# lr35902_int_ctrl

File: config.mk
export PLATFORM = sky130hd
export DESIGN_NAME = lr35902_int_ctrl
export DESIGN_NICKNAME = d
export VERILOG_FILES = /design/src/rtl/lr35902_int_ctrl.sv
export SDC_FILE = /design/constraint.sdc
export NUM_CORES = 1
export LEC_CHECK = 0
export CAP_MARGIN = 40
export CORE_MARGIN = 5
export CORE_UTILIZATION = 50
export DETAILED_ROUTE_END_ITERATION = 6
export PLACE_DENSITY_LB_ADDON = 0.08
export SYNTH_ARGS = -nofsm -noshare
export SYNTH_HDL_FRONTEND = slang
export SYNTH_SLANG_ARGS = --single-unit
File: constraint.sdc
create_clock -name clk -period 3.2 [get_ports clk]
set_clock_uncertainty 0.15 [all_clocks]
set_input_delay 0.64 -clock clk [delete_from_list [all_inputs] [get_ports clk]]
set_output_delay 0.64 -clock clk [all_outputs]
set_load 0.05 [all_outputs]
File: src/rtl/lr35902_int_ctrl.sv
// ============================================================================
// Module      : lr35902_int_ctrl
// Description : LR35902 interrupt controller with edge-captured IF, IE, CPU
//               register access and fixed-priority vectored dispatch.
// Revision    : 1.0 - initial release
// ============================================================================
`default_nettype none

module lr35902_int_ctrl (
   input  logic       clk,
   input  logic       reset,
   input  logic [7:0] din,
   input  logic       adr,
   input  logic       read,
   input  logic       write,
   output logic [7:0] dout,
   input  logic [4:0] irq_in,
   output logic       int_req,
   input  logic       int_ack,
   output logic [7:0] int_vec
);

   logic [4:0] r_if;
   logic [7:0] r_ie;
   logic [4:0] r_prev_in;
   logic       r_pwrite;
   logic       r_wr_discard;

   logic [4:0] w_pend;
   logic [4:0] w_win_oh;
   logic [2:0] w_win_idx;
   logic [4:0] w_edge;
   logic       w_commit;
   logic [4:0] w_if_nxt;

   assign w_pend   = r_if & r_ie[4:0];
   assign w_win_oh = w_pend & (~w_pend + 5'd1);
   assign w_edge   = irq_in & ~r_prev_in;
   assign w_commit = r_pwrite & ~write & ~r_wr_discard;
   assign int_req  = |w_pend;

   always_comb begin
      w_win_idx = 3'd0;
      for (int i = 4; i >= 0; i--) begin
         if (w_pend[i]) w_win_idx = 3'(i);
      end
   end

   // Write first, then ack clear, then edge set: a fresh edge is never lost.
   always_comb begin
      w_if_nxt = r_if;
      if (w_commit && !adr) w_if_nxt = din[4:0];
      if (int_ack) w_if_nxt = w_if_nxt & ~w_win_oh;
      w_if_nxt = w_if_nxt | w_edge;
   end

   always_ff @(posedge clk) begin
      if (reset) begin
         r_if         <= 5'd0;
         r_ie         <= 8'd0;
         r_prev_in    <= 5'd0;
         r_pwrite     <= 1'b0;
         r_wr_discard <= write;
         dout         <= 8'd0;
         int_vec      <= 8'd0;
      end else begin
         r_if      <= w_if_nxt;
         r_prev_in <= irq_in;
         r_pwrite  <= write;
         // A write interrupted by reset stays blocked until the strobe drops.
         if (!write) r_wr_discard <= 1'b0;
         if (w_commit && adr) r_ie <= din;
         if (read) dout <= adr ? r_ie : {3'b111, r_if};
         if (int_ack) int_vec <= (|w_pend) ? (8'h40 + {2'b00, w_win_idx, 3'b000}) : 8'h00;
      end
   end

endmodule

`default_nettype wire

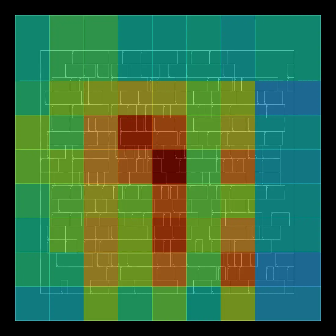
**Above:** lr35902_int_ctrl (routing congestion).
DR WL/cell: 13.1 microns
fin util: 68.6%
busiest grt layer: met2
met2 Use GR: 27.7%
met3 usage: 5.87%

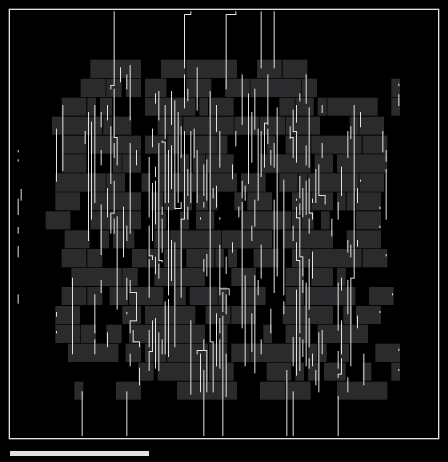
**Above:** lr35902_int_ctrl (M2 wires).
Scale bar: 20 microns. Cells faint in the background.
longest straight run = 36.0 microns
main direction = vertical
nets with wire on the layer = 162
share of all routed wire = 46%

## final timing paths
kind                              to  slack [ns]  cells past startpoint
max                          int_req        0.45                      4
min reg2reg  int_vec[3]$_SDFFE_PP0P_        0.32                      2
min          int_vec[3]$_SDFFE_PP0P_        0.32                      2
max reg2reg       r_if[2]$_SDFF_PP0_        1.53                      4
## per-layer routing
| metal | GRT usage [%] | wire length (microns) |
|---|---|---|
| met4 | 6.36 | 42 |
| met5 | 0 | 0 |
| met2 | 27.7 | 1210 |
| met1 | 18.1 | 1210 |
| met3 | 5.87 | 186 |
==> results.toml <==
# implementation run metrics
[run_status]
status = "finished, final reports clean"

[route]
drt_wl_total_microns = 2650

[grt]
antenna_found_initial = 0
grt_pass1_vias = 1058

[finish]
antennaDiodeCount = 0
comb_cells = 94

[clocking]
cts_sinks = 32

[placed_design]
gp_congestion = 0.784
portBuffers = 31

[floorplanning]
io_pins = 36
tapCellCount = 30

[synthesis]
aoi_share_pct = 12.8
synth_top_area_share_pct = 46.8
ys_types = 33

[pwr]
switching_power_mw = 0.215
internal-power_mw = 0.602

[critical_path]
crit_required_ns = 2.41

[sta]
setup_ws_ns = 0.452

# imem_loader

**imem_loader: M1 wires**

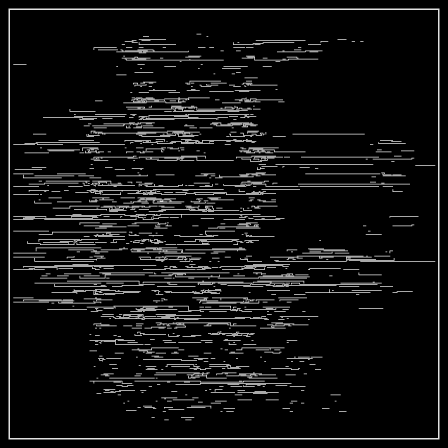
**imem_loader: met3 routing**

Scale bar: 50 microns.
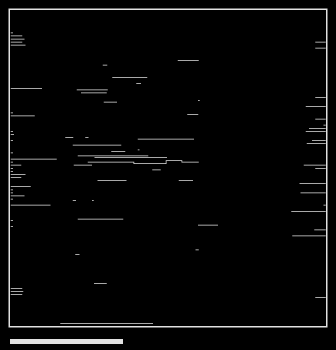
**imem_loader: met4 routing**

Cells faint in the background.
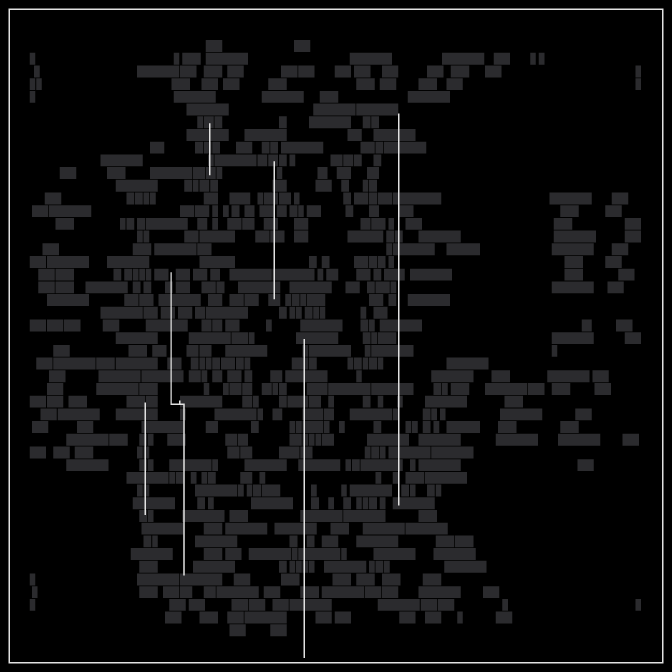
`config.mk`:
```
export PLATFORM = sky130hd
export DESIGN_NAME = imem_loader
export DESIGN_NICKNAME = d
export VERILOG_FILES = /design/src/rtl/imem_loader.sv
export SDC_FILE = /design/constraint.sdc
export NUM_CORES = 1
export LEC_CHECK = 0
export CAP_MARGIN = 20
export CORE_MARGIN = 4
export CORE_UTILIZATION = 30
export CTS_CLUSTER_DIAMETER = 30
export DETAILED_ROUTE_END_ITERATION = 16
export REMOVE_ABC_BUFFERS = 1
export SLEW_MARGIN = 10
export SYNTH_ARGS = -nofsm -noshare
export SYNTH_HDL_FRONTEND = slang
export SYNTH_SLANG_ARGS = --single-unit
```
`constraint.sdc`:
```
create_clock -name clk_i -period 3.5 [get_ports clk_i]
set_clock_uncertainty 0.15 [all_clocks]
set_input_delay 0.7 -clock clk_i [delete_from_list [all_inputs] [get_ports clk_i]]
set_output_delay 0.7 -clock clk_i [all_outputs]
set_load 0.03 [all_outputs]
```
`src/rtl/imem_loader.sv`:
```
// Instruction-memory loader: unpacks a length-prefixed little-endian byte stream into
// 32-bit words, writes them to instruction memory and raises cpu_start_o when done.
module imem_loader #(
  parameter int unsigned DEPTH     = 256,
  parameter logic [31:0] BASE_ADDR = 32'h0000_0000
) (
  input  logic        clk_i,
  input  logic        rst_i,
  input  logic        restart_i,
  input  logic        byte_valid_i,
  input  logic [7:0]  byte_data_i,
  output logic        byte_ready_o,
  output logic        imem_we_o,
  output logic [31:0] imem_addr_o,
  output logic [31:0] imem_wdata_o,
  output logic [15:0] words_done_o,
  output logic        cpu_start_o,
  output logic        error_o
);

  localparam logic [2:0] S_HDR0  = 3'd0;
  localparam logic [2:0] S_HDR1  = 3'd1;
  localparam logic [2:0] S_DATA  = 3'd2;
  localparam logic [2:0] S_WRITE = 3'd3;
  localparam logic [2:0] S_DONE  = 3'd4;
  localparam logic [2:0] S_ERROR = 3'd5;

  localparam logic [16:0] DEPTH_W = 17'(DEPTH);

  logic [2:0]  state_q, state_d;
  logic [15:0] n_q, n_d;
  logic [1:0]  byte_cnt_q, byte_cnt_d;
  logic [31:0] word_q, word_d;
  logic [15:0] words_done_q, words_done_d;
  logic        we_q, we_d;
  logic [31:0] addr_q, addr_d;
  logic [31:0] wdata_q, wdata_d;
  logic        xfer;
  logic [15:0] hdr_n;

  assign byte_ready_o = (state_q == S_HDR0) || (state_q == S_HDR1) || (state_q == S_DATA);
  assign xfer         = byte_valid_i && byte_ready_o;
  assign hdr_n        = {byte_data_i, n_q[7:0]};

  always_comb begin
    // NOTE: every next-state signal gets a hold default first, so no path infers a latch.
    state_d      = state_q;
    n_d          = n_q;
    byte_cnt_d   = byte_cnt_q;
    word_d       = word_q;
    words_done_d = words_done_q;
    we_d         = 1'b0;
    addr_d       = addr_q;
    wdata_d      = wdata_q;

    case (state_q)
      S_HDR0: begin
        if (xfer) begin
          n_d[7:0] = byte_data_i;
          state_d  = S_HDR1;
        end
      end
      S_HDR1: begin
        if (xfer) begin
          n_d = hdr_n;
          if (hdr_n == 16'd0)                state_d = S_DONE;
          else if ({1'b0, hdr_n} > DEPTH_W)  state_d = S_ERROR;
          else                               state_d = S_DATA;
        end
      end
      S_DATA: begin
        if (xfer) begin
          word_d[{byte_cnt_q, 3'b000} +: 8] = byte_data_i;
          byte_cnt_d = byte_cnt_q + 2'd1;
          // Last lane goes straight into the write register; word_q holds the lower three.
          if (byte_cnt_q == 2'd3) begin
            we_d    = 1'b1;
            addr_d  = BASE_ADDR + {14'd0, words_done_q, 2'b00};
            wdata_d = {byte_data_i, word_q[23:0]};
            state_d = S_WRITE;
          end
        end
      end
      S_WRITE: begin
        words_done_d = words_done_q + 16'd1;
        state_d      = (words_done_d == n_q) ? S_DONE : S_DATA;
      end
      S_DONE, S_ERROR: begin
        if (restart_i) begin
          state_d      = S_HDR0;
          n_d          = 16'd0;
          byte_cnt_d   = 2'd0;
          words_done_d = 16'd0;
        end
      end
      default: state_d = S_HDR0;
    endcase
  end

  // NOTE: state registers use non-blocking assignments so every flop samples pre-edge values.
  always_ff @(posedge clk_i or posedge rst_i) begin
    if (rst_i) begin
      state_q      <= S_HDR0;
      n_q          <= 16'd0;
      byte_cnt_q   <= 2'd0;
      word_q       <= 32'd0;
      words_done_q <= 16'd0;
      we_q         <= 1'b0;
      addr_q       <= 32'd0;
      wdata_q      <= 32'd0;
    end else begin
      state_q      <= state_d;
      n_q          <= n_d;
      byte_cnt_q   <= byte_cnt_d;
      word_q       <= word_d;
      words_done_q <= words_done_d;
      we_q         <= we_d;
      addr_q       <= addr_d;
      wdata_q      <= wdata_d;
    end
  end

  assign imem_we_o    = we_q;
  assign imem_addr_o  = addr_q;
  assign imem_wdata_o = wdata_q;
  assign words_done_o = words_done_q;
  assign cpu_start_o  = (state_q == S_DONE);
  assign error_o      = (state_q == S_ERROR);

endmodule

```
==> results.toml <==
# implementation run metrics
[run_status]
status = "finished, final reports clean"

[critical_path]
crit_path_end_kind = "output pin"

[floorplanning]
core_area_sq_um = 16800
io_pins = 96

[finish]
seq_share_pct = 42.6
clock_buffers = 11

[route]
drt_wl_total_microns = 12900

[pwr]
sequentialPowerShare_pct = 47.9
internal-power_mw = 2.15

[grt]
grt_overflow = 0
antenna_found_initial = 0

[clocking]
cts_resized = 0

[hold_path]
hp-class = "flip-flop to flip-flop"

[sta]
min_period_over_period_pct = 81.5

[synthesis]
numSynthFlops = 110
top_area_cell = "dfrtp_1"
Notes on 'M1 wires' of imem_loader above:
share of all routed wire = 46%
longest straight run = 36.3 microns

Notes on 'met3 routing' of imem_loader above:
longest straight run = 40.7 microns
main direction = horizontal
share of all routed wire = 4.7%
nets with wire on the layer = 65
wire length on this layer = 609 microns

Notes on 'met4 routing' of imem_loader above:
nets with wire on the layer = 5
wire length on this layer = 283 microns
main direction = vertical
longest straight run = 83.6 microns

## critical path: stages, from the launching register on
cell             delay, ns
dfrtp_1               0.48
inv_1                 0.13
nor3b_1               0.29
clkdlybuf4s50_1       0.75
## per-layer routing
metal	up-vias	routed length (microns)	GRT usage, %
li1	1804	-	-
met1	1883	5920	18.3
met2	100	6040	21.1
met3	18	609	2.85
met4	0	283	6.53
met5	-	0	0
## power by group through the flow
stage	logic, mW	clock network (mW)	registers (mW)
finish	0.673	0.961	1.50
global route	0.740	1.04	1.52
CTS	0.679	0.997	1.50
floorplan	0.492	0	1.49
detailed placement	0.672	0	1.53
global placement	0.659	0	1.52

# counter_gen

**counter_gen: M1 wires**

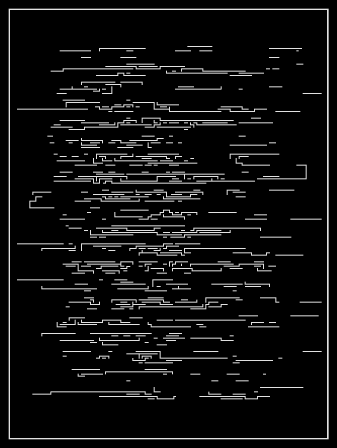
**counter_gen: M2 wires**

Scale bar: 10 microns. Cells faint in the background.
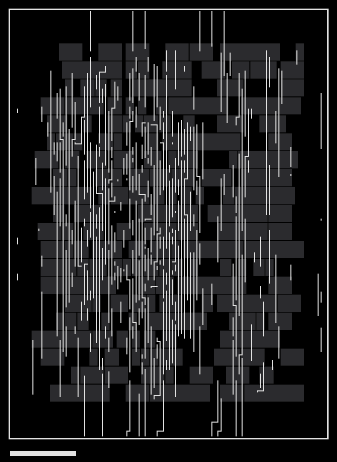
--- config.mk ---
export PLATFORM = sky130hd
export DESIGN_NAME = counter_gen
export DESIGN_NICKNAME = d
export VERILOG_FILES = /design/src/rtl/counter_pkg.sv /design/src/rtl/counter_gen_cap_edge_det.sv /design/src/rtl/counter_gen.sv
export SDC_FILE = /design/constraint.sdc
export NUM_CORES = 1
export LEC_CHECK = 0
export CORE_ASPECT_RATIO = 1.4
export CORE_MARGIN = 3
export CORE_UTILIZATION = 51
export DETAILED_ROUTE_END_ITERATION = 12
export GPL_TIMING_DRIVEN = 0
export PLACE_DENSITY = 0.81
export SYNTH_ARGS = -nofsm -noshare
export SYNTH_HDL_FRONTEND = slang
export SYNTH_SLANG_ARGS = --single-unit
--- constraint.sdc ---
create_clock -name clk -period 4 [get_ports clk]
set_input_delay 0.4 -clock clk [delete_from_list [all_inputs] [get_ports clk]]
set_output_delay 0.4 -clock clk [all_outputs]
set_load 0.02 [all_outputs]
--- src/rtl/counter_pkg.sv ---
// Shared types and helpers for the counter_gen ramp/SAR timing counter.
package counter_pkg;

  typedef enum logic {CTR_UP = 1'b0, CTR_DOWN = 1'b1} ctr_dir_e;

  localparam int CTR_WIDTH_DEF = 8;
  localparam int CTR_MAX_DEF   = (1 << CTR_WIDTH_DEF) - 1;
  localparam int CTR_CLAMP_W   = 32;

  // Limit a load value to the counter's terminal value.
  function automatic logic [CTR_CLAMP_W-1:0] ctr_clamp(
    input logic [CTR_CLAMP_W-1:0] setval,
    input logic [CTR_CLAMP_W-1:0] max
  );
    return (setval > max) ? max : setval;
  endfunction

endpackage

--- src/rtl/counter_gen_cap_edge_det.sv ---
// Rising-edge detector with an optional input synchroniser, shared by
// comparator-facing blocks. SYNC_STAGES = 0 samples the input directly.
module cap_edge_det #(
  parameter int SYNC_STAGES = 0
) (
  input  logic clk,
  input  logic rst,
  input  logic in,
  output logic rise
);

  logic s;
  logic hist_q;
  logic hist_d;

  generate
    if (SYNC_STAGES == 0) begin : g_direct
      assign s = in;
    end else begin : g_sync
      logic [SYNC_STAGES-1:0] sync_q;
      logic [SYNC_STAGES-1:0] sync_d;

      always_comb begin
        sync_d[0] = in;
        for (int i = 1; i < SYNC_STAGES; i++) begin
          sync_d[i] = sync_q[i-1];
        end
      end

      always_ff @(posedge clk or posedge rst) begin
        if (rst) sync_q <= '0;
        else     sync_q <= sync_d;
      end

      assign s = sync_q[SYNC_STAGES-1];
    end
  endgenerate

  assign hist_d = s;

  always_ff @(posedge clk or posedge rst) begin
    if (rst) hist_q <= 1'b0;
    else     hist_q <= hist_d;
  end

  assign rise = s & ~hist_q;

endmodule

--- src/rtl/counter_gen.sv ---
// Parametrised up/down wrap/saturate counter with edge-triggered capture.
// Define COUNTER_CAP_SYNC_EN to pass cap through a 2-flop synchroniser.
import counter_pkg::*;

module counter_gen #(
  parameter int WIDTH    = CTR_WIDTH_DEF,
  parameter int MAX_VAL  = 2**WIDTH - 1,
  parameter bit SATURATE = 1'b0
) (
  input  logic             clk,
  input  logic             rst,
  input  logic             en,
  input  logic             set,
  input  logic [WIDTH-1:0] setval,
  input  logic             dir,
  input  logic             cap,
  input  logic             cap_clr,
  output logic [WIDTH-1:0] count,
  output logic             overflow,
  output logic             underflow,
  output logic             tc,
  output logic [WIDTH-1:0] cap_val,
  output logic             cap_valid
);

`ifdef COUNTER_CAP_SYNC_EN
  localparam int SYNC_STAGES = 2;
`else
  localparam int SYNC_STAGES = 0;
`endif

  localparam logic [WIDTH-1:0] MAX_W = WIDTH'(MAX_VAL);

  ctr_dir_e         dir_e;
  logic [WIDTH-1:0] count_q, count_d;
  logic             overflow_q, overflow_d;
  logic             underflow_q, underflow_d;
  logic [WIDTH-1:0] cap_val_q, cap_val_d;
  logic             cap_valid_q, cap_valid_d;
  logic             cap_rise;

  assign dir_e = ctr_dir_e'(dir);

  cap_edge_det #(
    .SYNC_STAGES(SYNC_STAGES)
  ) u_cap_edge (
    .clk (clk),
    .rst (rst),
    .in  (cap),
    .rise(cap_rise)
  );

  // Load beats counting; a limit hit either wraps or holds but always pulses.
  always_comb begin
    count_d     = count_q;
    overflow_d  = 1'b0;
    underflow_d = 1'b0;
    if (set) begin
      count_d = WIDTH'(ctr_clamp(CTR_CLAMP_W'(setval), CTR_CLAMP_W'(MAX_VAL)));
    end else if (en) begin
      if (dir_e == CTR_UP) begin
        if (count_q == MAX_W) begin
          overflow_d = 1'b1;
          count_d    = SATURATE ? count_q : '0;
        end else begin
          count_d = count_q + WIDTH'(1);
        end
      end else begin
        if (count_q == '0) begin
          underflow_d = 1'b1;
          count_d     = SATURATE ? count_q : MAX_W;
        end else begin
          count_d = count_q - WIDTH'(1);
        end
      end
    end
  end

  // Capture takes the pre-update count and wins over a simultaneous clear.
  always_comb begin
    cap_val_d   = cap_val_q;
    cap_valid_d = cap_valid_q;
    if (cap_rise) begin
      cap_val_d   = count_q;
      cap_valid_d = 1'b1;
    end else if (cap_clr) begin
      cap_valid_d = 1'b0;
    end
  end

  always_ff @(posedge clk or posedge rst) begin
    if (rst) begin
      count_q     <= '0;
      overflow_q  <= 1'b0;
      underflow_q <= 1'b0;
      cap_val_q   <= '0;
      cap_valid_q <= 1'b0;
    end else begin
      count_q     <= count_d;
      overflow_q  <= overflow_d;
      underflow_q <= underflow_d;
      cap_val_q   <= cap_val_d;
      cap_valid_q <= cap_valid_d;
    end
  end

  assign count     = count_q;
  assign overflow  = overflow_q;
  assign underflow = underflow_q;
  assign cap_val   = cap_val_q;
  assign cap_valid = cap_valid_q;
  assign tc        = ((dir_e == CTR_UP)   && (count_q == MAX_W)) ||
                     ((dir_e == CTR_DOWN) && (count_q == '0));

endmodule

==> results.toml <==
# implementation run metrics
[clocking]
clock-root-buffer = "clkbuf_4"
tritoncts = "done"

[hold_path]
worstHoldStart = "cap_val[0]$_DFFE_PP0P_"

[finish]
syn_to_final_growth_pct = 30.2

[synthesis]
most_common_cell = "dfrtp_1"
syn-cell-area_sq_um = 1260

[pwr]
power_frac_comb_pct = 39.0
powerClk_mw = 0.0962

[run_status]
status = "finished, final reports clean"

[critical_path]
crit_path_end_kind = "output pin"
endpoint = "tc"
crit_type = "flip-flop to output pin"

[route]
dr_wl_met3_microns = 133
drt_wl_total_microns = 3190
wl_met2_microns = 1680

[placed_design]
place_inst = 194
gp_congestion = 0.970
Notes on 'M1 wires' of counter_gen above:
wire length on this layer = 1,270 microns
main direction = horizontal
nets with wire on the layer = 166
share of all routed wire = 40%
longest straight run = 14.7 microns

Notes on 'M2 wires' of counter_gen above:
nets with wire on the layer = 174
longest straight run = 32.1 microns

## cell type report
type,count,share of cell area [%]
plain buffers,9,3.35
clock buffers,3,1.37
well taps,22,1.68
multi-input cells,103,41.4
flip-flops and latches,20,30.5
inverters,7,1.60
repair buffers,33,20.1
## worst reg2reg max path, cell delays in order (launching register included)
cell,delay (ns)
dfrtp_1,0.50
inv_1,0.17
ha_1,0.30
nor2b_1,0.18
o21ai_1,0.07
a211o_1,0.31
a32oi_1,0.20
## sequential cells by signal (all words and copies together) (netlist names)
register	flops
count	8
cap_valid	1
cap_val	8
underflow	1
u_cap_edge.hist_q	1
overflow	1

# gray_frame_ctrl

### src/rtl/gray_pkg.sv
// Shared types and VGA 640x480@60 blanking constants for the gray frame controller.
// Totals are derived from the active size so reduced geometries share one formula.
package gray_pkg;

    typedef enum logic [1:0] {
        MODE_RGB   = 2'd0,
        MODE_WGRAY = 2'd1,
        MODE_AVG   = 2'd2,
        MODE_BIN   = 2'd3
    } mode_e;

    localparam int H_FP   = 16;
    localparam int H_SYNC = 96;
    localparam int H_BP   = 48;
    localparam int V_FP   = 10;
    localparam int V_SYNC = 2;
    localparam int V_BP   = 33;

    localparam int H_ACTIVE_STD = 640;
    localparam int V_ACTIVE_STD = 480;

    function automatic int h_total_of(input int h_active);
        return h_active + H_FP + H_SYNC + H_BP;
    endfunction

    function automatic int v_total_of(input int v_active);
        return v_active + V_FP + V_SYNC + V_BP;
    endfunction

    localparam int H_TOTAL = H_ACTIVE_STD + H_FP + H_SYNC + H_BP;
    localparam int V_TOTAL = V_ACTIVE_STD + V_FP + V_SYNC + V_BP;

endpackage

### src/rtl/vga_timing_gen.sv
// Raster counters with registered sync/active decode; outputs lag the counters by 1 cycle.
// frame_start_next is the unregistered (0,0) decode so the parent can act on the same edge.
module vga_timing_gen
    import gray_pkg::*;
#(
    parameter int H_ACTIVE = 640,
    parameter int V_ACTIVE = 480
) (
    input  logic       clk,
    input  logic       rst,
    output logic       hsync,
    output logic       vsync,
    output logic       pix_req,
    output logic [9:0] pix_x,
    output logic [9:0] pix_y,
    output logic       frame_start,
    output logic       frame_start_next
);

    localparam logic [9:0] H_LAST = 10'(h_total_of(H_ACTIVE) - 1);
    localparam logic [9:0] V_LAST = 10'(v_total_of(V_ACTIVE) - 1);
    localparam logic [9:0] H_ACT  = 10'(H_ACTIVE);
    localparam logic [9:0] V_ACT  = 10'(V_ACTIVE);
    localparam logic [9:0] HS_BEG = 10'(H_ACTIVE + H_FP);
    localparam logic [9:0] HS_END = 10'(H_ACTIVE + H_FP + H_SYNC);
    localparam logic [9:0] VS_BEG = 10'(V_ACTIVE + V_FP);
    localparam logic [9:0] VS_END = 10'(V_ACTIVE + V_FP + V_SYNC);

    logic [9:0] h_cnt;
    logic [9:0] v_cnt;
    logic       active;
    logic       hs_n;
    logic       vs_n;

    always_comb begin
        active           = (h_cnt < H_ACT) && (v_cnt < V_ACT);
        hs_n             = !((h_cnt >= HS_BEG) && (h_cnt < HS_END));
        vs_n             = !((v_cnt >= VS_BEG) && (v_cnt < VS_END));
        frame_start_next = (h_cnt == 10'd0) && (v_cnt == 10'd0);
    end

    always_ff @(posedge clk or posedge rst) begin
        if (rst) begin
            h_cnt <= '0;
            v_cnt <= '0;
        end else if (h_cnt == H_LAST) begin
            h_cnt <= '0;
            v_cnt <= (v_cnt == V_LAST) ? 10'd0 : v_cnt + 10'd1;
        end else begin
            h_cnt <= h_cnt + 10'd1;
        end
    end

    always_ff @(posedge clk or posedge rst) begin
        if (rst) begin
            hsync       <= 1'b1;
            vsync       <= 1'b1;
            pix_req     <= 1'b0;
            pix_x       <= '0;
            pix_y       <= '0;
            frame_start <= 1'b0;
        end else begin
            hsync       <= hs_n;
            vsync       <= vs_n;
            pix_req     <= active;
            pix_x       <= active ? h_cnt : 10'd0;
            pix_y       <= active ? v_cnt : 10'd0;
            frame_start <= frame_start_next;
        end
    end

endmodule

### src/rtl/gray_frame_ctrl.sv
// Frame controller: VGA timing plus a mode shadow register that only updates on frame_start.
// One request in flight; ready stays low until the cycle after the mode lands. Option: FRAME_CNT_EN.
module gray_frame_ctrl
    import gray_pkg::*;
#(
    parameter int         H_ACTIVE = 640,
    parameter int         V_ACTIVE = 480,
    parameter logic [1:0] MODE_RST = 2'd1
) (
    input  logic        clk,
    input  logic        rst,
    input  logic        mode_req_valid,
    input  logic [1:0]  mode_req_data,
    output logic        mode_req_ready,
    output logic [1:0]  mode_active,
    output logic        hsync,
    output logic        vsync,
    output logic        pix_req,
    output logic [9:0]  pix_x,
    output logic [9:0]  pix_y,
    output logic        frame_start
`ifdef FRAME_CNT_EN
    ,
    output logic [15:0] frame_cnt
`endif
);

    logic  fs_next;
    logic  pend_vld;
    logic  applied;
    logic  xfer;
    mode_e pend_mode;

    vga_timing_gen #(
        .H_ACTIVE (H_ACTIVE),
        .V_ACTIVE (V_ACTIVE)
    ) u_timing (
        .clk              (clk),
        .rst              (rst),
        .hsync            (hsync),
        .vsync            (vsync),
        .pix_req          (pix_req),
        .pix_x            (pix_x),
        .pix_y            (pix_y),
        .frame_start      (frame_start),
        .frame_start_next (fs_next)
    );

    // applied holds ready low for the frame_start cycle itself
    assign mode_req_ready = !(pend_vld || applied);
    assign xfer           = mode_req_valid && mode_req_ready;

    always_ff @(posedge clk or posedge rst) begin
        if (rst) begin
            pend_mode   <= MODE_RGB;
            pend_vld    <= 1'b0;
            applied     <= 1'b0;
            mode_active <= MODE_RST;
        end else begin
            applied <= fs_next && pend_vld;
            if (fs_next && pend_vld) begin
                mode_active <= pend_mode;
                pend_vld    <= 1'b0;
            end else if (xfer) begin
                pend_mode <= mode_e'(mode_req_data);
                pend_vld  <= 1'b1;
            end
        end
    end

`ifdef FRAME_CNT_EN
    always_ff @(posedge clk or posedge rst) begin
        if (rst) begin
            frame_cnt <= '0;
        end else if (fs_next) begin
            frame_cnt <= frame_cnt + 16'd1;
        end
    end
`endif

endmodule

### config.mk
export PLATFORM = sky130hd
export DESIGN_NAME = gray_frame_ctrl
export DESIGN_NICKNAME = d
export VERILOG_FILES = /design/src/rtl/gray_pkg.sv /design/src/rtl/vga_timing_gen.sv /design/src/rtl/gray_frame_ctrl.sv
export SDC_FILE = /design/constraint.sdc
export NUM_CORES = 1
export LEC_CHECK = 0
export CELL_PAD_IN_SITES_DETAIL_PLACEMENT = 0
export CELL_PAD_IN_SITES_GLOBAL_PLACEMENT = 1
export CORE_ASPECT_RATIO = 0.9
export CORE_MARGIN = 4
export CORE_UTILIZATION = 35
export DETAILED_ROUTE_END_ITERATION = 8
export GPL_TIMING_DRIVEN = 0
export PLACE_DENSITY_LB_ADDON = 0.1
export SLEW_MARGIN = 20
export SYNTH_ARGS = -nofsm -noshare
export SYNTH_HDL_FRONTEND = slang
export SYNTH_HIERARCHICAL = 1
export SYNTH_SLANG_ARGS = --single-unit
### constraint.sdc
create_clock -name clk -period 2.5 [get_ports clk]
set_input_delay 0.375 -clock clk [delete_from_list [all_inputs] [get_ports clk]]
set_output_delay 0.375 -clock clk [all_outputs]
set_load 0.01 [all_outputs]
==> results.toml <==
# implementation run metrics
[route]
vias = 1479
viasPerCell = 4.95
dr.pass1.iters = 4
drt_wl_total_microns = 4360

[synthesis]
most_common_cell = "dfrtp_1"
common_cells = "47 x dfrtp_1, 13 x and2_1, 13 x nand3_1, 11 x inv_1, 11 x nor4_1"
postSynthAreaPerCell_sq_um = 11.3
syn_inst = 190
ys_warn_count = 6
simple_gate_share_pct = 23.3
ys_seq_share_pct = 58.4
ys_chip_area_sq_um = 2150
numSynthFlops = 50
synth_top_area_share_pct = 54.8

[floorplanning]
core_area_sq_um = 5820

[finish]
design.seq.count = 50
final_cell_mix = "47 x dfrtp_1, 31 x clkdlybuf4s50_1, 13 x nand3_1, 13 x and2_1"
drive_gt1_share_pct = 12.7
antennaDiodeCount = 0
inv_count = 11
comb_cells = 118
syn_to_final_growth_pct = 24.9
seqCellArea_sq_um = 1250

[flow_run]
cap_violations = 0

[run_status]
status = "finished, final reports clean"

[critical_path]
rrSetupSlack_ns = 0.17
crit_path_end_kind = "flip-flop"
worstReg2RegStart = "u_timing/h_cnt[7]$_DFF_PP0_"
ff2ff_path_depth = 7

[placed_design]
place_ws_ns = -0.0978
place_area_sq_um = 2570

[pwr]
power.share.clock_pct = 35.5
powerClk_mw = 0.499

[hold_path]
hp-class = "input port to asynchronous set/reset pin"

[sta]
setup_ws_ns = 0.172

[clocking]
clk_latency_ns = 0.30
==> routing by layer <==
metal | global-route usage, % | up-vias | routed length [microns]
li1 | - | 730 | -
met1 | 17.2 | 706 | 2110
met2 | 20.4 | 41 | 2000
met3 | 3.99 | 2 | 232
met4 | 4.28 | 0 | 21
met5 | 0 | - | 0
==> critical path, delay by kind of cell (launching register included) <==
kind                   cells  cell delay [ns]
buffers and inverters      1             0.20
and+or+nand+nor            5             1.33
muxes                      1             0.29
DFF                        1             0.40
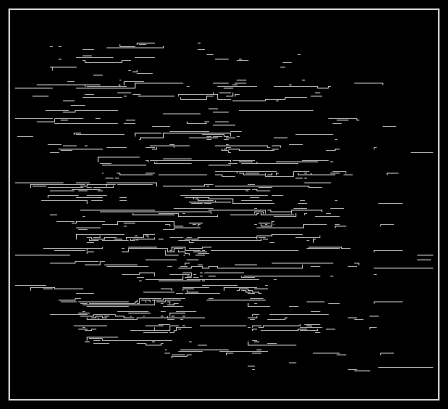
**Above:** gray_frame_ctrl (M1 wires).
main direction = horizontal
share of all routed wire = 48%
wire length on this layer = 2,110 microns
longest straight run = 23.5 microns

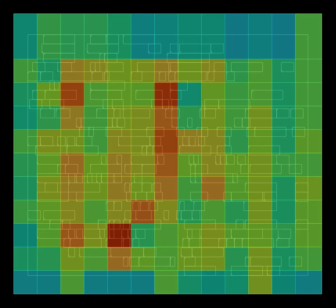
**Above:** gray_frame_ctrl (routing congestion).
DR WL/cell: 14.6 microns
fin util: 46.1%
total track usage: 13.0%
met3 usage: 3.99%
busiest grt layer: met2

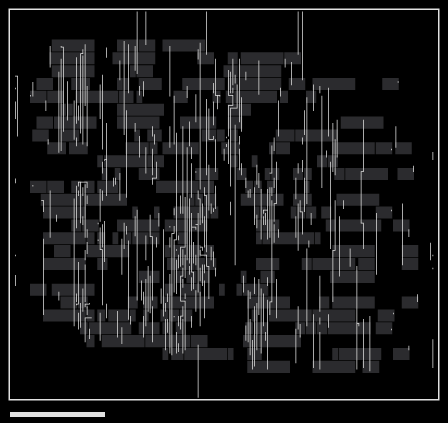
**Above:** gray_frame_ctrl (M2 wires).
Scale bar: 20 microns. Cells faint in the background.
main direction = vertical
share of all routed wire = 46%
wire length on this layer = 2,000 microns
longest straight run = 30.9 microns
nets with wire on the layer = 187


# dcache_fill_ctrl

**dcache_fill_ctrl: M1 wires**

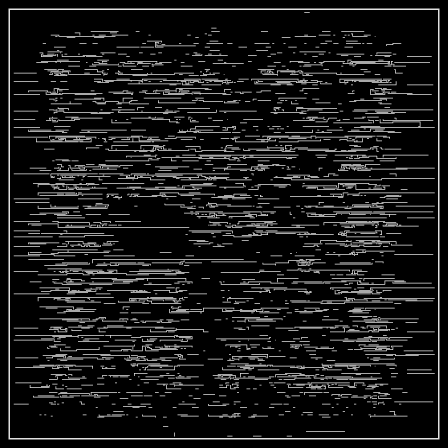
**dcache_fill_ctrl: M2 wires**

Scale bar: 20 microns. Cells faint in the background.
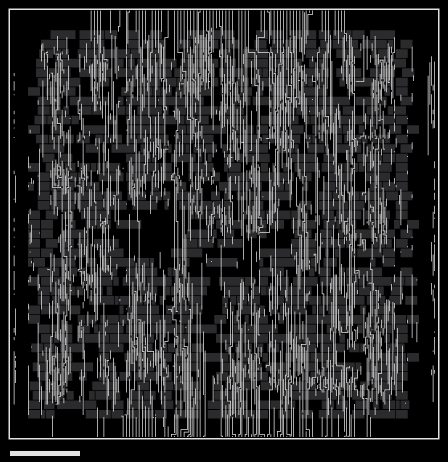
**dcache_fill_ctrl: met3 routing**

Scale bar: 20 microns.
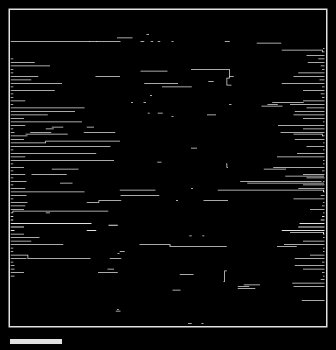
$ cat config.mk
export PLATFORM = sky130hd
export DESIGN_NAME = dcache_fill_ctrl
export DESIGN_NICKNAME = d
export VERILOG_FILES = /design/src/rtl/dmem_pkg.sv /design/src/rtl/mem_lat_counter.sv /design/src/rtl/dcache_fill_ctrl.sv
export SDC_FILE = /design/constraint.sdc
export NUM_CORES = 1
export LEC_CHECK = 0
export CAP_MARGIN = 0
export CORE_MARGIN = 5
export CORE_UTILIZATION = 44
export CTS_CLUSTER_DIAMETER = 50
export CTS_CLUSTER_SIZE = 12
export DETAILED_ROUTE_END_ITERATION = 10
export GPL_TIMING_DRIVEN = 0
export PLACE_DENSITY_LB_ADDON = 0.08
export SLEW_MARGIN = 5
export SYNTH_ARGS = -nofsm -noshare
export SYNTH_HDL_FRONTEND = slang
export SYNTH_SLANG_ARGS = --single-unit
$ cat constraint.sdc
create_clock -name clk -period 4.9 [get_ports clk]
set_clock_uncertainty 0.05 [all_clocks]
set_input_delay 0.98 -clock clk [delete_from_list [all_inputs] [get_ports clk]]
set_output_delay 0.98 -clock clk [all_outputs]
set_load 0.01 [all_outputs]
$ cat src/rtl/dmem_pkg.sv
// Shared data-memory definitions: fill FSM states, block geometry and
// address alignment helpers used by the data- and instruction-side fill paths.
package dmem_pkg;

    typedef enum logic [2:0] {
        ST_IDLE    = 3'd0,
        ST_RD_WAIT = 3'd1,
        ST_FILL    = 3'd2,
        ST_RECHECK = 3'd3,
        ST_WR_WAIT = 3'd4
    } fill_state_e;

    // 64-bit block: 3 byte-offset bits; bit 2 selects the 32-bit word
    localparam int BLOCK_OFFSET_W = 3;
    localparam int WORD_SEL       = 2;

    // Helpers operate on the widest supported address; callers cast
    localparam int ADDR_MAX_W = 64;

    // Clear the byte offset inside a 64-bit block
    function automatic logic [ADDR_MAX_W-1:0] block_align(input logic [ADDR_MAX_W-1:0] a);
        logic [ADDR_MAX_W-1:0] r;
        r = a;
        r[BLOCK_OFFSET_W-1:0] = '0;
        return r;
    endfunction

    // Clear the byte offset inside a 32-bit word
    function automatic logic [ADDR_MAX_W-1:0] word_align(input logic [ADDR_MAX_W-1:0] a);
        logic [ADDR_MAX_W-1:0] r;
        r = a;
        r[WORD_SEL-1:0] = '0;
        return r;
    endfunction

endpackage

$ cat src/rtl/mem_lat_counter.sv
// Memory latency counter: loads LATENCY-1, counts down to zero and holds there.
module mem_lat_counter #(
    parameter int LATENCY = 4
) (
    input  logic clk,
    input  logic rst,
    input  logic load,
    input  logic dec,
    output logic zero
);

    localparam int CNT_W = $clog2(LATENCY + 1);
    localparam logic [CNT_W-1:0] LOAD_VAL = CNT_W'(LATENCY - 1);

    logic [CNT_W-1:0] cnt_q;
    logic [CNT_W-1:0] cnt_d;

    // Next count: load wins, decrement saturates at zero
    always_comb begin
        cnt_d = cnt_q;
        if (load) begin
            cnt_d = LOAD_VAL;
        end else if (dec && (cnt_q != '0)) begin
            cnt_d = cnt_q - CNT_W'(1);
        end
    end

    // Count register
    always_ff @(posedge clk) begin
        if (rst) begin
            cnt_q <= '0;
        end else begin
            cnt_q <= cnt_d;
        end
    end

    assign zero = (cnt_q == '0);

endmodule

$ cat src/rtl/dcache_fill_ctrl.sv
// Data-cache miss fill and write-through controller. Fetches a 64-bit block
// on a load miss, forwards every store to memory, and stalls the pipeline
// while either is in flight.
module dcache_fill_ctrl
    import dmem_pkg::*;
#(
    parameter int LATENCY = 4,
    parameter int AW      = 32
) (
    input  logic          clk,
    input  logic          rst,
    input  logic          req_valid,
    input  logic          wren,
    input  logic [AW-1:0] addr,
    input  logic [31:0]   din_pipe,
    input  logic          hit_miss,
    output logic          stall,
    output logic [63:0]   din_mem,
    output logic          countdone,
    output logic [AW-1:0] mem_addr,
    output logic          mem_rd,
    output logic          mem_wr,
    output logic [31:0]   mem_wdata,
    input  logic [63:0]   mem_rdata
);

    fill_state_e   state_q,     state_d;
    logic [63:0]   din_mem_q,   din_mem_d;
    logic          countdone_q, countdone_d;
    logic [AW-1:0] mem_addr_q,  mem_addr_d;
    logic          mem_rd_q,    mem_rd_d;
    logic          mem_wr_q,    mem_wr_d;
    logic [31:0]   mem_wdata_q, mem_wdata_d;

    logic cnt_load;
    logic cnt_dec;
    logic cnt_zero;

    mem_lat_counter #(
        .LATENCY(LATENCY)
    ) u_lat_cnt (
        .clk (clk),
        .rst (rst),
        .load(cnt_load),
        .dec (cnt_dec),
        .zero(cnt_zero)
    );

    // Next state and next registered outputs; strobes default low so each
    // lasts exactly one cycle, address/data registers hold between accesses
    always_comb begin
        state_d     = state_q;
        din_mem_d   = din_mem_q;
        countdone_d = 1'b0;
        mem_addr_d  = mem_addr_q;
        mem_rd_d    = 1'b0;
        mem_wr_d    = 1'b0;
        mem_wdata_d = mem_wdata_q;
        cnt_load    = 1'b0;
        cnt_dec     = 1'b0;

        case (state_q)
            ST_IDLE: begin
                // Stores take priority; load hits need no memory traffic
                if (req_valid && wren) begin
                    state_d     = ST_WR_WAIT;
                    mem_wr_d    = 1'b1;
                    mem_addr_d  = AW'(word_align(ADDR_MAX_W'(addr)));
                    mem_wdata_d = din_pipe;
                    cnt_load    = 1'b1;
                end else if (req_valid && !hit_miss) begin
                    state_d    = ST_RD_WAIT;
                    mem_rd_d   = 1'b1;
                    mem_addr_d = AW'(block_align(ADDR_MAX_W'(addr)));
                    cnt_load   = 1'b1;
                end
            end
            ST_RD_WAIT: begin
                if (cnt_zero) begin
                    din_mem_d   = mem_rdata;
                    countdone_d = 1'b1;
                    state_d     = ST_FILL;
                end else begin
                    cnt_dec = 1'b1;
                end
            end
            ST_FILL: begin
                state_d = ST_RECHECK;
            end
            ST_RECHECK: begin
                // Gives the cache one cycle to re-register hit_miss for the new line
                state_d = ST_IDLE;
            end
            ST_WR_WAIT: begin
                if (cnt_zero) begin
                    state_d = ST_IDLE;
                end else begin
                    cnt_dec = 1'b1;
                end
            end
            default: begin
                state_d = ST_IDLE;
            end
        endcase
    end

    // FSM state and registered outputs
    always_ff @(posedge clk) begin
        if (rst) begin
            state_q     <= ST_IDLE;
            din_mem_q   <= '0;
            countdone_q <= 1'b0;
            mem_addr_q  <= '0;
            mem_rd_q    <= 1'b0;
            mem_wr_q    <= 1'b0;
            mem_wdata_q <= '0;
        end else begin
            state_q     <= state_d;
            din_mem_q   <= din_mem_d;
            countdone_q <= countdone_d;
            mem_addr_q  <= mem_addr_d;
            mem_rd_q    <= mem_rd_d;
            mem_wr_q    <= mem_wr_d;
            mem_wdata_q <= mem_wdata_d;
        end
    end

    // Stall is combinational so the detect cycle itself freezes the pipeline
    always_comb begin
        stall = 1'b1;
        if (state_q == ST_IDLE) begin
            stall = req_valid && (wren || !hit_miss);
        end
    end

    assign din_mem   = din_mem_q;
    assign countdone = countdone_q;
    assign mem_addr  = mem_addr_q;
    assign mem_rd    = mem_rd_q;
    assign mem_wr    = mem_wr_q;
    assign mem_wdata = mem_wdata_q;

endmodule
==> results.toml <==
# implementation run metrics
[run_status]
status = "finished, final reports clean"

[synthesis]
ys_types = 38
syn-cell-area_sq_um = 5580
aoi_share_pct = 18.3
postSynthAreaPerCell_sq_um = 8.82

[finish]
nets = 1046
drive_gt1_share_pct = 7.25
sh_comb_area_pct = 27.7

[floorplanning]
tapCellCount = 172
fp_util_pct = 44.6
dieWidth_microns = 123

[route]
vias = 5934
ant_nets = 0
dr_wl_met3_microns = 1590
viasPerCell = 5.41

[grt]
grt_pass1_vias = 6151

[placed_design]
gp_congestion = 0.832

[sta]
drv_slew = 0

[critical_path]
crit_path_end_kind = "output pin"
rrSetupSlack_ns = 2.96
crit_cells = 7

[hold_path]
hp-class = "flip-flop to flip-flop"
whs_path_depth = 2

[pwr]
sequentialPowerShare_pct = 37.2
pg_comb_mw = 0.733
power.group.top = "the clock network"
powerClk_mw = 1.30
Notes on 'M1 wires' of dcache_fill_ctrl above:
share of all routed wire = 39%
nets with wire on the layer = 946
main direction = horizontal
wire length on this layer = 7,420 microns
longest straight run = 43.2 microns

Notes on 'M2 wires' of dcache_fill_ctrl above:
longest straight run = 38.2 microns
nets with wire on the layer = 940
main direction = vertical

Notes on 'met3 routing' of dcache_fill_ctrl above:
nets with wire on the layer = 176
share of all routed wire = 8.3%
longest straight run = 40.9 microns

## state kept, by name (all words and copies together), names as in the netlist
| name | count |
|---|---|
| countdone | 1 |
| din_mem | 64 |
| mem_addr | 30 |
| mem_rd | 1 |
| mem_wdata | 32 |
| mem_wr | 1 |
| state_q | 3 |
| u_lat_cnt.cnt_q | 3 |
## cell families after synthesis
kind of cell	Yosys count
DFF	135
and+or+nand+nor	213
other	1
xor gates and xnor gates	2
buffers and inverters	82
AOI/OAI and AO/OA	198
adders and majority gates	2

# cla_mp_sequencer

**config.mk**
```make
export PLATFORM = sky130hd
export DESIGN_NAME = cla_mp_sequencer
export DESIGN_NICKNAME = d
export VERILOG_FILES = /design/src/rtl/cla_mp_sequencer_pkg.sv /design/src/rtl/cla_behavioral.sv /design/src/rtl/cla_mp_sequencer.sv
export SDC_FILE = /design/constraint.sdc
export NUM_CORES = 1
export LEC_CHECK = 0
export ABC_AREA = 0
export CAP_MARGIN = 40
export CORE_MARGIN = 10
export CORE_UTILIZATION = 47
export CTS_CLUSTER_SIZE = 10
export DETAILED_ROUTE_END_ITERATION = 8
export HOLD_SLACK_MARGIN = 0.03
export MAX_ROUTING_LAYER = met4
export PLACE_DENSITY_LB_ADDON = 0.05
export SYNTH_ARGS = -nofsm -noshare
export SYNTH_HDL_FRONTEND = slang
export SYNTH_HIERARCHICAL = 1
export SYNTH_SLANG_ARGS = --single-unit
export TNS_END_PERCENT = 5
```
**constraint.sdc**
```tcl
create_clock -name clk -period 9.1 [get_ports clk]
set_input_delay 1.82 -clock clk [delete_from_list [all_inputs] [get_ports clk]]
set_output_delay 1.82 -clock clk [all_outputs]
set_load 0.005 [all_outputs]
```
**src/rtl/cla_mp_sequencer_pkg.sv**
```systemverilog
// Shared types and constants for the multi-precision CLA sequencer.
//   state_e : sequencer FSM states
//   BYTE_W  : width of the shared adder cell
//   idx_w() : width of the byte index counter for a given operand size
package cla_seq_pkg;

  localparam int unsigned BYTE_W = 8;

  typedef enum logic [1:0] {
    ST_IDLE = 2'd0,
    ST_RUN  = 2'd1,
    ST_DONE = 2'd2
  } state_e;

  // Byte index width; never narrower than one bit
  function automatic int unsigned idx_w(input int unsigned nbytes);
    return (nbytes > 1) ? $clog2(nbytes) : 1;
  endfunction

endpackage

```
**src/rtl/cla_behavioral.sv**
```systemverilog
// 8-bit carry-lookahead adder cell (combinational).
//   sum  : a + b + cin, low 8 bits
//   cout : carry out of bit 7
//   a, b : addends
//   cin  : carry in
module cla_behavioral
  import cla_seq_pkg::*;
(
  output logic [BYTE_W-1:0] sum,
  output logic              cout,
  input  logic [BYTE_W-1:0] a,
  input  logic [BYTE_W-1:0] b,
  input  logic              cin
);

  logic [BYTE_W-1:0] g;
  logic [BYTE_W-1:0] p;
  logic [BYTE_W:0]   c;

  // Generate/propagate carry chain
  always_comb begin
    g    = a & b;
    p    = a ^ b;
    c    = '0;
    c[0] = cin;
    for (int i = 0; i < int'(BYTE_W); i++) begin
      c[i+1] = g[i] | (p[i] & c[i]);
    end
    sum  = p ^ c[BYTE_W-1:0];
    cout = c[BYTE_W];
  end

endmodule

```
**src/rtl/cla_mp_sequencer.sv**
```systemverilog
// Multi-precision add/subtract sequencer: runs one 8-bit CLA cell over
// NBYTES cycles, LSB first, chaining the carry through a register.
//   clk, rst_n : clock, async active-low reset
//   start      : launch request, sampled in IDLE only
//   sub        : 0 = a+b, 1 = a-b (sampled with start)
//   a, b       : W-bit operands (sampled with start)
//   busy       : high while the byte loop runs
//   done       : one-cycle pulse, result/cout/ovf valid
//   result     : W-bit sum/difference
//   cout       : final carry (sub: 1 = no borrow)
//   ovf        : signed overflow
module cla_mp_sequencer
  import cla_seq_pkg::*;
#(
  parameter int unsigned NBYTES = 4
) (
  input  logic                   clk,
  input  logic                   rst_n,
  input  logic                   start,
  input  logic                   sub,
  input  logic [BYTE_W*NBYTES-1:0] a,
  input  logic [BYTE_W*NBYTES-1:0] b,
  output logic                   busy,
  output logic                   done,
  output logic [BYTE_W*NBYTES-1:0] result,
  output logic                   cout,
  output logic                   ovf
);

  localparam int unsigned W     = BYTE_W * NBYTES;
  localparam int unsigned IDX_W = idx_w(NBYTES);
  localparam logic [IDX_W-1:0] IDX_LAST = IDX_W'(NBYTES - 1);

  state_e           state_q, state_d;
  logic [IDX_W-1:0] idx_q, idx_d;
  logic             carry_q, carry_d;
  logic [W-1:0]     a_q, a_d;
  logic [W-1:0]     b_q, b_d;
  logic [W-1:0]     result_q, result_d;
  logic             cout_q, cout_d;
  logic             ovf_q, ovf_d;
  logic             busy_q, busy_d;
  logic             done_q, done_d;

  logic [BYTE_W-1:0] a_byte_c;
  logic [BYTE_W-1:0] b_byte_c;
  logic [BYTE_W-1:0] sum_c;
  logic              cla_cout_c;

  // Current byte slice fed to the shared adder
  always_comb begin
    a_byte_c = a_q[BYTE_W*32'(idx_q) +: BYTE_W];
    b_byte_c = b_q[BYTE_W*32'(idx_q) +: BYTE_W];
  end

  cla_behavioral u_cla (
    .sum  (sum_c),
    .cout (cla_cout_c),
    .a    (a_byte_c),
    .b    (b_byte_c),
    .cin  (carry_q)
  );

  // Next-state and datapath update
  always_comb begin
    state_d  = state_q;
    idx_d    = idx_q;
    carry_d  = carry_q;
    a_d      = a_q;
    b_d      = b_q;
    result_d = result_q;
    cout_d   = cout_q;
    ovf_d    = ovf_q;
    busy_d   = 1'b0;
    done_d   = 1'b0;

    unique case (state_q)
      ST_IDLE: begin
        if (start) begin
          state_d  = ST_RUN;
          a_d      = a;
          // Subtraction is a + ~b + 1: invert here, +1 enters as carry-in
          b_d      = sub ? ~b : b;
          carry_d  = sub;
          idx_d    = '0;
          result_d = '0;
          cout_d   = 1'b0;
          ovf_d    = 1'b0;
          busy_d   = 1'b1;
        end
      end
      ST_RUN: begin
        result_d[BYTE_W*32'(idx_q) +: BYTE_W] = sum_c;
        carry_d = cla_cout_c;
        if (idx_q == IDX_LAST) begin
          state_d = ST_DONE;
          idx_d   = '0;
          cout_d  = cla_cout_c;
          // b_q already holds the inverted operand for subtraction
          ovf_d   = (a_q[W-1] == b_q[W-1]) && (sum_c[BYTE_W-1] != a_q[W-1]);
          done_d  = 1'b1;
        end else begin
          idx_d  = idx_q + IDX_W'(1);
          busy_d = 1'b1;
        end
      end
      ST_DONE: begin
        state_d = ST_IDLE;
      end
      default: begin
        state_d = ST_IDLE;
      end
    endcase
  end

  // State and output registers
  always_ff @(posedge clk or negedge rst_n) begin
    if (!rst_n) begin
      state_q  <= ST_IDLE;
      idx_q    <= '0;
      carry_q  <= 1'b0;
      a_q      <= '0;
      b_q      <= '0;
      result_q <= '0;
      cout_q   <= 1'b0;
      ovf_q    <= 1'b0;
      busy_q   <= 1'b0;
      done_q   <= 1'b0;
    end else begin
      state_q  <= state_d;
      idx_q    <= idx_d;
      carry_q  <= carry_d;
      a_q      <= a_d;
      b_q      <= b_d;
      result_q <= result_d;
      cout_q   <= cout_d;
      ovf_q    <= ovf_d;
      busy_q   <= busy_d;
      done_q   <= done_d;
    end
  end

  assign busy   = busy_q;
  assign done   = done_q;
  assign result = result_q;
  assign cout   = cout_q;
  assign ovf    = ovf_q;

endmodule
```
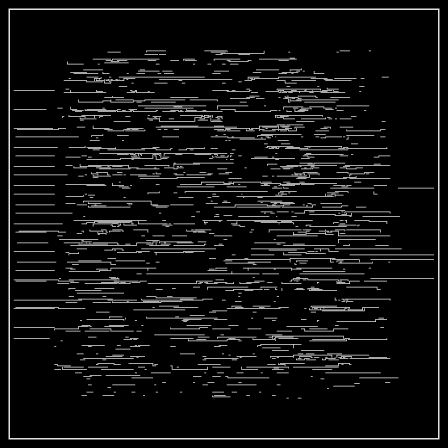
**Above:** cla_mp_sequencer (M1 wires).
longest straight run = 32.2 microns
nets with wire on the layer = 483
main direction = horizontal
share of all routed wire = 44%

flip-flops by register name (all words and copies together), names as in the netlist:
register	count
result	32
a_q	32
ovf	1
cout	1
busy	1
carry_q	1
done	1
b_q	32
idx_q	2
state_q	2
through the flow:
step                      cell area (sq um)  setup slack, ns  util [%]  hold slack, ns  power [mW]
after floorplan                        4890             4.22         -           0.475        1.57
after global placement                 5970             4.16      58.3           0.486        1.95
after detailed placement               6000             4.03      58.6           0.493        1.99
after CTS                              6200             4.02      60.6           0.517        2.29
after global routing                   6200             3.73      60.6           0.530        2.44
final                                  6200             4.03      60.6           0.511        2.26
==> results.toml <==
# implementation run metrics
[finish]
seqCellArea_sq_um = 2630
sh_comb_area_pct = 33.1
nets = 550
final_cell_mix = "105 x dfrtp_1, 101 x clkdlybuf4s50_1, 35 x a21oi_1, 34 x a22o_1, 33 x nor2_1"
clock_buffers = 10

[critical_path]
path_cells = "buf_4 > mux4_2 > inv_1 > fa_1 > inv_1 > fa_1 > fa_1 > fa_1 > fa_1 > fa_1 > fa_1 > inv_1 > fa_1 > inv_1 > nor3b_1 > a21oi_1 > o21ai_0"
rrSetupSlack_ns = 4.03
r2r-end = "ovf$_DFFE_PN0P_"

[route]
wl_met1_microns = 4750
drt_wl_total_microns = 10800

[synthesis]
ys_warn_count = 6
common_cells = "105 x dfrtp_1, 35 x a21oi_1, 34 x a22o_1, 33 x nor2_1"

[floorplanning]
io_pins = 104

[run_status]
status = "finished, final reports clean"

[sta]
drv_slew = 0
max_clock_freq_mhz = 197
min_period_over_period_pct = 55.7

[grt]
grt_first_pass_wirelength_microns = 17800
gr-usage-met3_pct = 2.73

[pwr]
p_per_area_nw_per_um2 = 364
power_leakage_nw = 2.59

[placed_design]
place_inst = 593

# serial_ripple_subtractor

**serial_ripple_subtractor: M1 wires**

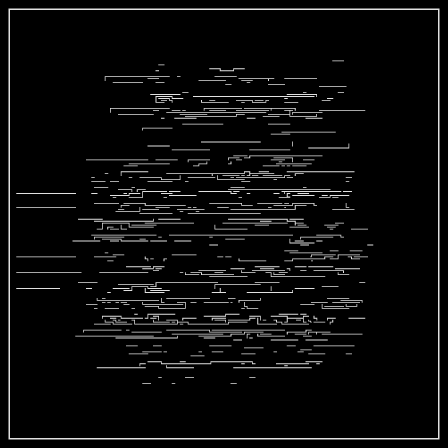
**config.mk**
```make
export PLATFORM = sky130hd
export DESIGN_NAME = serial_ripple_subtractor
export DESIGN_NICKNAME = d
export VERILOG_FILES = /design/src/rtl/serial_ripple_subtractor.sv
export SDC_FILE = /design/constraint.sdc
export NUM_CORES = 1
export LEC_CHECK = 0
export CAP_MARGIN = 20
export CORE_MARGIN = 8
export CORE_UTILIZATION = 49
export CTS_BUF_LIST = sky130_fd_sc_hd__clkbuf_8
export DETAILED_ROUTE_END_ITERATION = 8
export GPL_TIMING_DRIVEN = 0
export PLACE_DENSITY = 0.77
export SYNTH_ARGS = -nofsm -noshare
export SYNTH_HDL_FRONTEND = slang
export SYNTH_SLANG_ARGS = --single-unit
```
**constraint.sdc**
```tcl
create_clock -name i_clk -period 1.44 [get_ports i_clk]
set_input_delay 0.288 -clock i_clk [delete_from_list [all_inputs] [get_ports i_clk]]
set_output_delay 0.288 -clock i_clk [all_outputs]
set_load 0.02 [all_outputs]
```
**src/rtl/serial_ripple_subtractor.sv**
```systemverilog
// Bit-serial ripple-borrow subtractor: one full-subtractor cell and a registered borrow, LSB first.
// Define RST_SIGNED_OVF_EN to add the registered two's-complement overflow flag o_overflow.
module serial_ripple_subtractor #(
  parameter int WIDTH = 7
) (
  input  logic             i_clk,
  input  logic             i_rst_n,
  input  logic             i_valid,
  output logic             o_ready,
  input  logic [WIDTH-1:0] i_minuend,
  input  logic [WIDTH-1:0] i_subtrahend,
  output logic             o_valid,
  input  logic             i_ready,
  output logic [WIDTH:0]   o_result
`ifdef RST_SIGNED_OVF_EN
  ,
  output logic             o_overflow
`endif
);

  localparam int CW = $clog2(WIDTH);
  localparam logic [CW-1:0] LAST = CW'(WIDTH - 1);

  typedef enum logic [1:0] {IDLE, RUN, DONE} state_t;

  state_t           state, state_next;
  logic [CW-1:0]    cnt;
  logic             bw;
  logic [WIDTH-1:0] a_sr, b_sr;
  logic [WIDTH-2:0] diff_sr;
  logic [WIDTH-1:0] diff_next;
  logic             a_bit, b_bit, d_bit, bw_next, last_bit;

  assign a_bit     = a_sr[0];
  assign b_bit     = b_sr[0];
  assign d_bit     = a_bit ^ b_bit ^ bw;
  assign bw_next   = (~a_bit & b_bit) | (~(a_bit ^ b_bit) & bw);
  assign last_bit  = (cnt == LAST);
  // The top bit of diff_next is the newest bit; on the final bit it is the complete difference.
  assign diff_next = {d_bit, diff_sr};

  always_ff @(posedge i_clk or negedge i_rst_n) begin
    if (!i_rst_n) state <= IDLE;
    else          state <= state_next;
  end

  always_comb begin
    state_next = state;
    o_ready    = 1'b0;
    o_valid    = 1'b0;
    case (state)
      IDLE: begin
        o_ready = 1'b1;
        if (i_valid) state_next = RUN;
      end
      RUN: begin
        if (last_bit) state_next = DONE;
      end
      DONE: begin
        o_valid = 1'b1;
        if (i_ready) state_next = IDLE;
      end
      default: state_next = IDLE;
    endcase
  end

  always_ff @(posedge i_clk or negedge i_rst_n) begin
    if (!i_rst_n) begin
      cnt        <= '0;
      bw         <= 1'b0;
      a_sr       <= '0;
      b_sr       <= '0;
      diff_sr    <= '0;
      o_result   <= '0;
`ifdef RST_SIGNED_OVF_EN
      o_overflow <= 1'b0;
`endif
    end else begin
      case (state)
        IDLE: begin
          if (i_valid) begin
            a_sr <= i_minuend;
            b_sr <= i_subtrahend;
            bw   <= 1'b0;
            cnt  <= '0;
          end
        end
        RUN: begin
          a_sr    <= {1'b0, a_sr[WIDTH-1:1]};
          b_sr    <= {1'b0, b_sr[WIDTH-1:1]};
          diff_sr <= diff_next[WIDTH-1:1];
          bw      <= bw_next;
          if (last_bit) begin
            o_result   <= {bw_next, diff_next};
`ifdef RST_SIGNED_OVF_EN
            // On the last bit the cells hold the operand sign bits and d_bit is the result sign.
            o_overflow <= (a_bit != b_bit) && (d_bit != a_bit);
`endif
          end else begin
            cnt <= cnt + 1'b1;
          end
        end
        default: ;
      endcase
    end
  end

endmodule

```
==> results.toml <==
# implementation run metrics
[run_status]
status = "finished, final reports clean"

[synthesis]
yosys_most_used_dff = "dfrtp_1"
common_cells = "34 x dfrtp_1, 16 x nand2_1, 13 x a21oi_1, 13 x mux2_2"
postSynthAreaPerCell_sq_um = 11.4
syn_inst = 142
ys_types = 26

[finish]
layout_top_cell = "dfrtp_1"
clock_buffers = 6
nFillCells = 262
syn_to_final_growth_pct = 34.9
utilization_pct = 67.1
drive_gt1_share_pct = 28.4
regMostFlops = "o_result"

[grt]
globalRoute.busiestLayer = "met2"
grt_pass1_vias = 1232

[placed_design]
place_area_sq_um = 1940
place_inst = 215

[route]
dr_wl_met3_microns = 139
viasPerCell = 5.24

[clocking]
holdBufCountCts = 0
clock-root-buffer = "clkbuf_8"

[critical_path]
path_max_fanout = 6
r2r-end = "cnt[1]$_DFFE_PN0P_"

[sta]
max_clock_freq_mhz = 696
min_period_over_period_pct = 99.8
drv_slew = 0
worstMarginPinSlew_ns = 0.749
finalHoldWorstSlack_ns = 0.0625

[pwr]
ir_drop_v = 0.000949
power.total_mw = 4.56
p_per_area_nw_per_um2 = 2090

[floorplanning]
tapCellCount = 46
Notes on 'M1 wires' of serial_ripple_subtractor above:
longest straight run = 21.2 microns
wire length on this layer = 1,510 microns
share of all routed wire = 43%
nets with wire on the layer = 196

==> kinds of logic (layout without fill, tap and decap cells) <==
kind of cell             Yosys count  count (layout)  synth area share [%]
flip-flops                        34              34                  52.5
buffers and inverters             16              63                  6.41
AND-OR/OR-AND                     42              42                  15.8
multiplexers                      13              13                  9.03
AND/OR/NAND/NOR                   34              35                  13.4
adder cells (fa/ha/maj)            3               3                  2.78
==> worst max-delay path, stage by stage (launching register included) <==
cell and delay, ns:
dfrtp_1 0.41, buf_8 0.15, buf_8 0.12, nor2_4 0.07
buf_6 0.12

# pulse_stretcher

**pulse_stretcher: M1 wires**

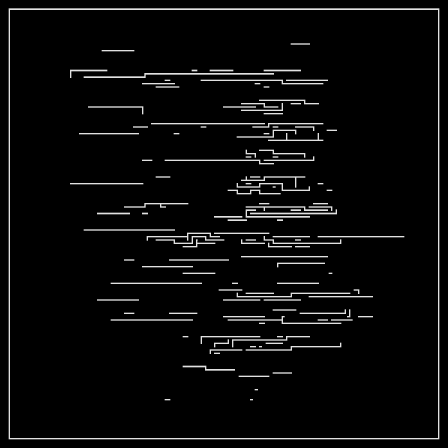
**pulse_stretcher: routing congestion**

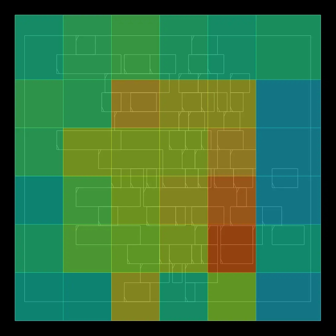
File: src/rtl/pulse_stretcher_pkg.sv
// Shared types and sizing helpers for the pulse stretcher.
// No logic, so no latency.
// No flow control.
package pulse_stretcher_pkg;

  typedef enum logic [1:0] {
    IDLE   = 2'd0,
    ACTIVE = 2'd1,
    GAP    = 2'd2
  } stretch_state_t;

  // Width of a down-counter that must hold values 0..n-1, never narrower than one bit
  function automatic int cnt_width(int n);
    return (n <= 1) ? 1 : $clog2(n);
  endfunction

endpackage

File: src/rtl/pulse_stretcher_sat_counter.sv
// Saturating up/down request counter with a one-cycle overflow strobe.
// Latency: count and overflow update on the clock edge after inc/dec.
// No backpressure: an inc at MAX is dropped and flagged on overflow.
module sat_counter #(
  parameter int MAX = 3,
  parameter int W   = 2
) (
  input  logic         clk,
  input  logic         rst_n,
  input  logic         inc,
  input  logic         dec,
  output logic [W-1:0] cnt,
  output logic         overflow
);

  // Simultaneous inc and dec cancel; overflow is high only for the cycle after a dropped inc
  always_ff @(posedge clk or negedge rst_n) begin
    if (!rst_n) begin
      cnt      <= '0;
      overflow <= 1'b0;
    end else begin
      overflow <= 1'b0;
      if (inc && !dec) begin
        if (cnt == W'(MAX)) begin
          overflow <= 1'b1;
        end else begin
          cnt <= cnt + 1'b1;
        end
      end else if (dec && !inc && (cnt != '0)) begin
        cnt <= cnt - 1'b1;
      end
    end
  end

endmodule

File: src/rtl/pulse_stretcher.sv
// Stretches single-cycle strobes into HIGH_CYC-wide pulses separated by at least GAP_CYC low cycles.
// Latency: out rises one cycle after the strobe edge; busy/pend_cnt/overflow are registered.
// No backpressure: strobes while busy are queued up to PEND_MAX, beyond that dropped with overflow.
// Build option STRETCH_RETRIGGER_EN: a strobe during the high phase extends the pulse instead of queueing.
module pulse_stretcher
  import pulse_stretcher_pkg::*;
#(
  parameter int HIGH_CYC = 4,
  parameter int GAP_CYC  = 2,
  parameter int PEND_MAX = 3,
  parameter int PW       = $clog2(PEND_MAX + 1)
) (
  input  logic          clk,
  input  logic          rst_n,
  input  logic          in_pulse,
  output logic          out,
  output logic          busy,
  output logic [PW-1:0] pend_cnt,
  output logic          overflow
);

  localparam int CMAX = (HIGH_CYC > GAP_CYC) ? HIGH_CYC : GAP_CYC;
  localparam int CW   = cnt_width(CMAX);
  localparam logic [CW-1:0] HIGH_LOAD = CW'(HIGH_CYC - 1);
  localparam logic [CW-1:0] GAP_LOAD  = CW'(GAP_CYC - 1);

  stretch_state_t state, state_nxt;
  logic [CW-1:0]  cnt, cnt_nxt;
  logic           q_inc, q_dec;
  logic           pend_nz;

  assign pend_nz = (pend_cnt != '0);

  // Next-state and phase counter; queue inc/dec requests for the pending counter
  always_comb begin
    state_nxt = state;
    cnt_nxt   = cnt;
    q_inc     = 1'b0;
    q_dec     = 1'b0;
    case (state)
      IDLE: begin
        if (in_pulse) begin
          state_nxt = ACTIVE;
          cnt_nxt   = HIGH_LOAD;
        end
      end
      ACTIVE: begin
`ifdef STRETCH_RETRIGGER_EN
        if (in_pulse) begin
          cnt_nxt = HIGH_LOAD;
        end else if (cnt == '0) begin
          state_nxt = GAP;
          cnt_nxt   = GAP_LOAD;
        end else begin
          cnt_nxt = cnt - 1'b1;
        end
`else
        q_inc = in_pulse;
        if (cnt == '0) begin
          state_nxt = GAP;
          cnt_nxt   = GAP_LOAD;
        end else begin
          cnt_nxt = cnt - 1'b1;
        end
`endif
      end
      GAP: begin
        if (cnt == '0) begin
          if (pend_nz || in_pulse) begin
            // A queued request is served first; a coincident new strobe takes its queue slot
            state_nxt = ACTIVE;
            cnt_nxt   = HIGH_LOAD;
            q_dec     = pend_nz;
            q_inc     = in_pulse && pend_nz;
          end else begin
            state_nxt = IDLE;
          end
        end else begin
          cnt_nxt = cnt - 1'b1;
          q_inc   = in_pulse;
        end
      end
      default: begin
        state_nxt = IDLE;
        cnt_nxt   = '0;
      end
    endcase
  end

  // State, phase counter and registered busy flag
  always_ff @(posedge clk or negedge rst_n) begin
    if (!rst_n) begin
      state <= IDLE;
      cnt   <= '0;
      busy  <= 1'b0;
    end else begin
      state <= state_nxt;
      cnt   <= cnt_nxt;
      busy  <= (state_nxt != IDLE);
    end
  end

  // Moore output straight from the state register keeps out glitch-free
  assign out = (state == ACTIVE);

  sat_counter #(
    .MAX (PEND_MAX),
    .W   (PW)
  ) u_pend (
    .clk      (clk),
    .rst_n    (rst_n),
    .inc      (q_inc),
    .dec      (q_dec),
    .cnt      (pend_cnt),
    .overflow (overflow)
  );

endmodule

File: config.mk
export PLATFORM = sky130hd
export DESIGN_NAME = pulse_stretcher
export DESIGN_NICKNAME = d
export VERILOG_FILES = /design/src/rtl/pulse_stretcher_pkg.sv /design/src/rtl/pulse_stretcher_sat_counter.sv /design/src/rtl/pulse_stretcher.sv
export SDC_FILE = /design/constraint.sdc
export NUM_CORES = 1
export LEC_CHECK = 0
export CAP_MARGIN = 20
export CORE_UTILIZATION = 30
export DETAILED_ROUTE_END_ITERATION = 8
export SLEW_MARGIN = 20
export SYNTH_ARGS = -nofsm -noshare
export SYNTH_HDL_FRONTEND = slang
export SYNTH_SLANG_ARGS = --single-unit
File: constraint.sdc
create_clock -name clk -period 2.1 [get_ports clk]
set_input_delay 0.525 -clock clk [delete_from_list [all_inputs] [get_ports clk]]
set_output_delay 0.525 -clock clk [all_outputs]
set_load 0.02 [all_outputs]
==> results.toml <==
# implementation run metrics
[pwr]
power.total_mw = 1.03
sequentialPowerShare_pct = 30.0

[grt]
gr-usage-met3_pct = 1.25
gr-usage-all-layers_pct = 11.7

[run_status]
status = "finished, final reports clean"

[critical_path]
crit_cells = 1
crit_required_ns = 1.57

[sta]
hold_viol_final = 0

[finish]
buffers = 8
final_area_sq_um = 641
nets = 76

[floorplanning]
fp_util_pct = 33.5

[route]
top_layer_used = "met3"
wl_met2_microns = 442
viasPerCell = 5.07

[placed_design]
place_ws_ns = 0.311
## Picture notes: 'M1 wires' of pulse_stretcher
main direction = horizontal
wire length on this layer = 472 microns
nets with wire on the layer = 66
share of all routed wire = 51%
longest straight run = 13.1 microns

## Picture notes: 'routing congestion' of pulse_stretcher
fin util: 41.1%
grt met1 use: 15.8%
met2 Use GR: 17.6%
DR WL/cell: 11.5 microns

[kinds of logic (layout without fill, tap and decap cells)]
group                    Yosys count  count (layout)  synth area share, %
buffers and inverters              8              18                 5.98
adder cells (fa/ha/maj)            6               6                 14.4
AND/OR/NAND/NOR                   14              14                 15.3
multiplexers                       2               2                 4.31
AND-OR/OR-AND                     17              17                 21.8
flip-flops                         8               8                 38.3
[state kept, by name (all words and copies together), names as in the netlist]
register / count
u_pend.cnt: 2
cnt: 2
busy: 1
state: 2
u_pend.overflow: 1
[timing repair]
item	CTS	global route
resized	0	1
endpoints found under the setup margin	0	1
buffers inserted	0	0

# reset_sequencer

`config.mk`:
```
export PLATFORM = sky130hd
export DESIGN_NAME = reset_sequencer
export DESIGN_NICKNAME = d
export VERILOG_FILES = /design/src/rtl/reset_sequencer.sv
export SDC_FILE = /design/constraint.sdc
export NUM_CORES = 1
export LEC_CHECK = 0
export CELL_PAD_IN_SITES_DETAIL_PLACEMENT = 1
export CELL_PAD_IN_SITES_GLOBAL_PLACEMENT = 2
export CORE_MARGIN = 1
export CORE_UTILIZATION = 40
export CTS_CLUSTER_SIZE = 16
export DETAILED_ROUTE_END_ITERATION = 8
export DONT_BUFFER_PORTS = 1
export GPL_ROUTABILITY_DRIVEN = 0
export PLACE_DENSITY_LB_ADDON = 0.1
export SLEW_MARGIN = 20
export SYNTH_ARGS = -nofsm -noshare
export SYNTH_HDL_FRONTEND = slang
export SYNTH_SLANG_ARGS = --single-unit
```
`constraint.sdc`:
```
create_clock -name i_clk -period 1.1 [get_ports i_clk]
set_clock_uncertainty 0.1 [all_clocks]
set_input_delay 0.11 -clock i_clk [delete_from_list [all_inputs] [get_ports i_clk]]
set_output_delay 0.11 -clock i_clk [all_outputs]
set_load 0.02 [all_outputs]
```
`src/rtl/reset_sequencer.sv`:
```
// reset_sequencer: qualifies PLL lock, then releases staged resets in ascending order
module reset_sequencer #(
   parameter int STAGES      = 4,
   parameter int HOLD        = 16,
   parameter int LOCK_FILTER = 8,
   parameter int SYNC_STAGES = 2
) (
   input  logic              i_clk,
   input  logic              i_rst,
   input  logic              i_locked,
   input  logic              i_sw_rst,
   output logic [STAGES-1:0] o_rst,
   output logic              o_ready
);
   localparam int LW = $clog2(LOCK_FILTER + 1);
   localparam int TW = $clog2(HOLD + 1);
   localparam int IW = $clog2(STAGES + 1);
   localparam logic [LW-1:0] LOCK_LAST = LW'(LOCK_FILTER - 1);
   localparam logic [TW-1:0] HOLD_LAST = TW'(HOLD - 1);
   localparam logic [IW-1:0] IDX_LAST  = IW'(STAGES - 1);
   typedef enum logic [1:0] {LOCK, STAGE, RUN} state_t;
   state_t state;
   logic [SYNC_STAGES-1:0] rst_sync;
   logic [SYNC_STAGES-1:0] lock_sync;
   logic rst_int;
   logic locked_s;
   logic fault;
   logic [LW-1:0] lock_cnt;
   logic [TW-1:0] timer;
   logic [IW-1:0] idx;
   assign rst_int  = rst_sync[SYNC_STAGES-1];
   assign locked_s = lock_sync[SYNC_STAGES-1];
   assign fault    = !locked_s || i_sw_rst;
   // internal reset: asserts with i_rst, deasserts after SYNC_STAGES clean edges
   always_ff @(posedge i_clk or posedge i_rst)
      if (i_rst)
         rst_sync <= '1;
      else
         rst_sync <= {rst_sync[SYNC_STAGES-2:0], 1'b0};
   // lock synchronizer, left unreset so lock status is already valid when reset lifts
   always_ff @(posedge i_clk)
      lock_sync <= {lock_sync[SYNC_STAGES-2:0], i_locked};
   // lock qualification, staged release and fault recovery; o_rst stays a thermometer code
   always_ff @(posedge i_clk or posedge rst_int)
      if (rst_int) begin
         state    <= LOCK;
         lock_cnt <= '0;
         timer    <= '0;
         idx      <= '0;
         o_rst    <= '1;
         o_ready  <= 1'b0;
      end else if (state == LOCK) begin
         if (fault)
            lock_cnt <= '0;
         else if (lock_cnt == LOCK_LAST) begin
            lock_cnt <= '0;
            timer    <= '0;
            idx      <= '0;
            state    <= STAGE;
         end else
            lock_cnt <= lock_cnt + 1'b1;
      end else if (fault) begin
         state    <= LOCK;
         lock_cnt <= '0;
         timer    <= '0;
         idx      <= '0;
         o_rst    <= '1;
         o_ready  <= 1'b0;
      end else if (state == STAGE) begin
         if (timer == HOLD_LAST) begin
            timer <= '0;
            idx   <= idx + 1'b1;
            o_rst <= {STAGES{1'b1}} << (idx + 1'b1);
            if (idx == IDX_LAST) begin
               state   <= RUN;
               o_ready <= 1'b1;
            end
         end else
            timer <= timer + 1'b1;
      end
endmodule

```
==> results.toml <==
# implementation run metrics
[clocking]
holdBufCountCts = 2
tritoncts = "done"

[run_status]
violations = "negative setup slack"
status = "finished with violations"

[grt]
globalRoute.busiestLayer = "met2"
grt_max_degree = 20

[finish]
buf_share_pct = 18.7
area_dominant_class = "combinational gates"

[sta]
setup_viol = 23
setup_ws_ns = -0.412

[critical_path]
path_cells = "ha_2 > nand3b_1 > buf_4 > nor2_2 > nor2_1 > a311oi_2"
r2r-end = "state[0]$_DFFE_PP0P_"

[synthesis]
edf_count = 0
numSynthFlops = 23

[route]
drc_errors = 0

[hold_path]
hp-class = "input port to asynchronous set/reset pin"
==> layout by cell type, fill, tap and decap left out, types with 2 or more instances in the layout <==
cell / count
nor2b_1: 2
buf_6: 3
o21ba_2: 2
clkbuf_4: 3
o2bb2ai_1: 2
o21ai_1: 7
buf_4: 30
a21oi_2: 4
ha_2: 3
nand3b_1: 2
o22a_1: 2
nor2_1: 6
inv_1: 5
dlygate4sd3_1: 2
nand3_1: 4
dfrtp_2: 2
ha_1: 2
a21oi_1: 3
nand4_1: 3
o21ai_0: 2
nand2_1: 5
dfstp_2: 6
dfrtp_1: 13
nand2_4: 2
dfxtp_1: 2
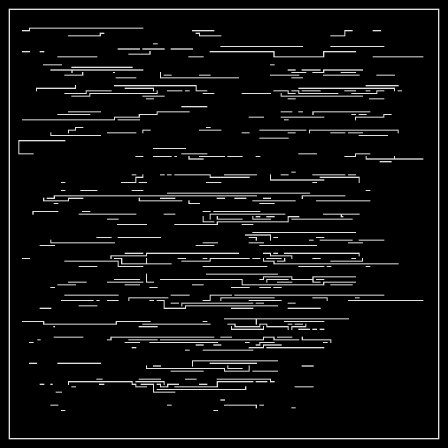
**Above:** reset_sequencer (M1 wires).
main direction = horizontal
share of all routed wire = 43%

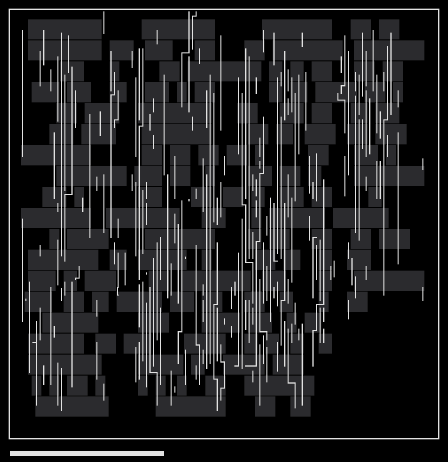
**Above:** reset_sequencer (M2 wires).
Scale bar: 20 microns. Cells faint in the background.
main direction = vertical
wire length on this layer = 1,500 microns


# alu_ctr_select_seq

==> src/rtl/alu_ctr_select_seq.sv <==
// Registered ALU-control select with a sequenced multi-cycle path (start pulse, stall window, done strobe).
// Optional flush of an in-flight multi-cycle op is enabled by defining ALU_CTR_SELECT_FLUSH_EN.
module alu_ctr_select_seq #(
    parameter int               CTR_W      = 3,
    parameter int               FUNC_W     = 3,
    parameter logic [CTR_W-1:0] RTYPE_CODE = {CTR_W{1'b1}},
    parameter logic [CTR_W-1:0] MC_CODE    = CTR_W'(3'b101),
    parameter int               MC_LAT     = 4
) (
    input  logic              clk,
    input  logic              rst_n,
`ifdef ALU_CTR_SELECT_FLUSH_EN
    input  logic              flush,
`endif
    input  logic              in_valid,
    output logic              in_ready,
    input  logic [CTR_W-1:0]  ALUop,
    input  logic [FUNC_W-1:0] func_bits,
    output logic [CTR_W-1:0]  alu_ctr,
    output logic              is_r_type,
    output logic              out_valid,
    output logic              mc_start,
    output logic              stall,
    output logic              dbg_state
);

    localparam int CNT_W = (MC_LAT > 1) ? $clog2(MC_LAT) : 1;

    typedef enum logic {IDLE = 1'b0, BUSY = 1'b1} state_e;

    state_e             state_q, state_d;
    logic [CNT_W-1:0]   cnt_q, cnt_d;
    logic [CTR_W-1:0]   ctr_q, ctr_d;
    logic               r_q, r_d;
    logic               ov_q, ov_d;
    logic               mcs_q, mcs_d;
    logic               flush_act;
    logic               r_sel;
    logic [CTR_W-1:0]   func_ext;
    logic [CTR_W-1:0]   sel;
    logic               accept;

`ifdef ALU_CTR_SELECT_FLUSH_EN
    assign flush_act = flush;
`else
    assign flush_act = 1'b0;
`endif

    generate
        if (FUNC_W < CTR_W) begin : g_ext
            assign func_ext = {{(CTR_W-FUNC_W){1'b0}}, func_bits};
        end else if (FUNC_W > CTR_W) begin : g_trunc
            assign func_ext = func_bits[CTR_W-1:0];
        end else begin : g_same
            assign func_ext = func_bits;
        end
    endgenerate

    assign r_sel = (ALUop == RTYPE_CODE);
    assign sel   = r_sel ? func_ext : ALUop;

    // Handshake: a request transfers on a cycle where in_valid && in_ready; upstream
    // holds ALUop/func_bits stable while in_ready is low. Outputs have no backpressure.
    assign in_ready = (state_q == IDLE) && !flush_act;
    assign accept   = in_valid && in_ready;

    always_comb begin
        state_d = state_q;
        cnt_d   = cnt_q;
        ctr_d   = ctr_q;
        r_d     = r_q;
        ov_d    = 1'b0;
        mcs_d   = 1'b0;
        case (state_q)
            IDLE: begin
                if (accept) begin
                    ctr_d = sel;
                    r_d   = r_sel;
                    if (sel == MC_CODE) begin
                        state_d = BUSY;
                        cnt_d   = CNT_W'(MC_LAT - 1);
                        mcs_d   = 1'b1;
                    end else begin
                        ov_d = 1'b1;
                    end
                end
            end
            BUSY: begin
                if (flush_act || cnt_q == '0) begin
                    state_d = IDLE;
                    cnt_d   = '0;
                end else begin
                    cnt_d = cnt_q - 1'b1;
                end
            end
            default: begin
                state_d = IDLE;
                cnt_d   = '0;
            end
        endcase
    end

    always_ff @(posedge clk) begin
        if (!rst_n) begin
            state_q <= IDLE;
            cnt_q   <= '0;
            ctr_q   <= '0;
            r_q     <= 1'b0;
            ov_q    <= 1'b0;
            mcs_q   <= 1'b0;
        end else begin
            state_q <= state_d;
            cnt_q   <= cnt_d;
            ctr_q   <= ctr_d;
            r_q     <= r_d;
            ov_q    <= ov_d;
            mcs_q   <= mcs_d;
        end
    end

    // The multi-cycle completion strobe comes from the last BUSY cycle; a flush suppresses it.
    assign out_valid = ov_q || ((state_q == BUSY) && (cnt_q == '0) && !flush_act);
    assign alu_ctr   = ctr_q;
    assign is_r_type = r_q;
    assign mc_start  = mcs_q;
    assign stall     = (state_q == BUSY);
    assign dbg_state = (state_q == BUSY);

endmodule

==> config.mk <==
export PLATFORM = sky130hd
export DESIGN_NAME = alu_ctr_select_seq
export DESIGN_NICKNAME = d
export VERILOG_FILES = /design/src/rtl/alu_ctr_select_seq.sv
export SDC_FILE = /design/constraint.sdc
export NUM_CORES = 1
export LEC_CHECK = 0
export ABC_AREA = 1
export CORE_AREA = 4 4 41 43
export DETAILED_ROUTE_END_ITERATION = 7
export DIE_AREA = 0 0 45 47
export GPL_TIMING_DRIVEN = 0
export PLACE_DENSITY_LB_ADDON = 0.12
export SYNTH_ARGS = -nofsm -noshare
export SYNTH_HDL_FRONTEND = slang
export SYNTH_SLANG_ARGS = --single-unit
==> constraint.sdc <==
create_clock -name clk -period 1.9 [get_ports clk]
set_input_delay 0.57 -clock clk [delete_from_list [all_inputs] [get_ports clk]]
set_output_delay 0.57 -clock clk [all_outputs]
set_load 0.02 [all_outputs]
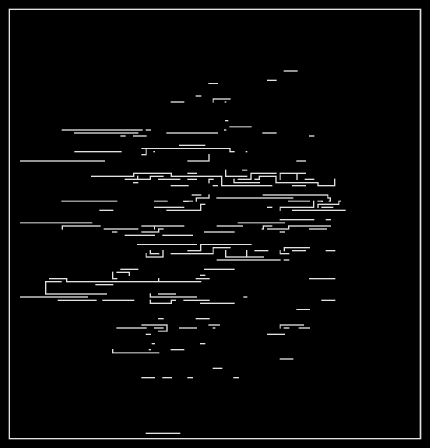
**Above:** alu_ctr_select_seq (M1 wires).
main direction = horizontal
share of all routed wire = 42%

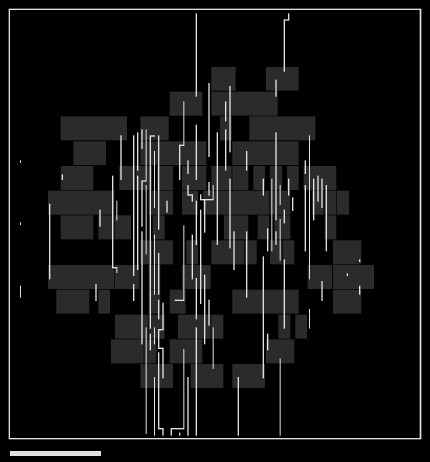
**Above:** alu_ctr_select_seq (M2 wires).
Scale bar: 10 microns. Cells faint in the background.
nets with wire on the layer = 72
longest straight run = 21.1 microns
main direction = vertical
share of all routed wire = 51%
wire length on this layer = 480 microns

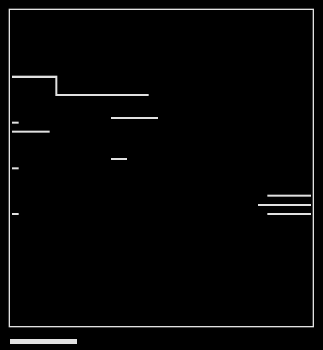
**Above:** alu_ctr_select_seq (met3 routing).
Scale bar: 10 microns.
nets with wire on the layer = 9
share of all routed wire = 6.2%
main direction = horizontal

==> repair_timing <==
item                                    4_1_cts  5_1_grt
setup buffers                                 0        0
endpoints found under the setup margin        3        1
gates resized                                 3        1
pin swaps                                     0        0
==> sequential cells by signal, indices dropped and copies added, names as in the netlist <==
signal and cells:
mc_start 1, alu_ctr 3, ov_q 1, is_r_type 1, cnt_q 2, dbg_state 1
==> cell families after synthesis <==
family / count (synthesis)
flip-flops: 9
AND/OR/NAND/NOR: 17
AND-OR/OR-AND: 13
buffers and inverters: 11
==> results.toml <==
# implementation run metrics
[pwr]
power_leakage_nw = 0.302
pg_seq_mw = 0.206
powerClk_mw = 0.149
switching_power_mw = 0.120
power.total_mw = 0.445

[critical_path]
crit_required_ns = 1.33
critPathBufInv = 1
crit_cells = 1
crit_type = "flip-flop to output pin"
cp_slowest_stage_delay_ns = 0.61

[synthesis]
ys_chip_area_sq_um = 388
async_flop_share_pct = 0
synth_top_area_share_pct = 46.5
postSynthAreaPerCell_sq_um = 7.76
top_area_cell = "dfxtp_1"
syn_inst = 50

[finish]
seq_share_pct = 29.9
layout.cells.non_filler = 86
utilization_pct = 46.3
drive_gt1_share_pct = 15.5
clock_buffers = 4
comb_area_sq_um = 163

[placed_design]
hpwlAfterDp_microns = 686
gp_congestion = 0.653

[route]
dr_wl_met3_microns = 58

[clocking]
clk_latency_ns = 0.26
cts-htree-levels = 1
clock-root-buffer = "clkbuf_4"
tritoncts = "done"

[sta]
min_period_over_period_pct = 93.0
clock_skew_ns = 0.00435
rsz0062_at_grt = "false"
setup_ws_ns = 0.133
max_clock_freq_mhz = 566

[hold_path]
worstHoldStart = "cnt_q[1]$_SDFFE_PN0P_"

[floorplanning]
chipArea_sq_um = 2120
tapCellCount = 15

[grt]
grt_pass1_vias = 403
gr-usage-all-layers_pct = 10.8

[run_status]
status = "finished, final reports clean"

# int8_psum_requant

`src/rtl/int8_acc_pkg.sv`:
```
// Shared widths and FSM state encoding for the int8 partial-sum accumulate/requant path.
package int8_acc_pkg;

  localparam int PSUM_W  = 24;
  localparam int ACC_W   = 32;
  localparam int SCALE_W = 16;
  localparam int SHIFT_W = 5;
  localparam int CNT_W   = 10;
  localparam int OUT_W   = 8;
  localparam int PROD_W  = ACC_W + SCALE_W + 1;

  localparam logic signed [OUT_W-1:0] INT8_MIN = -8'sd128;
  localparam logic signed [OUT_W-1:0] INT8_MAX = 8'sd127;

  typedef enum logic [1:0] {
    ACCUM = 2'd0,
    MULT  = 2'd1,
    ROUND = 2'd2,
    HOLD  = 2'd3
  } state_t;

endpackage

```
`src/rtl/int8_round_sat.sv`:
```
// Combinational round-half-up right shift of a scaled product, clamped to int8.
// Optional INT8_REQUANT_RELU_EN: negative results forced to 0 after the clamp.
module int8_round_sat
  import int8_acc_pkg::*;
(
  input  logic signed [PROD_W-1:0]  prod,
  input  logic        [SHIFT_W-1:0] shift,
  output logic signed [OUT_W-1:0]   out_data,
  output logic                      clamped
);

  // One guard bit so adding the rounding term can never wrap.
  localparam int SUM_W = PROD_W + 1;
  localparam logic signed [SUM_W-1:0] SAT_HI = SUM_W'(INT8_MAX);
  localparam logic signed [SUM_W-1:0] SAT_LO = SUM_W'(INT8_MIN);

  logic signed [SUM_W-1:0] rnd;
  logic signed [SUM_W-1:0] sum;
  logic signed [SUM_W-1:0] shifted;

  always_comb begin
    rnd      = '0;
    sum      = '0;
    shifted  = '0;
    out_data = '0;
    clamped  = 1'b0;
    if (shift != '0) begin
      rnd = SUM_W'(1) << (shift - SHIFT_W'(1));
    end
    sum     = $signed({prod[PROD_W-1], prod}) + rnd;
    shifted = sum >>> shift;
    if (shifted > SAT_HI) begin
      out_data = INT8_MAX;
      clamped  = 1'b1;
    end else if (shifted < SAT_LO) begin
      out_data = INT8_MIN;
      clamped  = 1'b1;
    end else begin
      out_data = shifted[OUT_W-1:0];
    end
`ifdef INT8_REQUANT_RELU_EN
    if (out_data[OUT_W-1]) begin
      out_data = '0;
    end
`endif
  end

endmodule

```
`src/rtl/int8_psum_requant.sv`:
```
// Accumulates signed partial sums for one output element, then requantizes to int8.
// Build option INT8_REQUANT_RELU_EN (in int8_round_sat) clamps negative results to 0.
module int8_psum_requant
  import int8_acc_pkg::*;
(
  input  logic                      clk,
  input  logic                      rst,
  input  logic        [SCALE_W-1:0] cfg_scale,
  input  logic        [SHIFT_W-1:0] cfg_shift,
  input  logic                      psum_valid,
  output logic                      psum_ready,
  input  logic signed [PSUM_W-1:0]  psum_data,
  input  logic                      psum_last,
  output logic                      out_valid,
  input  logic                      out_ready,
  output logic signed [OUT_W-1:0]   out_data,
  output logic                      out_sat,
  output logic        [CNT_W-1:0]   out_beats
);

  function automatic logic signed [ACC_W-1:0] sat_acc(input logic signed [ACC_W:0] s);
    if (s[ACC_W] != s[ACC_W-1]) begin
      return s[ACC_W] ? {1'b1, {(ACC_W-1){1'b0}}} : {1'b0, {(ACC_W-1){1'b1}}};
    end
    return s[ACC_W-1:0];
  endfunction

  state_t state, state_nxt;

  logic signed [ACC_W-1:0]   acc_p0;
  logic        [CNT_W-1:0]   beats_p0;
  logic                      ovf_p0;
  logic        [SCALE_W-1:0] scale_p0;
  logic        [SHIFT_W-1:0] shift_p0;
  logic signed [PROD_W-1:0]  prod_p1;

  logic signed [ACC_W:0]     acc_sum;
  logic                      acc_clamp;
  logic                      psum_fire;
  logic signed [OUT_W-1:0]   rs_data;
  logic                      rs_clamped;

  assign psum_ready = (state == ACCUM);
  assign psum_fire  = psum_valid & psum_ready;
  assign acc_sum    = $signed({acc_p0[ACC_W-1], acc_p0})
                    + $signed({{(ACC_W+1-PSUM_W){psum_data[PSUM_W-1]}}, psum_data});
  assign acc_clamp  = (acc_sum[ACC_W] != acc_sum[ACC_W-1]);

  always_comb begin
    state_nxt = state;
    case (state)
      ACCUM:   if (psum_fire && psum_last) state_nxt = MULT;
      MULT:    state_nxt = ROUND;
      ROUND:   state_nxt = HOLD;
      HOLD:    if (out_ready) state_nxt = ACCUM;
      default: state_nxt = ACCUM;
    endcase
  end

  always_ff @(posedge clk) begin
    if (rst) begin
      state <= ACCUM;
    end else begin
      state <= state_nxt;
    end
  end

  // p0: accumulate partial sums and latch requant config on the last beat
  always_ff @(posedge clk) begin
    if (rst) begin
      acc_p0   <= '0;
      beats_p0 <= '0;
      ovf_p0   <= 1'b0;
    end else if (state == ACCUM && psum_fire) begin
      acc_p0   <= sat_acc(acc_sum);
      ovf_p0   <= ovf_p0 | acc_clamp;
      beats_p0 <= (beats_p0 == '1) ? beats_p0 : beats_p0 + CNT_W'(1);
    end else if (state == HOLD && out_ready) begin
      acc_p0   <= '0;
      beats_p0 <= '0;
      ovf_p0   <= 1'b0;
    end
  end

  always_ff @(posedge clk) begin
    if (psum_fire && psum_last) begin
      scale_p0 <= cfg_scale;
      shift_p0 <= cfg_shift;
    end
  end

  // p1: scale the accumulated total
  always_ff @(posedge clk) begin
    if (state == MULT) begin
      prod_p1 <= $signed({{(PROD_W-ACC_W){acc_p0[ACC_W-1]}}, acc_p0})
               * $signed({{(PROD_W-SCALE_W){1'b0}}, scale_p0});
    end
  end

  int8_round_sat u_round_sat (
    .prod     (prod_p1),
    .shift    (shift_p0),
    .out_data (rs_data),
    .clamped  (rs_clamped)
  );

  // p2: round/saturate result registered onto the output handshake
  always_ff @(posedge clk) begin
    if (rst) begin
      out_valid <= 1'b0;
      out_data  <= '0;
      out_sat   <= 1'b0;
      out_beats <= '0;
    end else if (state == ROUND) begin
      out_valid <= 1'b1;
      out_data  <= rs_data;
      out_sat   <= ovf_p0 | rs_clamped;
      out_beats <= beats_p0;
    end else if (state == HOLD && out_ready) begin
      out_valid <= 1'b0;
    end
  end

endmodule

```
`config.mk`:
```
export PLATFORM = sky130hd
export DESIGN_NAME = int8_psum_requant
export DESIGN_NICKNAME = d
export VERILOG_FILES = /design/src/rtl/int8_acc_pkg.sv /design/src/rtl/int8_round_sat.sv /design/src/rtl/int8_psum_requant.sv
export SDC_FILE = /design/constraint.sdc
export NUM_CORES = 2
export LEC_CHECK = 0
export ABC_AREA = 1
export CAP_MARGIN = 20
export CORE_ASPECT_RATIO = 0.5
export CORE_MARGIN = 10
export CORE_UTILIZATION = 55
export DETAILED_ROUTE_END_ITERATION = 8
export PLACE_DENSITY_LB_ADDON = 0.2
export SLEW_MARGIN = 20
export SYNTH_ARGS = -nofsm -noshare
export SYNTH_HDL_FRONTEND = slang
export SYNTH_HIERARCHICAL = 1
export SYNTH_SLANG_ARGS = --single-unit
export TNS_END_PERCENT = 100
```
`constraint.sdc`:
```
create_clock -name clk -period 8.7 [get_ports clk]
set_input_delay 1.74 -clock clk [delete_from_list [all_inputs] [get_ports clk]]
set_output_delay 1.74 -clock clk [all_outputs]
set_load 0.02 [all_outputs]
```
==> results.toml <==
# implementation run metrics
[critical_path]
path_max_fanout = 20
r2r-end = "prod_p1[42]$_DFFE_PN_"
cp_slowest_stage_delay_ns = 1.20
crit_path_start = "scale_p0[13]$_DFFE_PP_"
critPathBufInv = 6

[clocking]
clockBufferDepth = 2
cts_resized = 0

[synthesis]
common_cells = "1,560 x nand2_1, 1,189 x inv_1, 522 x nand3_1, 491 x fa_1, 266 x nor2_1"
ys_sh_xor_pct = 1.98
simple_gate_share_pct = 31.9
ys_warn_count = 6
aoi_share_pct = 5.26
most_common_cell = "nand2_1"

[floorplanning]
core_area_sq_um = 61600

[hold_path]
whs_path_depth = 2
worstHoldStart = "out_valid$_SDFFE_PP0P_"

[route]
dr.pass1.iters = 8
wl_met1_microns = 46200
ant_nets = 0
wire_per_inst_microns = 18.0
top_layer_used = "met4"
drc_errors = 0

[grt]
grt_max_degree = 77
globalRoute.busiestLayer = "met2"
antenna_found_initial = 0

[placed_design]
hpwlAfterDp_microns = 86800
portBuffers = 70

[sta]
hold_viol_final = 0
clock_skew_ns = 0.0254
setup_viol = 0
period_needed_ns = 7.34

[finish]
design.seq.count = 135
nets = 5827
drive_gt1_share_pct = 4.79

[run_status]
status = "finished, final reports clean"
state kept, by name (all words and copies together), names as in the netlist:
signal / count
out_sat: 1
beats_p0: 10
acc_p0: 32
ovf_p0: 1
out_data: 8
prod_p1: 49
shift_p0: 5
out_valid: 1
state: 2
out_beats: 10
scale_p0: 16
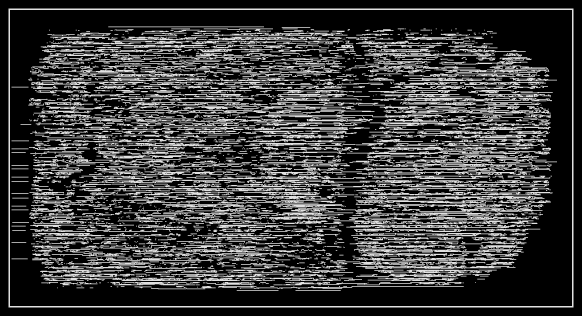
**Above:** int8_psum_requant (M1 wires).
longest straight run = 104 microns
main direction = horizontal
share of all routed wire = 43%
nets with wire on the layer = 5,579


# traf_sched

**traf_sched: M1 wires**

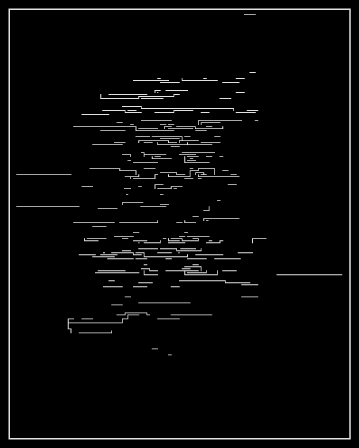
**traf_sched: M2 wires**

Scale bar: 20 microns. Cells faint in the background.
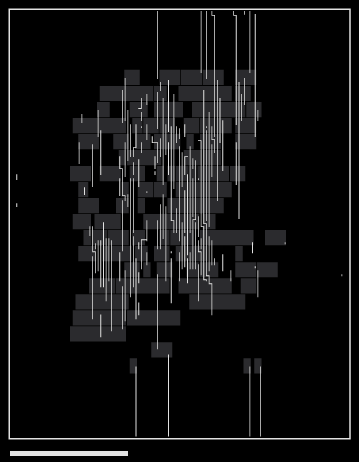
===== config.mk =====
export PLATFORM = sky130hd
export DESIGN_NAME = traf_sched
export DESIGN_NICKNAME = d
export VERILOG_FILES = /design/src/rtl/traf_pkg.sv /design/src/rtl/traf_req_latch.sv /design/src/rtl/traf_sched.sv
export SDC_FILE = /design/constraint.sdc
export NUM_CORES = 1
export LEC_CHECK = 0
export CAP_MARGIN = 15
export CORE_ASPECT_RATIO = 1.4
export CORE_MARGIN = 10
export CORE_UTILIZATION = 35
export CTS_CLUSTER_DIAMETER = 40
export DETAILED_ROUTE_END_ITERATION = 6
export PLACE_DENSITY = 0.7
export SLEW_MARGIN = 0
export SYNTH_ARGS = -nofsm -noshare
export SYNTH_HDL_FRONTEND = slang
export SYNTH_SLANG_ARGS = --single-unit

===== constraint.sdc =====
create_clock -name CLK -period 1.5 [get_ports CLK]
set_input_delay 0.3 -clock CLK [delete_from_list [all_inputs] [get_ports CLK]]
set_output_delay 0.3 -clock CLK [all_outputs]
set_load 0.005 [all_outputs]

===== src/rtl/traf_pkg.sv =====
// Shared definitions for the traffic phase scheduler and the light sequencer:
// phase codes, dwell lengths, FSM encoding and the fixed phase-order rule.
package traf_pkg;

  typedef enum logic [2:0] {
    MAIN_GO   = 3'd0,
    MAIN_TURN = 3'd1,
    SIDE_GO   = 3'd2,
    WALK_MAIN = 3'd3,
    WALK_SIDE = 3'd4
  } phase_e;

  typedef enum logic [1:0] {
    START     = 2'd0,
    ISSUE     = 2'd1,
    WAIT_DONE = 2'd2,
    NEXT      = 2'd3
  } state_e;

  localparam int unsigned DWELL_MAIN = 6;
  localparam int unsigned DWELL_TURN = 3;
  localparam int unsigned DWELL_SIDE = 4;
  localparam int unsigned DWELL_WALK = 5;

  function automatic int unsigned dwell_of(phase_e p);
    case (p)
      MAIN_GO:   return DWELL_MAIN;
      MAIN_TURN: return DWELL_TURN;
      SIDE_GO:   return DWELL_SIDE;
      default:   return DWELL_WALK;
    endcase
  endfunction

  // pend = {walk_ss, walk_ms, turn}; ptr selects WALK_SIDE when both walks wait.
  function automatic phase_e next_phase(phase_e cur, logic [2:0] pend, logic ptr);
    case (cur)
      MAIN_GO:   return pend[0] ? MAIN_TURN : SIDE_GO;
      MAIN_TURN: return SIDE_GO;
      SIDE_GO: begin
        if (pend[2:1] == 2'b11) return ptr ? WALK_SIDE : WALK_MAIN;
        else if (pend[1])       return WALK_MAIN;
        else if (pend[2])       return WALK_SIDE;
        else                    return MAIN_GO;
      end
      default:   return MAIN_GO;
    endcase
  endfunction

endpackage


===== src/rtl/traf_req_latch.sv =====
// Sticky request bit: set on set_i, cleared on clr_i, set wins when both.
module traf_req_latch (
  input  logic clk_i,
  input  logic rst_ni,
  input  logic set_i,
  input  logic clr_i,
  output logic q_o
);

  logic q_q, q_d;

  always_comb begin
    q_d = q_q;
    if (clr_i) q_d = 1'b0;
    if (set_i) q_d = 1'b1;
  end

  always_ff @(posedge clk_i or negedge rst_ni) begin
    if (!rst_ni) q_q <= 1'b0;
    else         q_q <= q_d;
  end

  assign q_o = q_q;

endmodule


===== src/rtl/traf_sched.sv =====
// Traffic phase scheduler: latches demands and offers one phase at a time to
// the light sequencer in a fixed order with round-robin walk selection.
module traf_sched
  import traf_pkg::*;
#(
  parameter int DW = 6
) (
  input  logic          CLK,
  input  logic          RST,
  input  logic          TURN_SENSOR,
  input  logic          WALK_MS_SENSOR,
  input  logic          WALK_SS_SENSOR,
  input  logic          PHASE_ACK,
  input  logic          PHASE_DONE,
  output logic [2:0]    PHASE,
  output logic          PHASE_VALID,
  output logic [DW-1:0] DWELL,
  output logic [2:0]    PEND,
  output logic [1:0]    DBG_STATE
);

  state_e        state_q, state_d;
  phase_e        phase_q, phase_d;
  logic [DW-1:0] dwell_q, dwell_d;
  logic          ptr_q;
  logic          ack_fire;
  logic [2:0]    pend;
  logic [2:0]    clr;

  traf_req_latch u_turn (.clk_i(CLK), .rst_ni(RST), .set_i(TURN_SENSOR),
                         .clr_i(clr[0]), .q_o(pend[0]));
  traf_req_latch u_walk_ms (.clk_i(CLK), .rst_ni(RST), .set_i(WALK_MS_SENSOR),
                            .clr_i(clr[1]), .q_o(pend[1]));
  traf_req_latch u_walk_ss (.clk_i(CLK), .rst_ni(RST), .set_i(WALK_SS_SENSOR),
                            .clr_i(clr[2]), .q_o(pend[2]));

  always_ff @(posedge CLK or negedge RST) begin
    if (!RST) begin
      state_q <= START;
      phase_q <= MAIN_GO;
      dwell_q <= '0;
    end else begin
      state_q <= state_d;
      phase_q <= phase_d;
      dwell_q <= dwell_d;
    end
  end

  // Phase and dwell are only reloaded on entry to ISSUE so they hold steady
  // for the whole offer.
  always_comb begin
    state_d = state_q;
    phase_d = phase_q;
    dwell_d = dwell_q;
    case (state_q)
      START: begin
        state_d = ISSUE;
        phase_d = MAIN_GO;
        dwell_d = DW'(dwell_of(MAIN_GO));
      end
      ISSUE:     if (PHASE_ACK)  state_d = WAIT_DONE;
      WAIT_DONE: if (PHASE_DONE) state_d = NEXT;
      NEXT: begin
        state_d = ISSUE;
        phase_d = next_phase(phase_q, pend, ptr_q);
        dwell_d = DW'(dwell_of(phase_d));
      end
      default:   state_d = START;
    endcase
  end

  always_comb begin
    PHASE_VALID = (state_q == ISSUE);
    PHASE       = phase_q;
    DWELL       = dwell_q;
    PEND        = pend;
    DBG_STATE   = state_q;
  end

  assign ack_fire = PHASE_VALID & PHASE_ACK;

  always_comb begin
    clr = '0;
    if (ack_fire) begin
      case (phase_q)
        MAIN_TURN: clr[0] = 1'b1;
        WALK_MAIN: clr[1] = 1'b1;
        WALK_SIDE: clr[2] = 1'b1;
        default:   clr    = '0;
      endcase
    end
  end

  always_ff @(posedge CLK or negedge RST) begin
    if (!RST) ptr_q <= 1'b0;
    else if (ack_fire && (phase_q == WALK_MAIN || phase_q == WALK_SIDE)) ptr_q <= ~ptr_q;
  end

endmodule


==> results.toml <==
# implementation run metrics
[run_status]
status = "finished, final reports clean"

[synthesis]
postSynthAreaPerCell_sq_um = 10.8
aoi_share_pct = 18.4
syn_inst = 64
ys_types = 27
numSynthFlops = 12
ys_sh_xor_pct = 1.26
synthTopLogicFamily = "AND-OR/OR-AND gates"
synth_top_area_share_pct = 43.3
most_common_cell = "dfrtp_1"

[critical_path]
worstReg2RegStart = "DBG_STATE[1]$_DFFE_PN0P_"
path_max_fanout = 2
endpoint = "PEND[1]"
crit_slowest_cell = "clkdlybuf4s50_1"
cpLargestDelayFamily = "buffers and inverters"

[sta]
setup_ws_ns = 0.0431
max_clock_freq_mhz = 686
hold_viol_final = 0
drv_slew = 0
finalSetupTns_ns = 0
finalHoldWorstSlack_ns = 0.315

[floorplanning]
core_area_sq_um = 1930
fp_util_pct = 36.0
io_pins = 22
die_height_microns = 72.7

[route]
drt_wl_total_microns = 1700
ant_nets = 0
dr.pass1.iters = 4

[placed_design]
place_ws_ns = 0.0153
portBuffers = 18

[finish]
nets = 104
layout.cells.non_filler = 113
final_area_sq_um = 998

[pwr]
power.share.clock_pct = 14.4
powerClk_mw = 0.265
power.total_mw = 1.84
p_per_area_nw_per_um2 = 1840
pg_comb_mw = 1.08

[grt]
gr-usage-met3_pct = 3.31
grt_max_degree = 13

[flow_run]
log.warning_count = 29

[clocking]
cts_resized = 7
Notes on 'M1 wires' of traf_sched above:
longest straight run = 15.6 microns
share of all routed wire = 36%
nets with wire on the layer = 85
main direction = horizontal
wire length on this layer = 605 microns

Notes on 'M2 wires' of traf_sched above:
longest straight run = 23.1 microns
share of all routed wire = 54%
main direction = vertical
nets with wire on the layer = 94

layer usage:
metal / vias up / share of wire (%)
li1: 273 / -
met1: 278 / 35
met2: 20 / 54
met3: 8 / 8.4
met4: 0 / 2.1
met5: - / 0
area by class of cell:
type	count	area, sq um
Tap cell	21	26.3
Clock buffer	4	36.3
Sequential cell	12	305
Fill cell	181	927
Multi-Input combinational cell	39	345
Timing Repair Buffer	29	255
Inverter	8	30.0
registers in the layout, indices dropped and copies added, names as in the netlist:
name and count:
u_walk_ss.q_o 1, DWELL 3, DBG_STATE 2, PHASE 3, ptr_q 1, u_turn.q_o 1
u_walk_ms.q_o 1

# cpu_stack_unit

## config.mk

```make
export PLATFORM = sky130hd
export DESIGN_NAME = cpu_stack_unit
export DESIGN_NICKNAME = d
export VERILOG_FILES = /design/src/rtl/cpu_stack_unit.sv
export SDC_FILE = /design/constraint.sdc
export NUM_CORES = 1
export LEC_CHECK = 0
export ABC_AREA = 1
export CAP_MARGIN = 20
export CORE_MARGIN = 2
export CORE_UTILIZATION = 54
export DETAILED_ROUTE_END_ITERATION = 10
export MAX_ROUTING_LAYER = met4
export PLACE_DENSITY = 0.78
export RECOVER_POWER = 50
export SLEW_MARGIN = 10
export SYNTH_ARGS = -nofsm -noshare
export SYNTH_HDL_FRONTEND = slang
export SYNTH_SLANG_ARGS = --single-unit
```

## constraint.sdc

```tcl
create_clock -name clk -period 3.65 [get_ports clk]
set_clock_uncertainty 0.2 [all_clocks]
set_input_delay 0.365 -clock clk [delete_from_list [all_inputs] [get_ports clk]]
set_output_delay 0.365 -clock clk [all_outputs]
set_load 0.1 [all_outputs]
```

## src/rtl/cpu_stack_unit.sv

```systemverilog
// LIFO stack held in a DEPTH x DATA_W register array indexed by the entry count.
// Provides the top two entries, occupancy flags and sticky overflow/underflow flags.
module cpu_stack_unit #(
    parameter int DATA_W = 8,
    parameter int DEPTH  = 8,
    parameter int CNT_W  = $clog2(DEPTH + 1)
) (
    input  logic              clk,
    input  logic              rst,
    input  logic              clr,
    input  logic              push,
    input  logic              pop,
    input  logic [DATA_W-1:0] din,
    output logic [DATA_W-1:0] top,
    output logic [DATA_W-1:0] next,
    output logic [CNT_W-1:0]  count,
    output logic              empty,
    output logic              full,
    output logic              overflow,
    output logic              underflow
);

    localparam int IDX_W = (DEPTH > 1) ? $clog2(DEPTH) : 1;

    logic [DATA_W-1:0] mem_q [DEPTH];
    logic [CNT_W-1:0]  count_q, count_d;
    logic              ovf_q, ovf_d;
    logic              unf_q, unf_d;

    logic              is_empty, is_full, has_two;
    logic [IDX_W-1:0]  top_idx, next_idx;
    logic              wr_en;
    logic [IDX_W-1:0]  wr_idx;

    assign is_empty = (count_q == '0);
    assign is_full  = (count_q == CNT_W'(DEPTH));
    assign has_two  = (count_q >= CNT_W'(2));
    assign top_idx  = IDX_W'(count_q - CNT_W'(1));
    assign next_idx = IDX_W'(count_q - CNT_W'(2));

    // Next-state decode; rst outranks clr, clr outranks push/pop.
    always_comb begin
        count_d = count_q;
        ovf_d   = ovf_q;
        unf_d   = unf_q;
        wr_en   = 1'b0;
        wr_idx  = IDX_W'(count_q);
        if (rst || clr) begin
            count_d = '0;
            ovf_d   = 1'b0;
            unf_d   = 1'b0;
        end else if (push && pop) begin
            wr_en = 1'b1;
            if (is_empty) begin
                wr_idx  = '0;
                count_d = CNT_W'(1);
            end else begin
                // Replace the top in place; occupancy is unchanged.
                wr_idx = top_idx;
            end
        end else if (push) begin
            if (is_full) begin
                ovf_d = 1'b1;
            end else begin
                wr_en   = 1'b1;
                count_d = count_q + CNT_W'(1);
            end
        end else if (pop) begin
            if (is_empty) begin
                unf_d = 1'b1;
            end else begin
                count_d = count_q - CNT_W'(1);
            end
        end
    end

    always_ff @(posedge clk) begin
        if (rst) begin
            count_q <= '0;
            ovf_q   <= 1'b0;
            unf_q   <= 1'b0;
        end else begin
            count_q <= count_d;
            ovf_q   <= ovf_d;
            unf_q   <= unf_d;
        end
    end

    // Storage is not reset; the output decode hides entries beyond the count.
    always_ff @(posedge clk) begin
        if (wr_en) begin
            mem_q[wr_idx] <= din;
        end
    end

    assign top       = is_empty ? '0 : mem_q[top_idx];
    assign next      = has_two ? mem_q[next_idx] : '0;
    assign count     = count_q;
    assign empty     = is_empty;
    assign full      = is_full;
    assign overflow  = ovf_q;
    assign underflow = unf_q;

endmodule
```

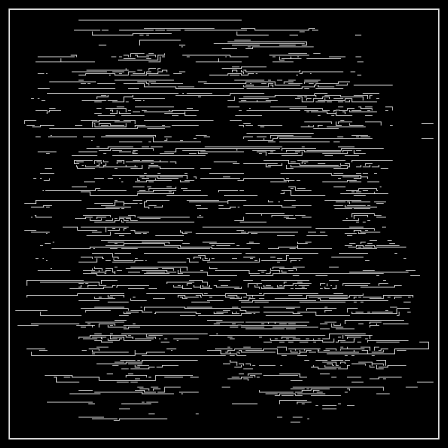
**Above:** cpu_stack_unit (M1 wires).
share of all routed wire = 43%
nets with wire on the layer = 427
wire length on this layer = 4,090 microns
main direction = horizontal
longest straight run = 33.1 microns

==> results.toml <==
# implementation run metrics
[placed_design]
portBuffers = 36
place_area_sq_um = 4420
gp_congestion = 0.924

[floorplanning]
core.rowCount = 30
chipArea_sq_um = 7610
io_pins = 37
tapCellCount = 80
fp_util_pct = 55.4

[pwr]
switching_share_pct = 37.8
power.group.top = "sequential cells"
powerClk_mw = 0.612
pg_seq_mw = 0.892
power_leakage_nw = 1.71

[critical_path]
crit_path_start = "count[1]$_SDFFE_PP0P_"
critPathBufInv = 3
crit_path_end_kind = "output pin"
crit_cells = 8
crit_required_ns = 3.08
cpLargestDelayFamily = "buffers and inverters"
path_common_cell = "inv_1"

[synthesis]
fp_nets = 439
syn_inst = 419
synth_top_area_share_pct = 51.4
postSynthAreaPerCell_sq_um = 8.93

[sta]
max_clock_freq_mhz = 316
worstMarginPinSlew_ns = 1.18
drv_slew = 0
relSlewSlack_pct = 21.4

[grt]
grt_overflow = 0
grt_max_degree = 76

[finish]
final_area_sq_um = 4580
largest_reg_flops = 64
design.seq.count = 70
nFillCells = 499
inv_count = 44

[hold_path]
whs_path_depth = 2

[flow_run]
log.warning_count = 32

[run_status]
status = "finished, final reports clean"

[clocking]
clk_latency_ns = 0.34

[route]
drtIter0Drc = 344
drt_wl_total_microns = 9470
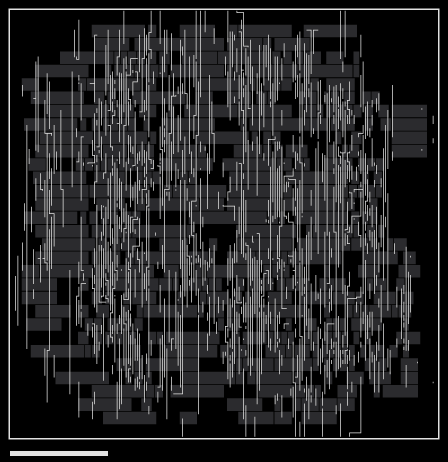
**Above:** cpu_stack_unit (M2 wires).
Scale bar: 20 microns. Cells faint in the background.
share of all routed wire = 48%
main direction = vertical
wire length on this layer = 4,530 microns

-- metal layers --
layer  part of all wire (%)  vias up  wire, microns
met4                    2.0        0            194
met3                    6.9       22            657
met2                     48      143           4530
li1                       -     1514              -
met1                     43     1528           4090
met5                      0        -              0
-- cell usage after synthesis (2+ instances only) --
master    count
nor2_4        3
nand2_1      33
nand3_1      15
ha_1          7
o21ai_0      89
buf_4         2
inv_2         2
o21ai_1      10
dfxtp_1       6
edfxtp_1     64
nand2_2       3
or2_2         7
a21oi_1      36
clkbuf_1      5
nor2_1       65
o22ai_1       8
inv_1        41
buf_2        13

# facs

### src/rtl/facs_pkg.sv
// Shared constants and the single-bit add/subtract cell function for facs.
package facs_pkg;

  localparam logic FACS_MODE_ADD = 1'b0;
  localparam logic FACS_MODE_SUB = 1'b1;

  typedef struct packed {
    logic s;
    logic co;
  } facs_bit_t;

  // One full-adder cell; y is inverted when subtracting.
  function automatic facs_bit_t facs_bit_f(input logic mode, input logic x,
                                           input logic y, input logic c);
    facs_bit_t r;
    logic      yi;
    yi   = y ^ (mode == FACS_MODE_SUB);
    r.s  = x ^ yi ^ c;
    r.co = (x & yi) | (c & (x ^ yi));
    return r;
  endfunction

endpackage

### src/rtl/facs_bit.sv
// Combinational single-bit add/subtract cell.
module facs_bit
  import facs_pkg::*;
(
  input  logic mode,
  input  logic x,
  input  logic y,
  input  logic c,
  output logic s,
  output logic co
);

  facs_bit_t r_c;

  always_comb r_c = facs_bit_f(mode, x, y, c);

  assign s  = r_c.s;
  assign co = r_c.co;

endmodule

### src/rtl/facs.sv
// Registered ripple adder/subtractor built from WIDTH facs_bit cells.
// Optional signed-overflow output ovf when FACS_OVERFLOW_EN is defined.
module facs
  import facs_pkg::*;
#(
  parameter int unsigned WIDTH = 1
) (
  input  logic             clk,
  input  logic             rst_n,
  input  logic             mode,
  input  logic [WIDTH-1:0] x,
  input  logic [WIDTH-1:0] y,
  input  logic             cin,
  input  logic             in_valid,
  output logic [WIDTH-1:0] sum,
  output logic             cout,
`ifdef FACS_OVERFLOW_EN
  output logic             ovf,
`endif
  output logic             out_valid
);

  logic [WIDTH-1:0] s_c;
  logic [WIDTH:0]   c_c;

  assign c_c[0] = cin;

  for (genvar i = 0; i < WIDTH; i++) begin : g_cell
    facs_bit u_bit (
      .mode (mode),
      .x    (x[i]),
      .y    (y[i]),
      .c    (c_c[i]),
      .s    (s_c[i]),
      .co   (c_c[i+1])
    );
  end

  // Result only loads on valid input, so idle-cycle operands never reach the outputs.
  always_ff @(posedge clk or negedge rst_n) begin
    if (!rst_n) begin
      sum       <= '0;
      cout      <= 1'b0;
`ifdef FACS_OVERFLOW_EN
      ovf       <= 1'b0;
`endif
      out_valid <= 1'b0;
    end else begin
      out_valid <= in_valid;
      if (in_valid) begin
        sum  <= s_c;
        cout <= c_c[WIDTH];
`ifdef FACS_OVERFLOW_EN
        ovf  <= c_c[WIDTH] ^ c_c[WIDTH-1];
`endif
      end
    end
  end

endmodule

### config.mk
export PLATFORM = sky130hd
export DESIGN_NAME = facs
export DESIGN_NICKNAME = d
export VERILOG_FILES = /design/src/rtl/facs_pkg.sv /design/src/rtl/facs_bit.sv /design/src/rtl/facs.sv
export SDC_FILE = /design/constraint.sdc
export NUM_CORES = 1
export LEC_CHECK = 0
export CORE_AREA = 2 2 39 41
export DETAILED_ROUTE_END_ITERATION = 7
export DIE_AREA = 0 0 41 43
export HOLD_SLACK_MARGIN = 0.02
export PLACE_DENSITY = 0.43
export RECOVER_POWER = 50
export SLEW_MARGIN = 20
export SYNTH_ARGS = -nofsm -noshare
export SYNTH_HDL_FRONTEND = slang
export SYNTH_SLANG_ARGS = --single-unit
### constraint.sdc
create_clock -name clk -period 1.74 [get_ports clk]
set_input_delay 0.261 -clock clk [delete_from_list [all_inputs] [get_ports clk]]
set_output_delay 0.261 -clock clk [all_outputs]
set_load 0.005 [all_outputs]
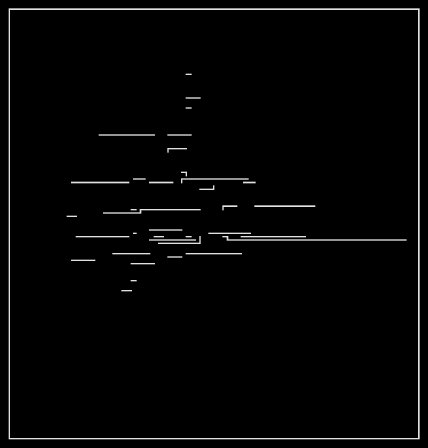
**Above:** facs (M1 wires).
share of all routed wire = 37%
wire length on this layer = 117 microns

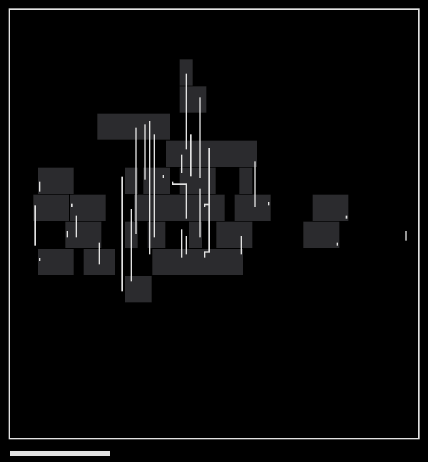
**Above:** facs (M2 wires).
Scale bar: 10 microns. Cells faint in the background.
main direction = vertical
nets with wire on the layer = 26

==> metal layers <==
layer	up-vias	share of wire, %	GRT usage, %
met2	13	39	6.25
li1	57	-	-
met4	0	0	4.00
met1	51	37	4.23
met5	-	0	0
met3	0	23	5.24
==> metrics by stage <==
stage / hold slack (ns) / instance area [sq um]
final: 0.280 / 270
after global routing: 0.285 / 270
after CTS: 0.208 / 270
after detailed placement: 0.454 / 244
after global placement: 0.449 / 244
after floorplan: -0.0346 / 134
==> results.toml <==
# implementation run metrics
[synthesis]
simple_gate_share_pct = 2.80
top_area_cell = "dfrtp_1"
edf_count = 0
yosys_most_used_dff = "dfrtp_1"
numSynthFlops = 3
adder_share_pct = 15.0
common_cells = "3 x dfrtp_1, 3 x inv_1"
synth_top_area_share_pct = 56.1

[finish]
clockNetworkAreaShare_pct = 9.72
buffers = 9
design.seq.count = 3
syn_to_final_growth_pct = 102
comb_cells = 5

[run_status]
status = "finished, final reports clean"

[critical_path]
path_cells = "clkdlybuf4s50_1"
worstReg2RegStart = "cout$_DFFE_PN0P_"
critPathBufInv = 1

[grt]
grt_first_pass_wirelength_microns = 510
grt_overflow = 0

[clocking]
cts_setup_buffers = 0
cts_sinks = 3
holdBufCountCts = 0
clock-root-buffer = "clkbuf_4"

[pwr]
power_leakage_nw = 0.120
pg_seq_mw = 0.0847
power.group.top = "the clock network"
power.total_mw = 0.259
power.share.clock_pct = 46.7
ir_drop_v = 0.000244

[route]
wire_per_inst_microns = 7.80
drc_errors = 0

[sta]
finalSetupTns_ns = 0
period_needed_ns = 1.34

[placed_design]
place_ws_ns = 0.175
gp_congestion = 0.597

[floorplanning]
dieWidth_microns = 41
io_pins = 10
fp_util_pct = 9.67

# fetch_buffer

## src/rtl/riscv_pkg.sv

```systemverilog
// Shared core types; ADDR_WIDTH defaults to 32 when riscv_core.svh has not set it.
`ifndef ADDR_WIDTH
`define ADDR_WIDTH 32
`endif

package riscv_pkg;

  localparam int unsigned ADDR_W  = `ADDR_WIDTH;
  localparam int unsigned INSTR_W = 32;

  // One fetched instruction as it travels from fetch to decode.
  typedef struct packed {
    logic [ADDR_W-1:0]  pc;
    logic [INSTR_W-1:0] instr;
    logic               guesses_branch;
    logic [ADDR_W-1:0]  prediction;
  } fetch_entry_t;

endpackage

```

## src/rtl/fetch_buffer.sv

```systemverilog
// In-order instruction queue between fetch and decode, flushed on mispredict.
// Optional macro FETCH_BUF_BYPASS_EN adds a zero-latency path for an empty buffer.
`ifndef ADDR_WIDTH
`define ADDR_WIDTH 32
`endif

module fetch_buffer
  import riscv_pkg::*;
#(
  parameter int unsigned DEPTH = 8
) (
  input  logic                     clk,
  input  logic                     n_rst,
  input  logic                     in_valid,
  input  logic [`ADDR_WIDTH-1:0]   in_pc,
  input  logic [31:0]              in_instr,
  input  logic                     in_guesses_branch,
  input  logic [`ADDR_WIDTH-1:0]   in_prediction,
  output logic                     in_ready,
  output logic                     out_valid,
  output logic [`ADDR_WIDTH-1:0]   out_pc,
  output logic [31:0]              out_instr,
  output logic                     out_guesses_branch,
  output logic [`ADDR_WIDTH-1:0]   out_prediction,
  input  logic                     out_ready,
  input  logic                     flush,
  output logic [$clog2(DEPTH):0]   occupancy
);

  localparam int unsigned PTR_W = $clog2(DEPTH);
  localparam int unsigned CNT_W = PTR_W + 1;

  fetch_entry_t             mem_q [DEPTH];
  fetch_entry_t             mem_d [DEPTH];
  logic [PTR_W-1:0]         wr_ptr_q, wr_ptr_d;
  logic [PTR_W-1:0]         rd_ptr_q, rd_ptr_d;
  logic [CNT_W-1:0]         count_q, count_d;

  fetch_entry_t             in_entry_c;
  fetch_entry_t             head_c;
  logic                     empty_c;
  logic                     full_c;
  logic                     bypass_c;
  logic                     push_c;
  logic                     pop_c;

  // Handshake decode and head selection.
  always_comb begin
    in_entry_c = '{pc:             in_pc,
                   instr:          in_instr,
                   guesses_branch: in_guesses_branch,
                   prediction:     in_prediction};
    empty_c    = (count_q == '0);
    full_c     = (count_q == CNT_W'(DEPTH));
    in_ready   = !full_c;
`ifdef FETCH_BUF_BYPASS_EN
    bypass_c   = empty_c && in_valid && out_ready && !flush;
    head_c     = empty_c ? in_entry_c : mem_q[rd_ptr_q];
    out_valid  = (!empty_c || in_valid) && !flush;
`else
    bypass_c   = 1'b0;
    head_c     = mem_q[rd_ptr_q];
    out_valid  = !empty_c && !flush;
`endif
    push_c     = in_valid && !full_c && !flush && !bypass_c;
    pop_c      = !empty_c && out_ready && !flush;
  end

  assign out_pc             = head_c.pc;
  assign out_instr          = head_c.instr;
  assign out_guesses_branch = head_c.guesses_branch;
  assign out_prediction     = head_c.prediction;
  assign occupancy          = count_q;

  // Pointer and count update; flush wins over push and pop.
  always_comb begin
    wr_ptr_d = wr_ptr_q;
    rd_ptr_d = rd_ptr_q;
    count_d  = count_q;
    if (flush) begin
      wr_ptr_d = '0;
      rd_ptr_d = '0;
      count_d  = '0;
    end else begin
      if (push_c) wr_ptr_d = wr_ptr_q + PTR_W'(1);
      if (pop_c)  rd_ptr_d = rd_ptr_q + PTR_W'(1);
      case ({push_c, pop_c})
        2'b10:   count_d = count_q + CNT_W'(1);
        2'b01:   count_d = count_q - CNT_W'(1);
        default: count_d = count_q;
      endcase
    end
  end

  always_comb begin
    mem_d = mem_q;
    if (push_c) mem_d[wr_ptr_q] = in_entry_c;
  end

  always_ff @(posedge clk) begin
    if (!n_rst) begin
      wr_ptr_q <= '0;
      rd_ptr_q <= '0;
      count_q  <= '0;
    end else begin
      wr_ptr_q <= wr_ptr_d;
      rd_ptr_q <= rd_ptr_d;
      count_q  <= count_d;
    end
  end

  // Payload storage is deliberately left unreset.
  always_ff @(posedge clk) begin
    mem_q <= mem_d;
  end

endmodule

```

## config.mk

```make
export PLATFORM = sky130hd
export DESIGN_NAME = fetch_buffer
export DESIGN_NICKNAME = d
export VERILOG_FILES = /design/src/rtl/riscv_pkg.sv /design/src/rtl/fetch_buffer.sv
export SDC_FILE = /design/constraint.sdc
export NUM_CORES = 1
export LEC_CHECK = 0
export ABC_AREA = 1
export CAP_MARGIN = 25
export CORE_ASPECT_RATIO = 1.2
export CORE_MARGIN = 2
export CORE_UTILIZATION = 59
export DETAILED_ROUTE_END_ITERATION = 16
export PLACE_DENSITY = 0.8
export SLEW_MARGIN = 20
export SYNTH_ARGS = -nofsm -noshare
export SYNTH_HDL_FRONTEND = slang
export SYNTH_SLANG_ARGS = --single-unit
```

## constraint.sdc

```tcl
create_clock -name clk -period 7 [get_ports clk]
set_clock_uncertainty 0.1 [all_clocks]
set_input_delay 1.05 -clock clk [delete_from_list [all_inputs] [get_ports clk]]
set_output_delay 1.05 -clock clk [all_outputs]
set_load 0.02 [all_outputs]
```

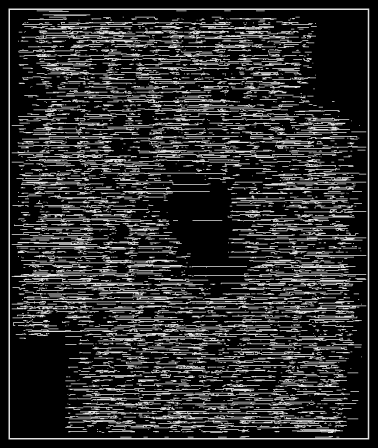
**Above:** fetch_buffer (M1 wires).
share of all routed wire = 39%
longest straight run = 51.5 microns
nets with wire on the layer = 2,358
wire length on this layer = 26.3 mm
main direction = horizontal

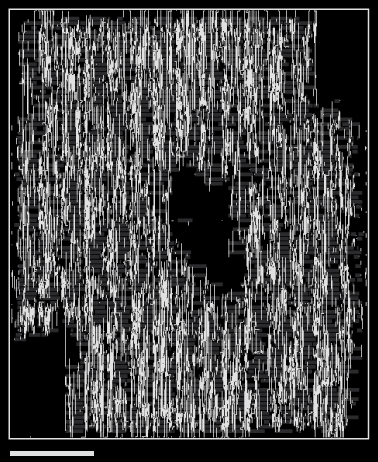
**Above:** fetch_buffer (M2 wires).
Scale bar: 50 microns. Cells faint in the background.
nets with wire on the layer = 2,033
longest straight run = 79.7 microns
wire length on this layer = 33.3 mm

==> results.toml <==
# implementation run metrics
[finish]
clock_buffers = 92
nFillCells = 3421
design.seq.count = 786
buf_share_pct = 6.50
syn_to_final_growth_pct = 15.6
final_cell_mix = "776 x edfxtp_1, 394 x nor2_1, 316 x nand2_1, 301 x o21ai_0, 204 x clkdlybuf4s50_1"

[grt]
gr-usage-met3_pct = 4.82
globalRoute.busiestLayer = "met2"
grt_first_pass_wirelength_microns = 102000
gr-usage-all-layers_pct = 24.8

[synthesis]
simple_gate_share_pct = 8.89
syn-cell-area_sq_um = 30700
syn_inst = 2273
top_area_cell = "edfxtp_1"
fp_nets = 2380

[floorplanning]
io_pins = 205
fp_util_pct = 59.7
core.rowCount = 91

[pwr]
power.total_mw = 9.36
ir_drop_v = 0.000218

[sta]
finalSetupTns_ns = 0
hold_viol_final = 0
max_clock_freq_mhz = 182
relSlewSlack_pct = 29.2
period_needed_ns = 5.50

[placed_design]
gp_congestion = 0.738
place_inst = 3054
place_ws_ns = 2.17

[clocking]
clk_latency_ns = 0.60
cts_setup_buffers = 0
cts_resized = 0
holdBufCountCts = 0

[run_status]
status = "finished, final reports clean"

[critical_path]
crit_slowest_cell = "buf_4"
cp_slowest_stage_delay_ns = 0.85
crit_required_ns = 5.85
cpLargestDelayFamily = "buffers and inverters"
crit_type = "flip-flop to output pin"

[flow_run]
cap_violations = 0

[hold_path]
whs_path_depth = 2
worstHoldStart = "wr_ptr_q[0]$_SDFFE_PP0P_"

[route]
drtIter0Drc = 1763
vias = 18700
-- flip-flops by register name, summed over array words and instances, names as in the netlist --
register and cells:
mem_q 776, occupancy 4, rd_ptr_q 3, wr_ptr_q 3
-- report_power, final --
| part | leakage [nW] | internal (mW) | switching (mW) |
|---|---|---|---|
| sequential | 7.09 | 5.21 | 0.0110 |
| combinational | 3.49 | 0.149 | 0.221 |
| clock | 1.12 | 2.14 | 1.62 |


==> gallery <==
Met3 routing.
image #1
Scale bar: 100 microns.
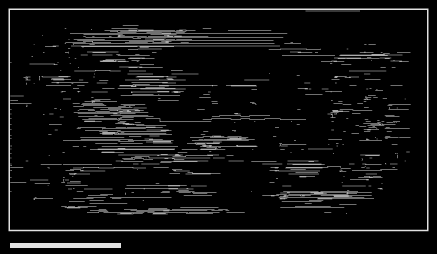
image #2
Scale bar: 20 microns.
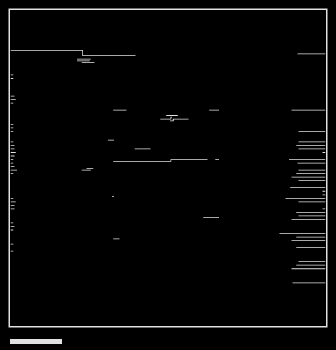
image #3
Scale bar: 10 microns.
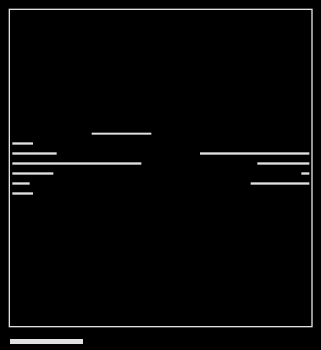
image #4
Scale bar: 20 microns.
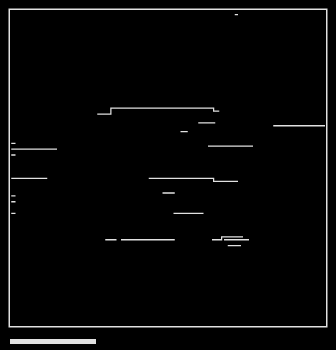
image #5
Scale bar: 20 microns.
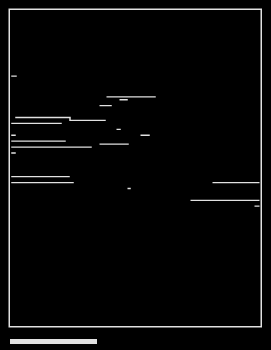
image #6
Scale bar: 20 microns.
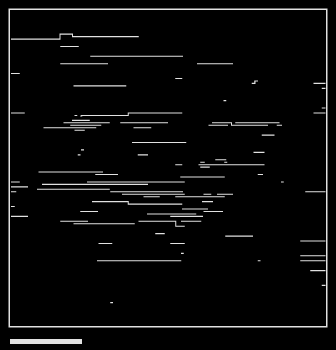
traf_sched -> image #5
cla_mp_sequencer -> image #2
serial_ripple_subtractor -> image #4
facs -> image #3
cpu_stack_unit -> image #6
int8_psum_requant -> image #1
Of these, largest die: image #1
Of these, smallest die: image #3


## Gallery

Routing congestion.
panel A
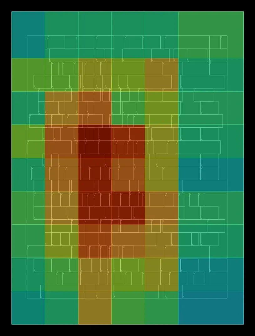
panel B
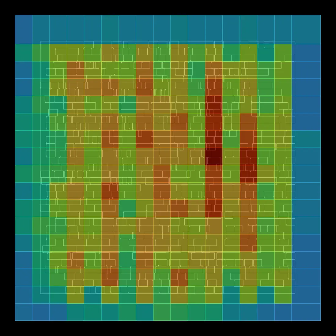
panel C
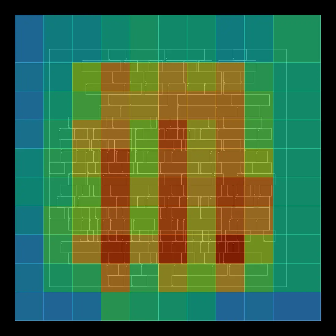
panel D
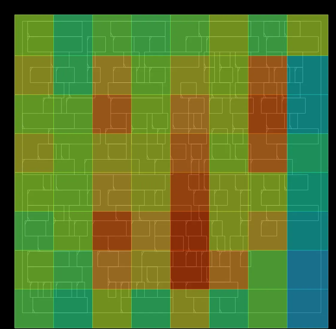
panel E
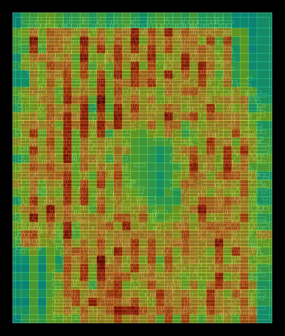
panel F
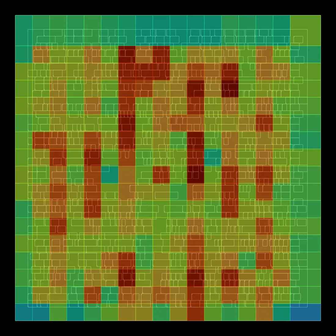
- most wire per cell: panel E
For counter_gen, see panel A.
For fetch_buffer, see panel E.
For dcache_fill_ctrl, see panel F.
For cla_mp_sequencer, see panel B.
For serial_ripple_subtractor, see panel C.
For reset_sequencer, see panel D.

Power figures rest on the tool's default switching activity, not on a simulated workload.
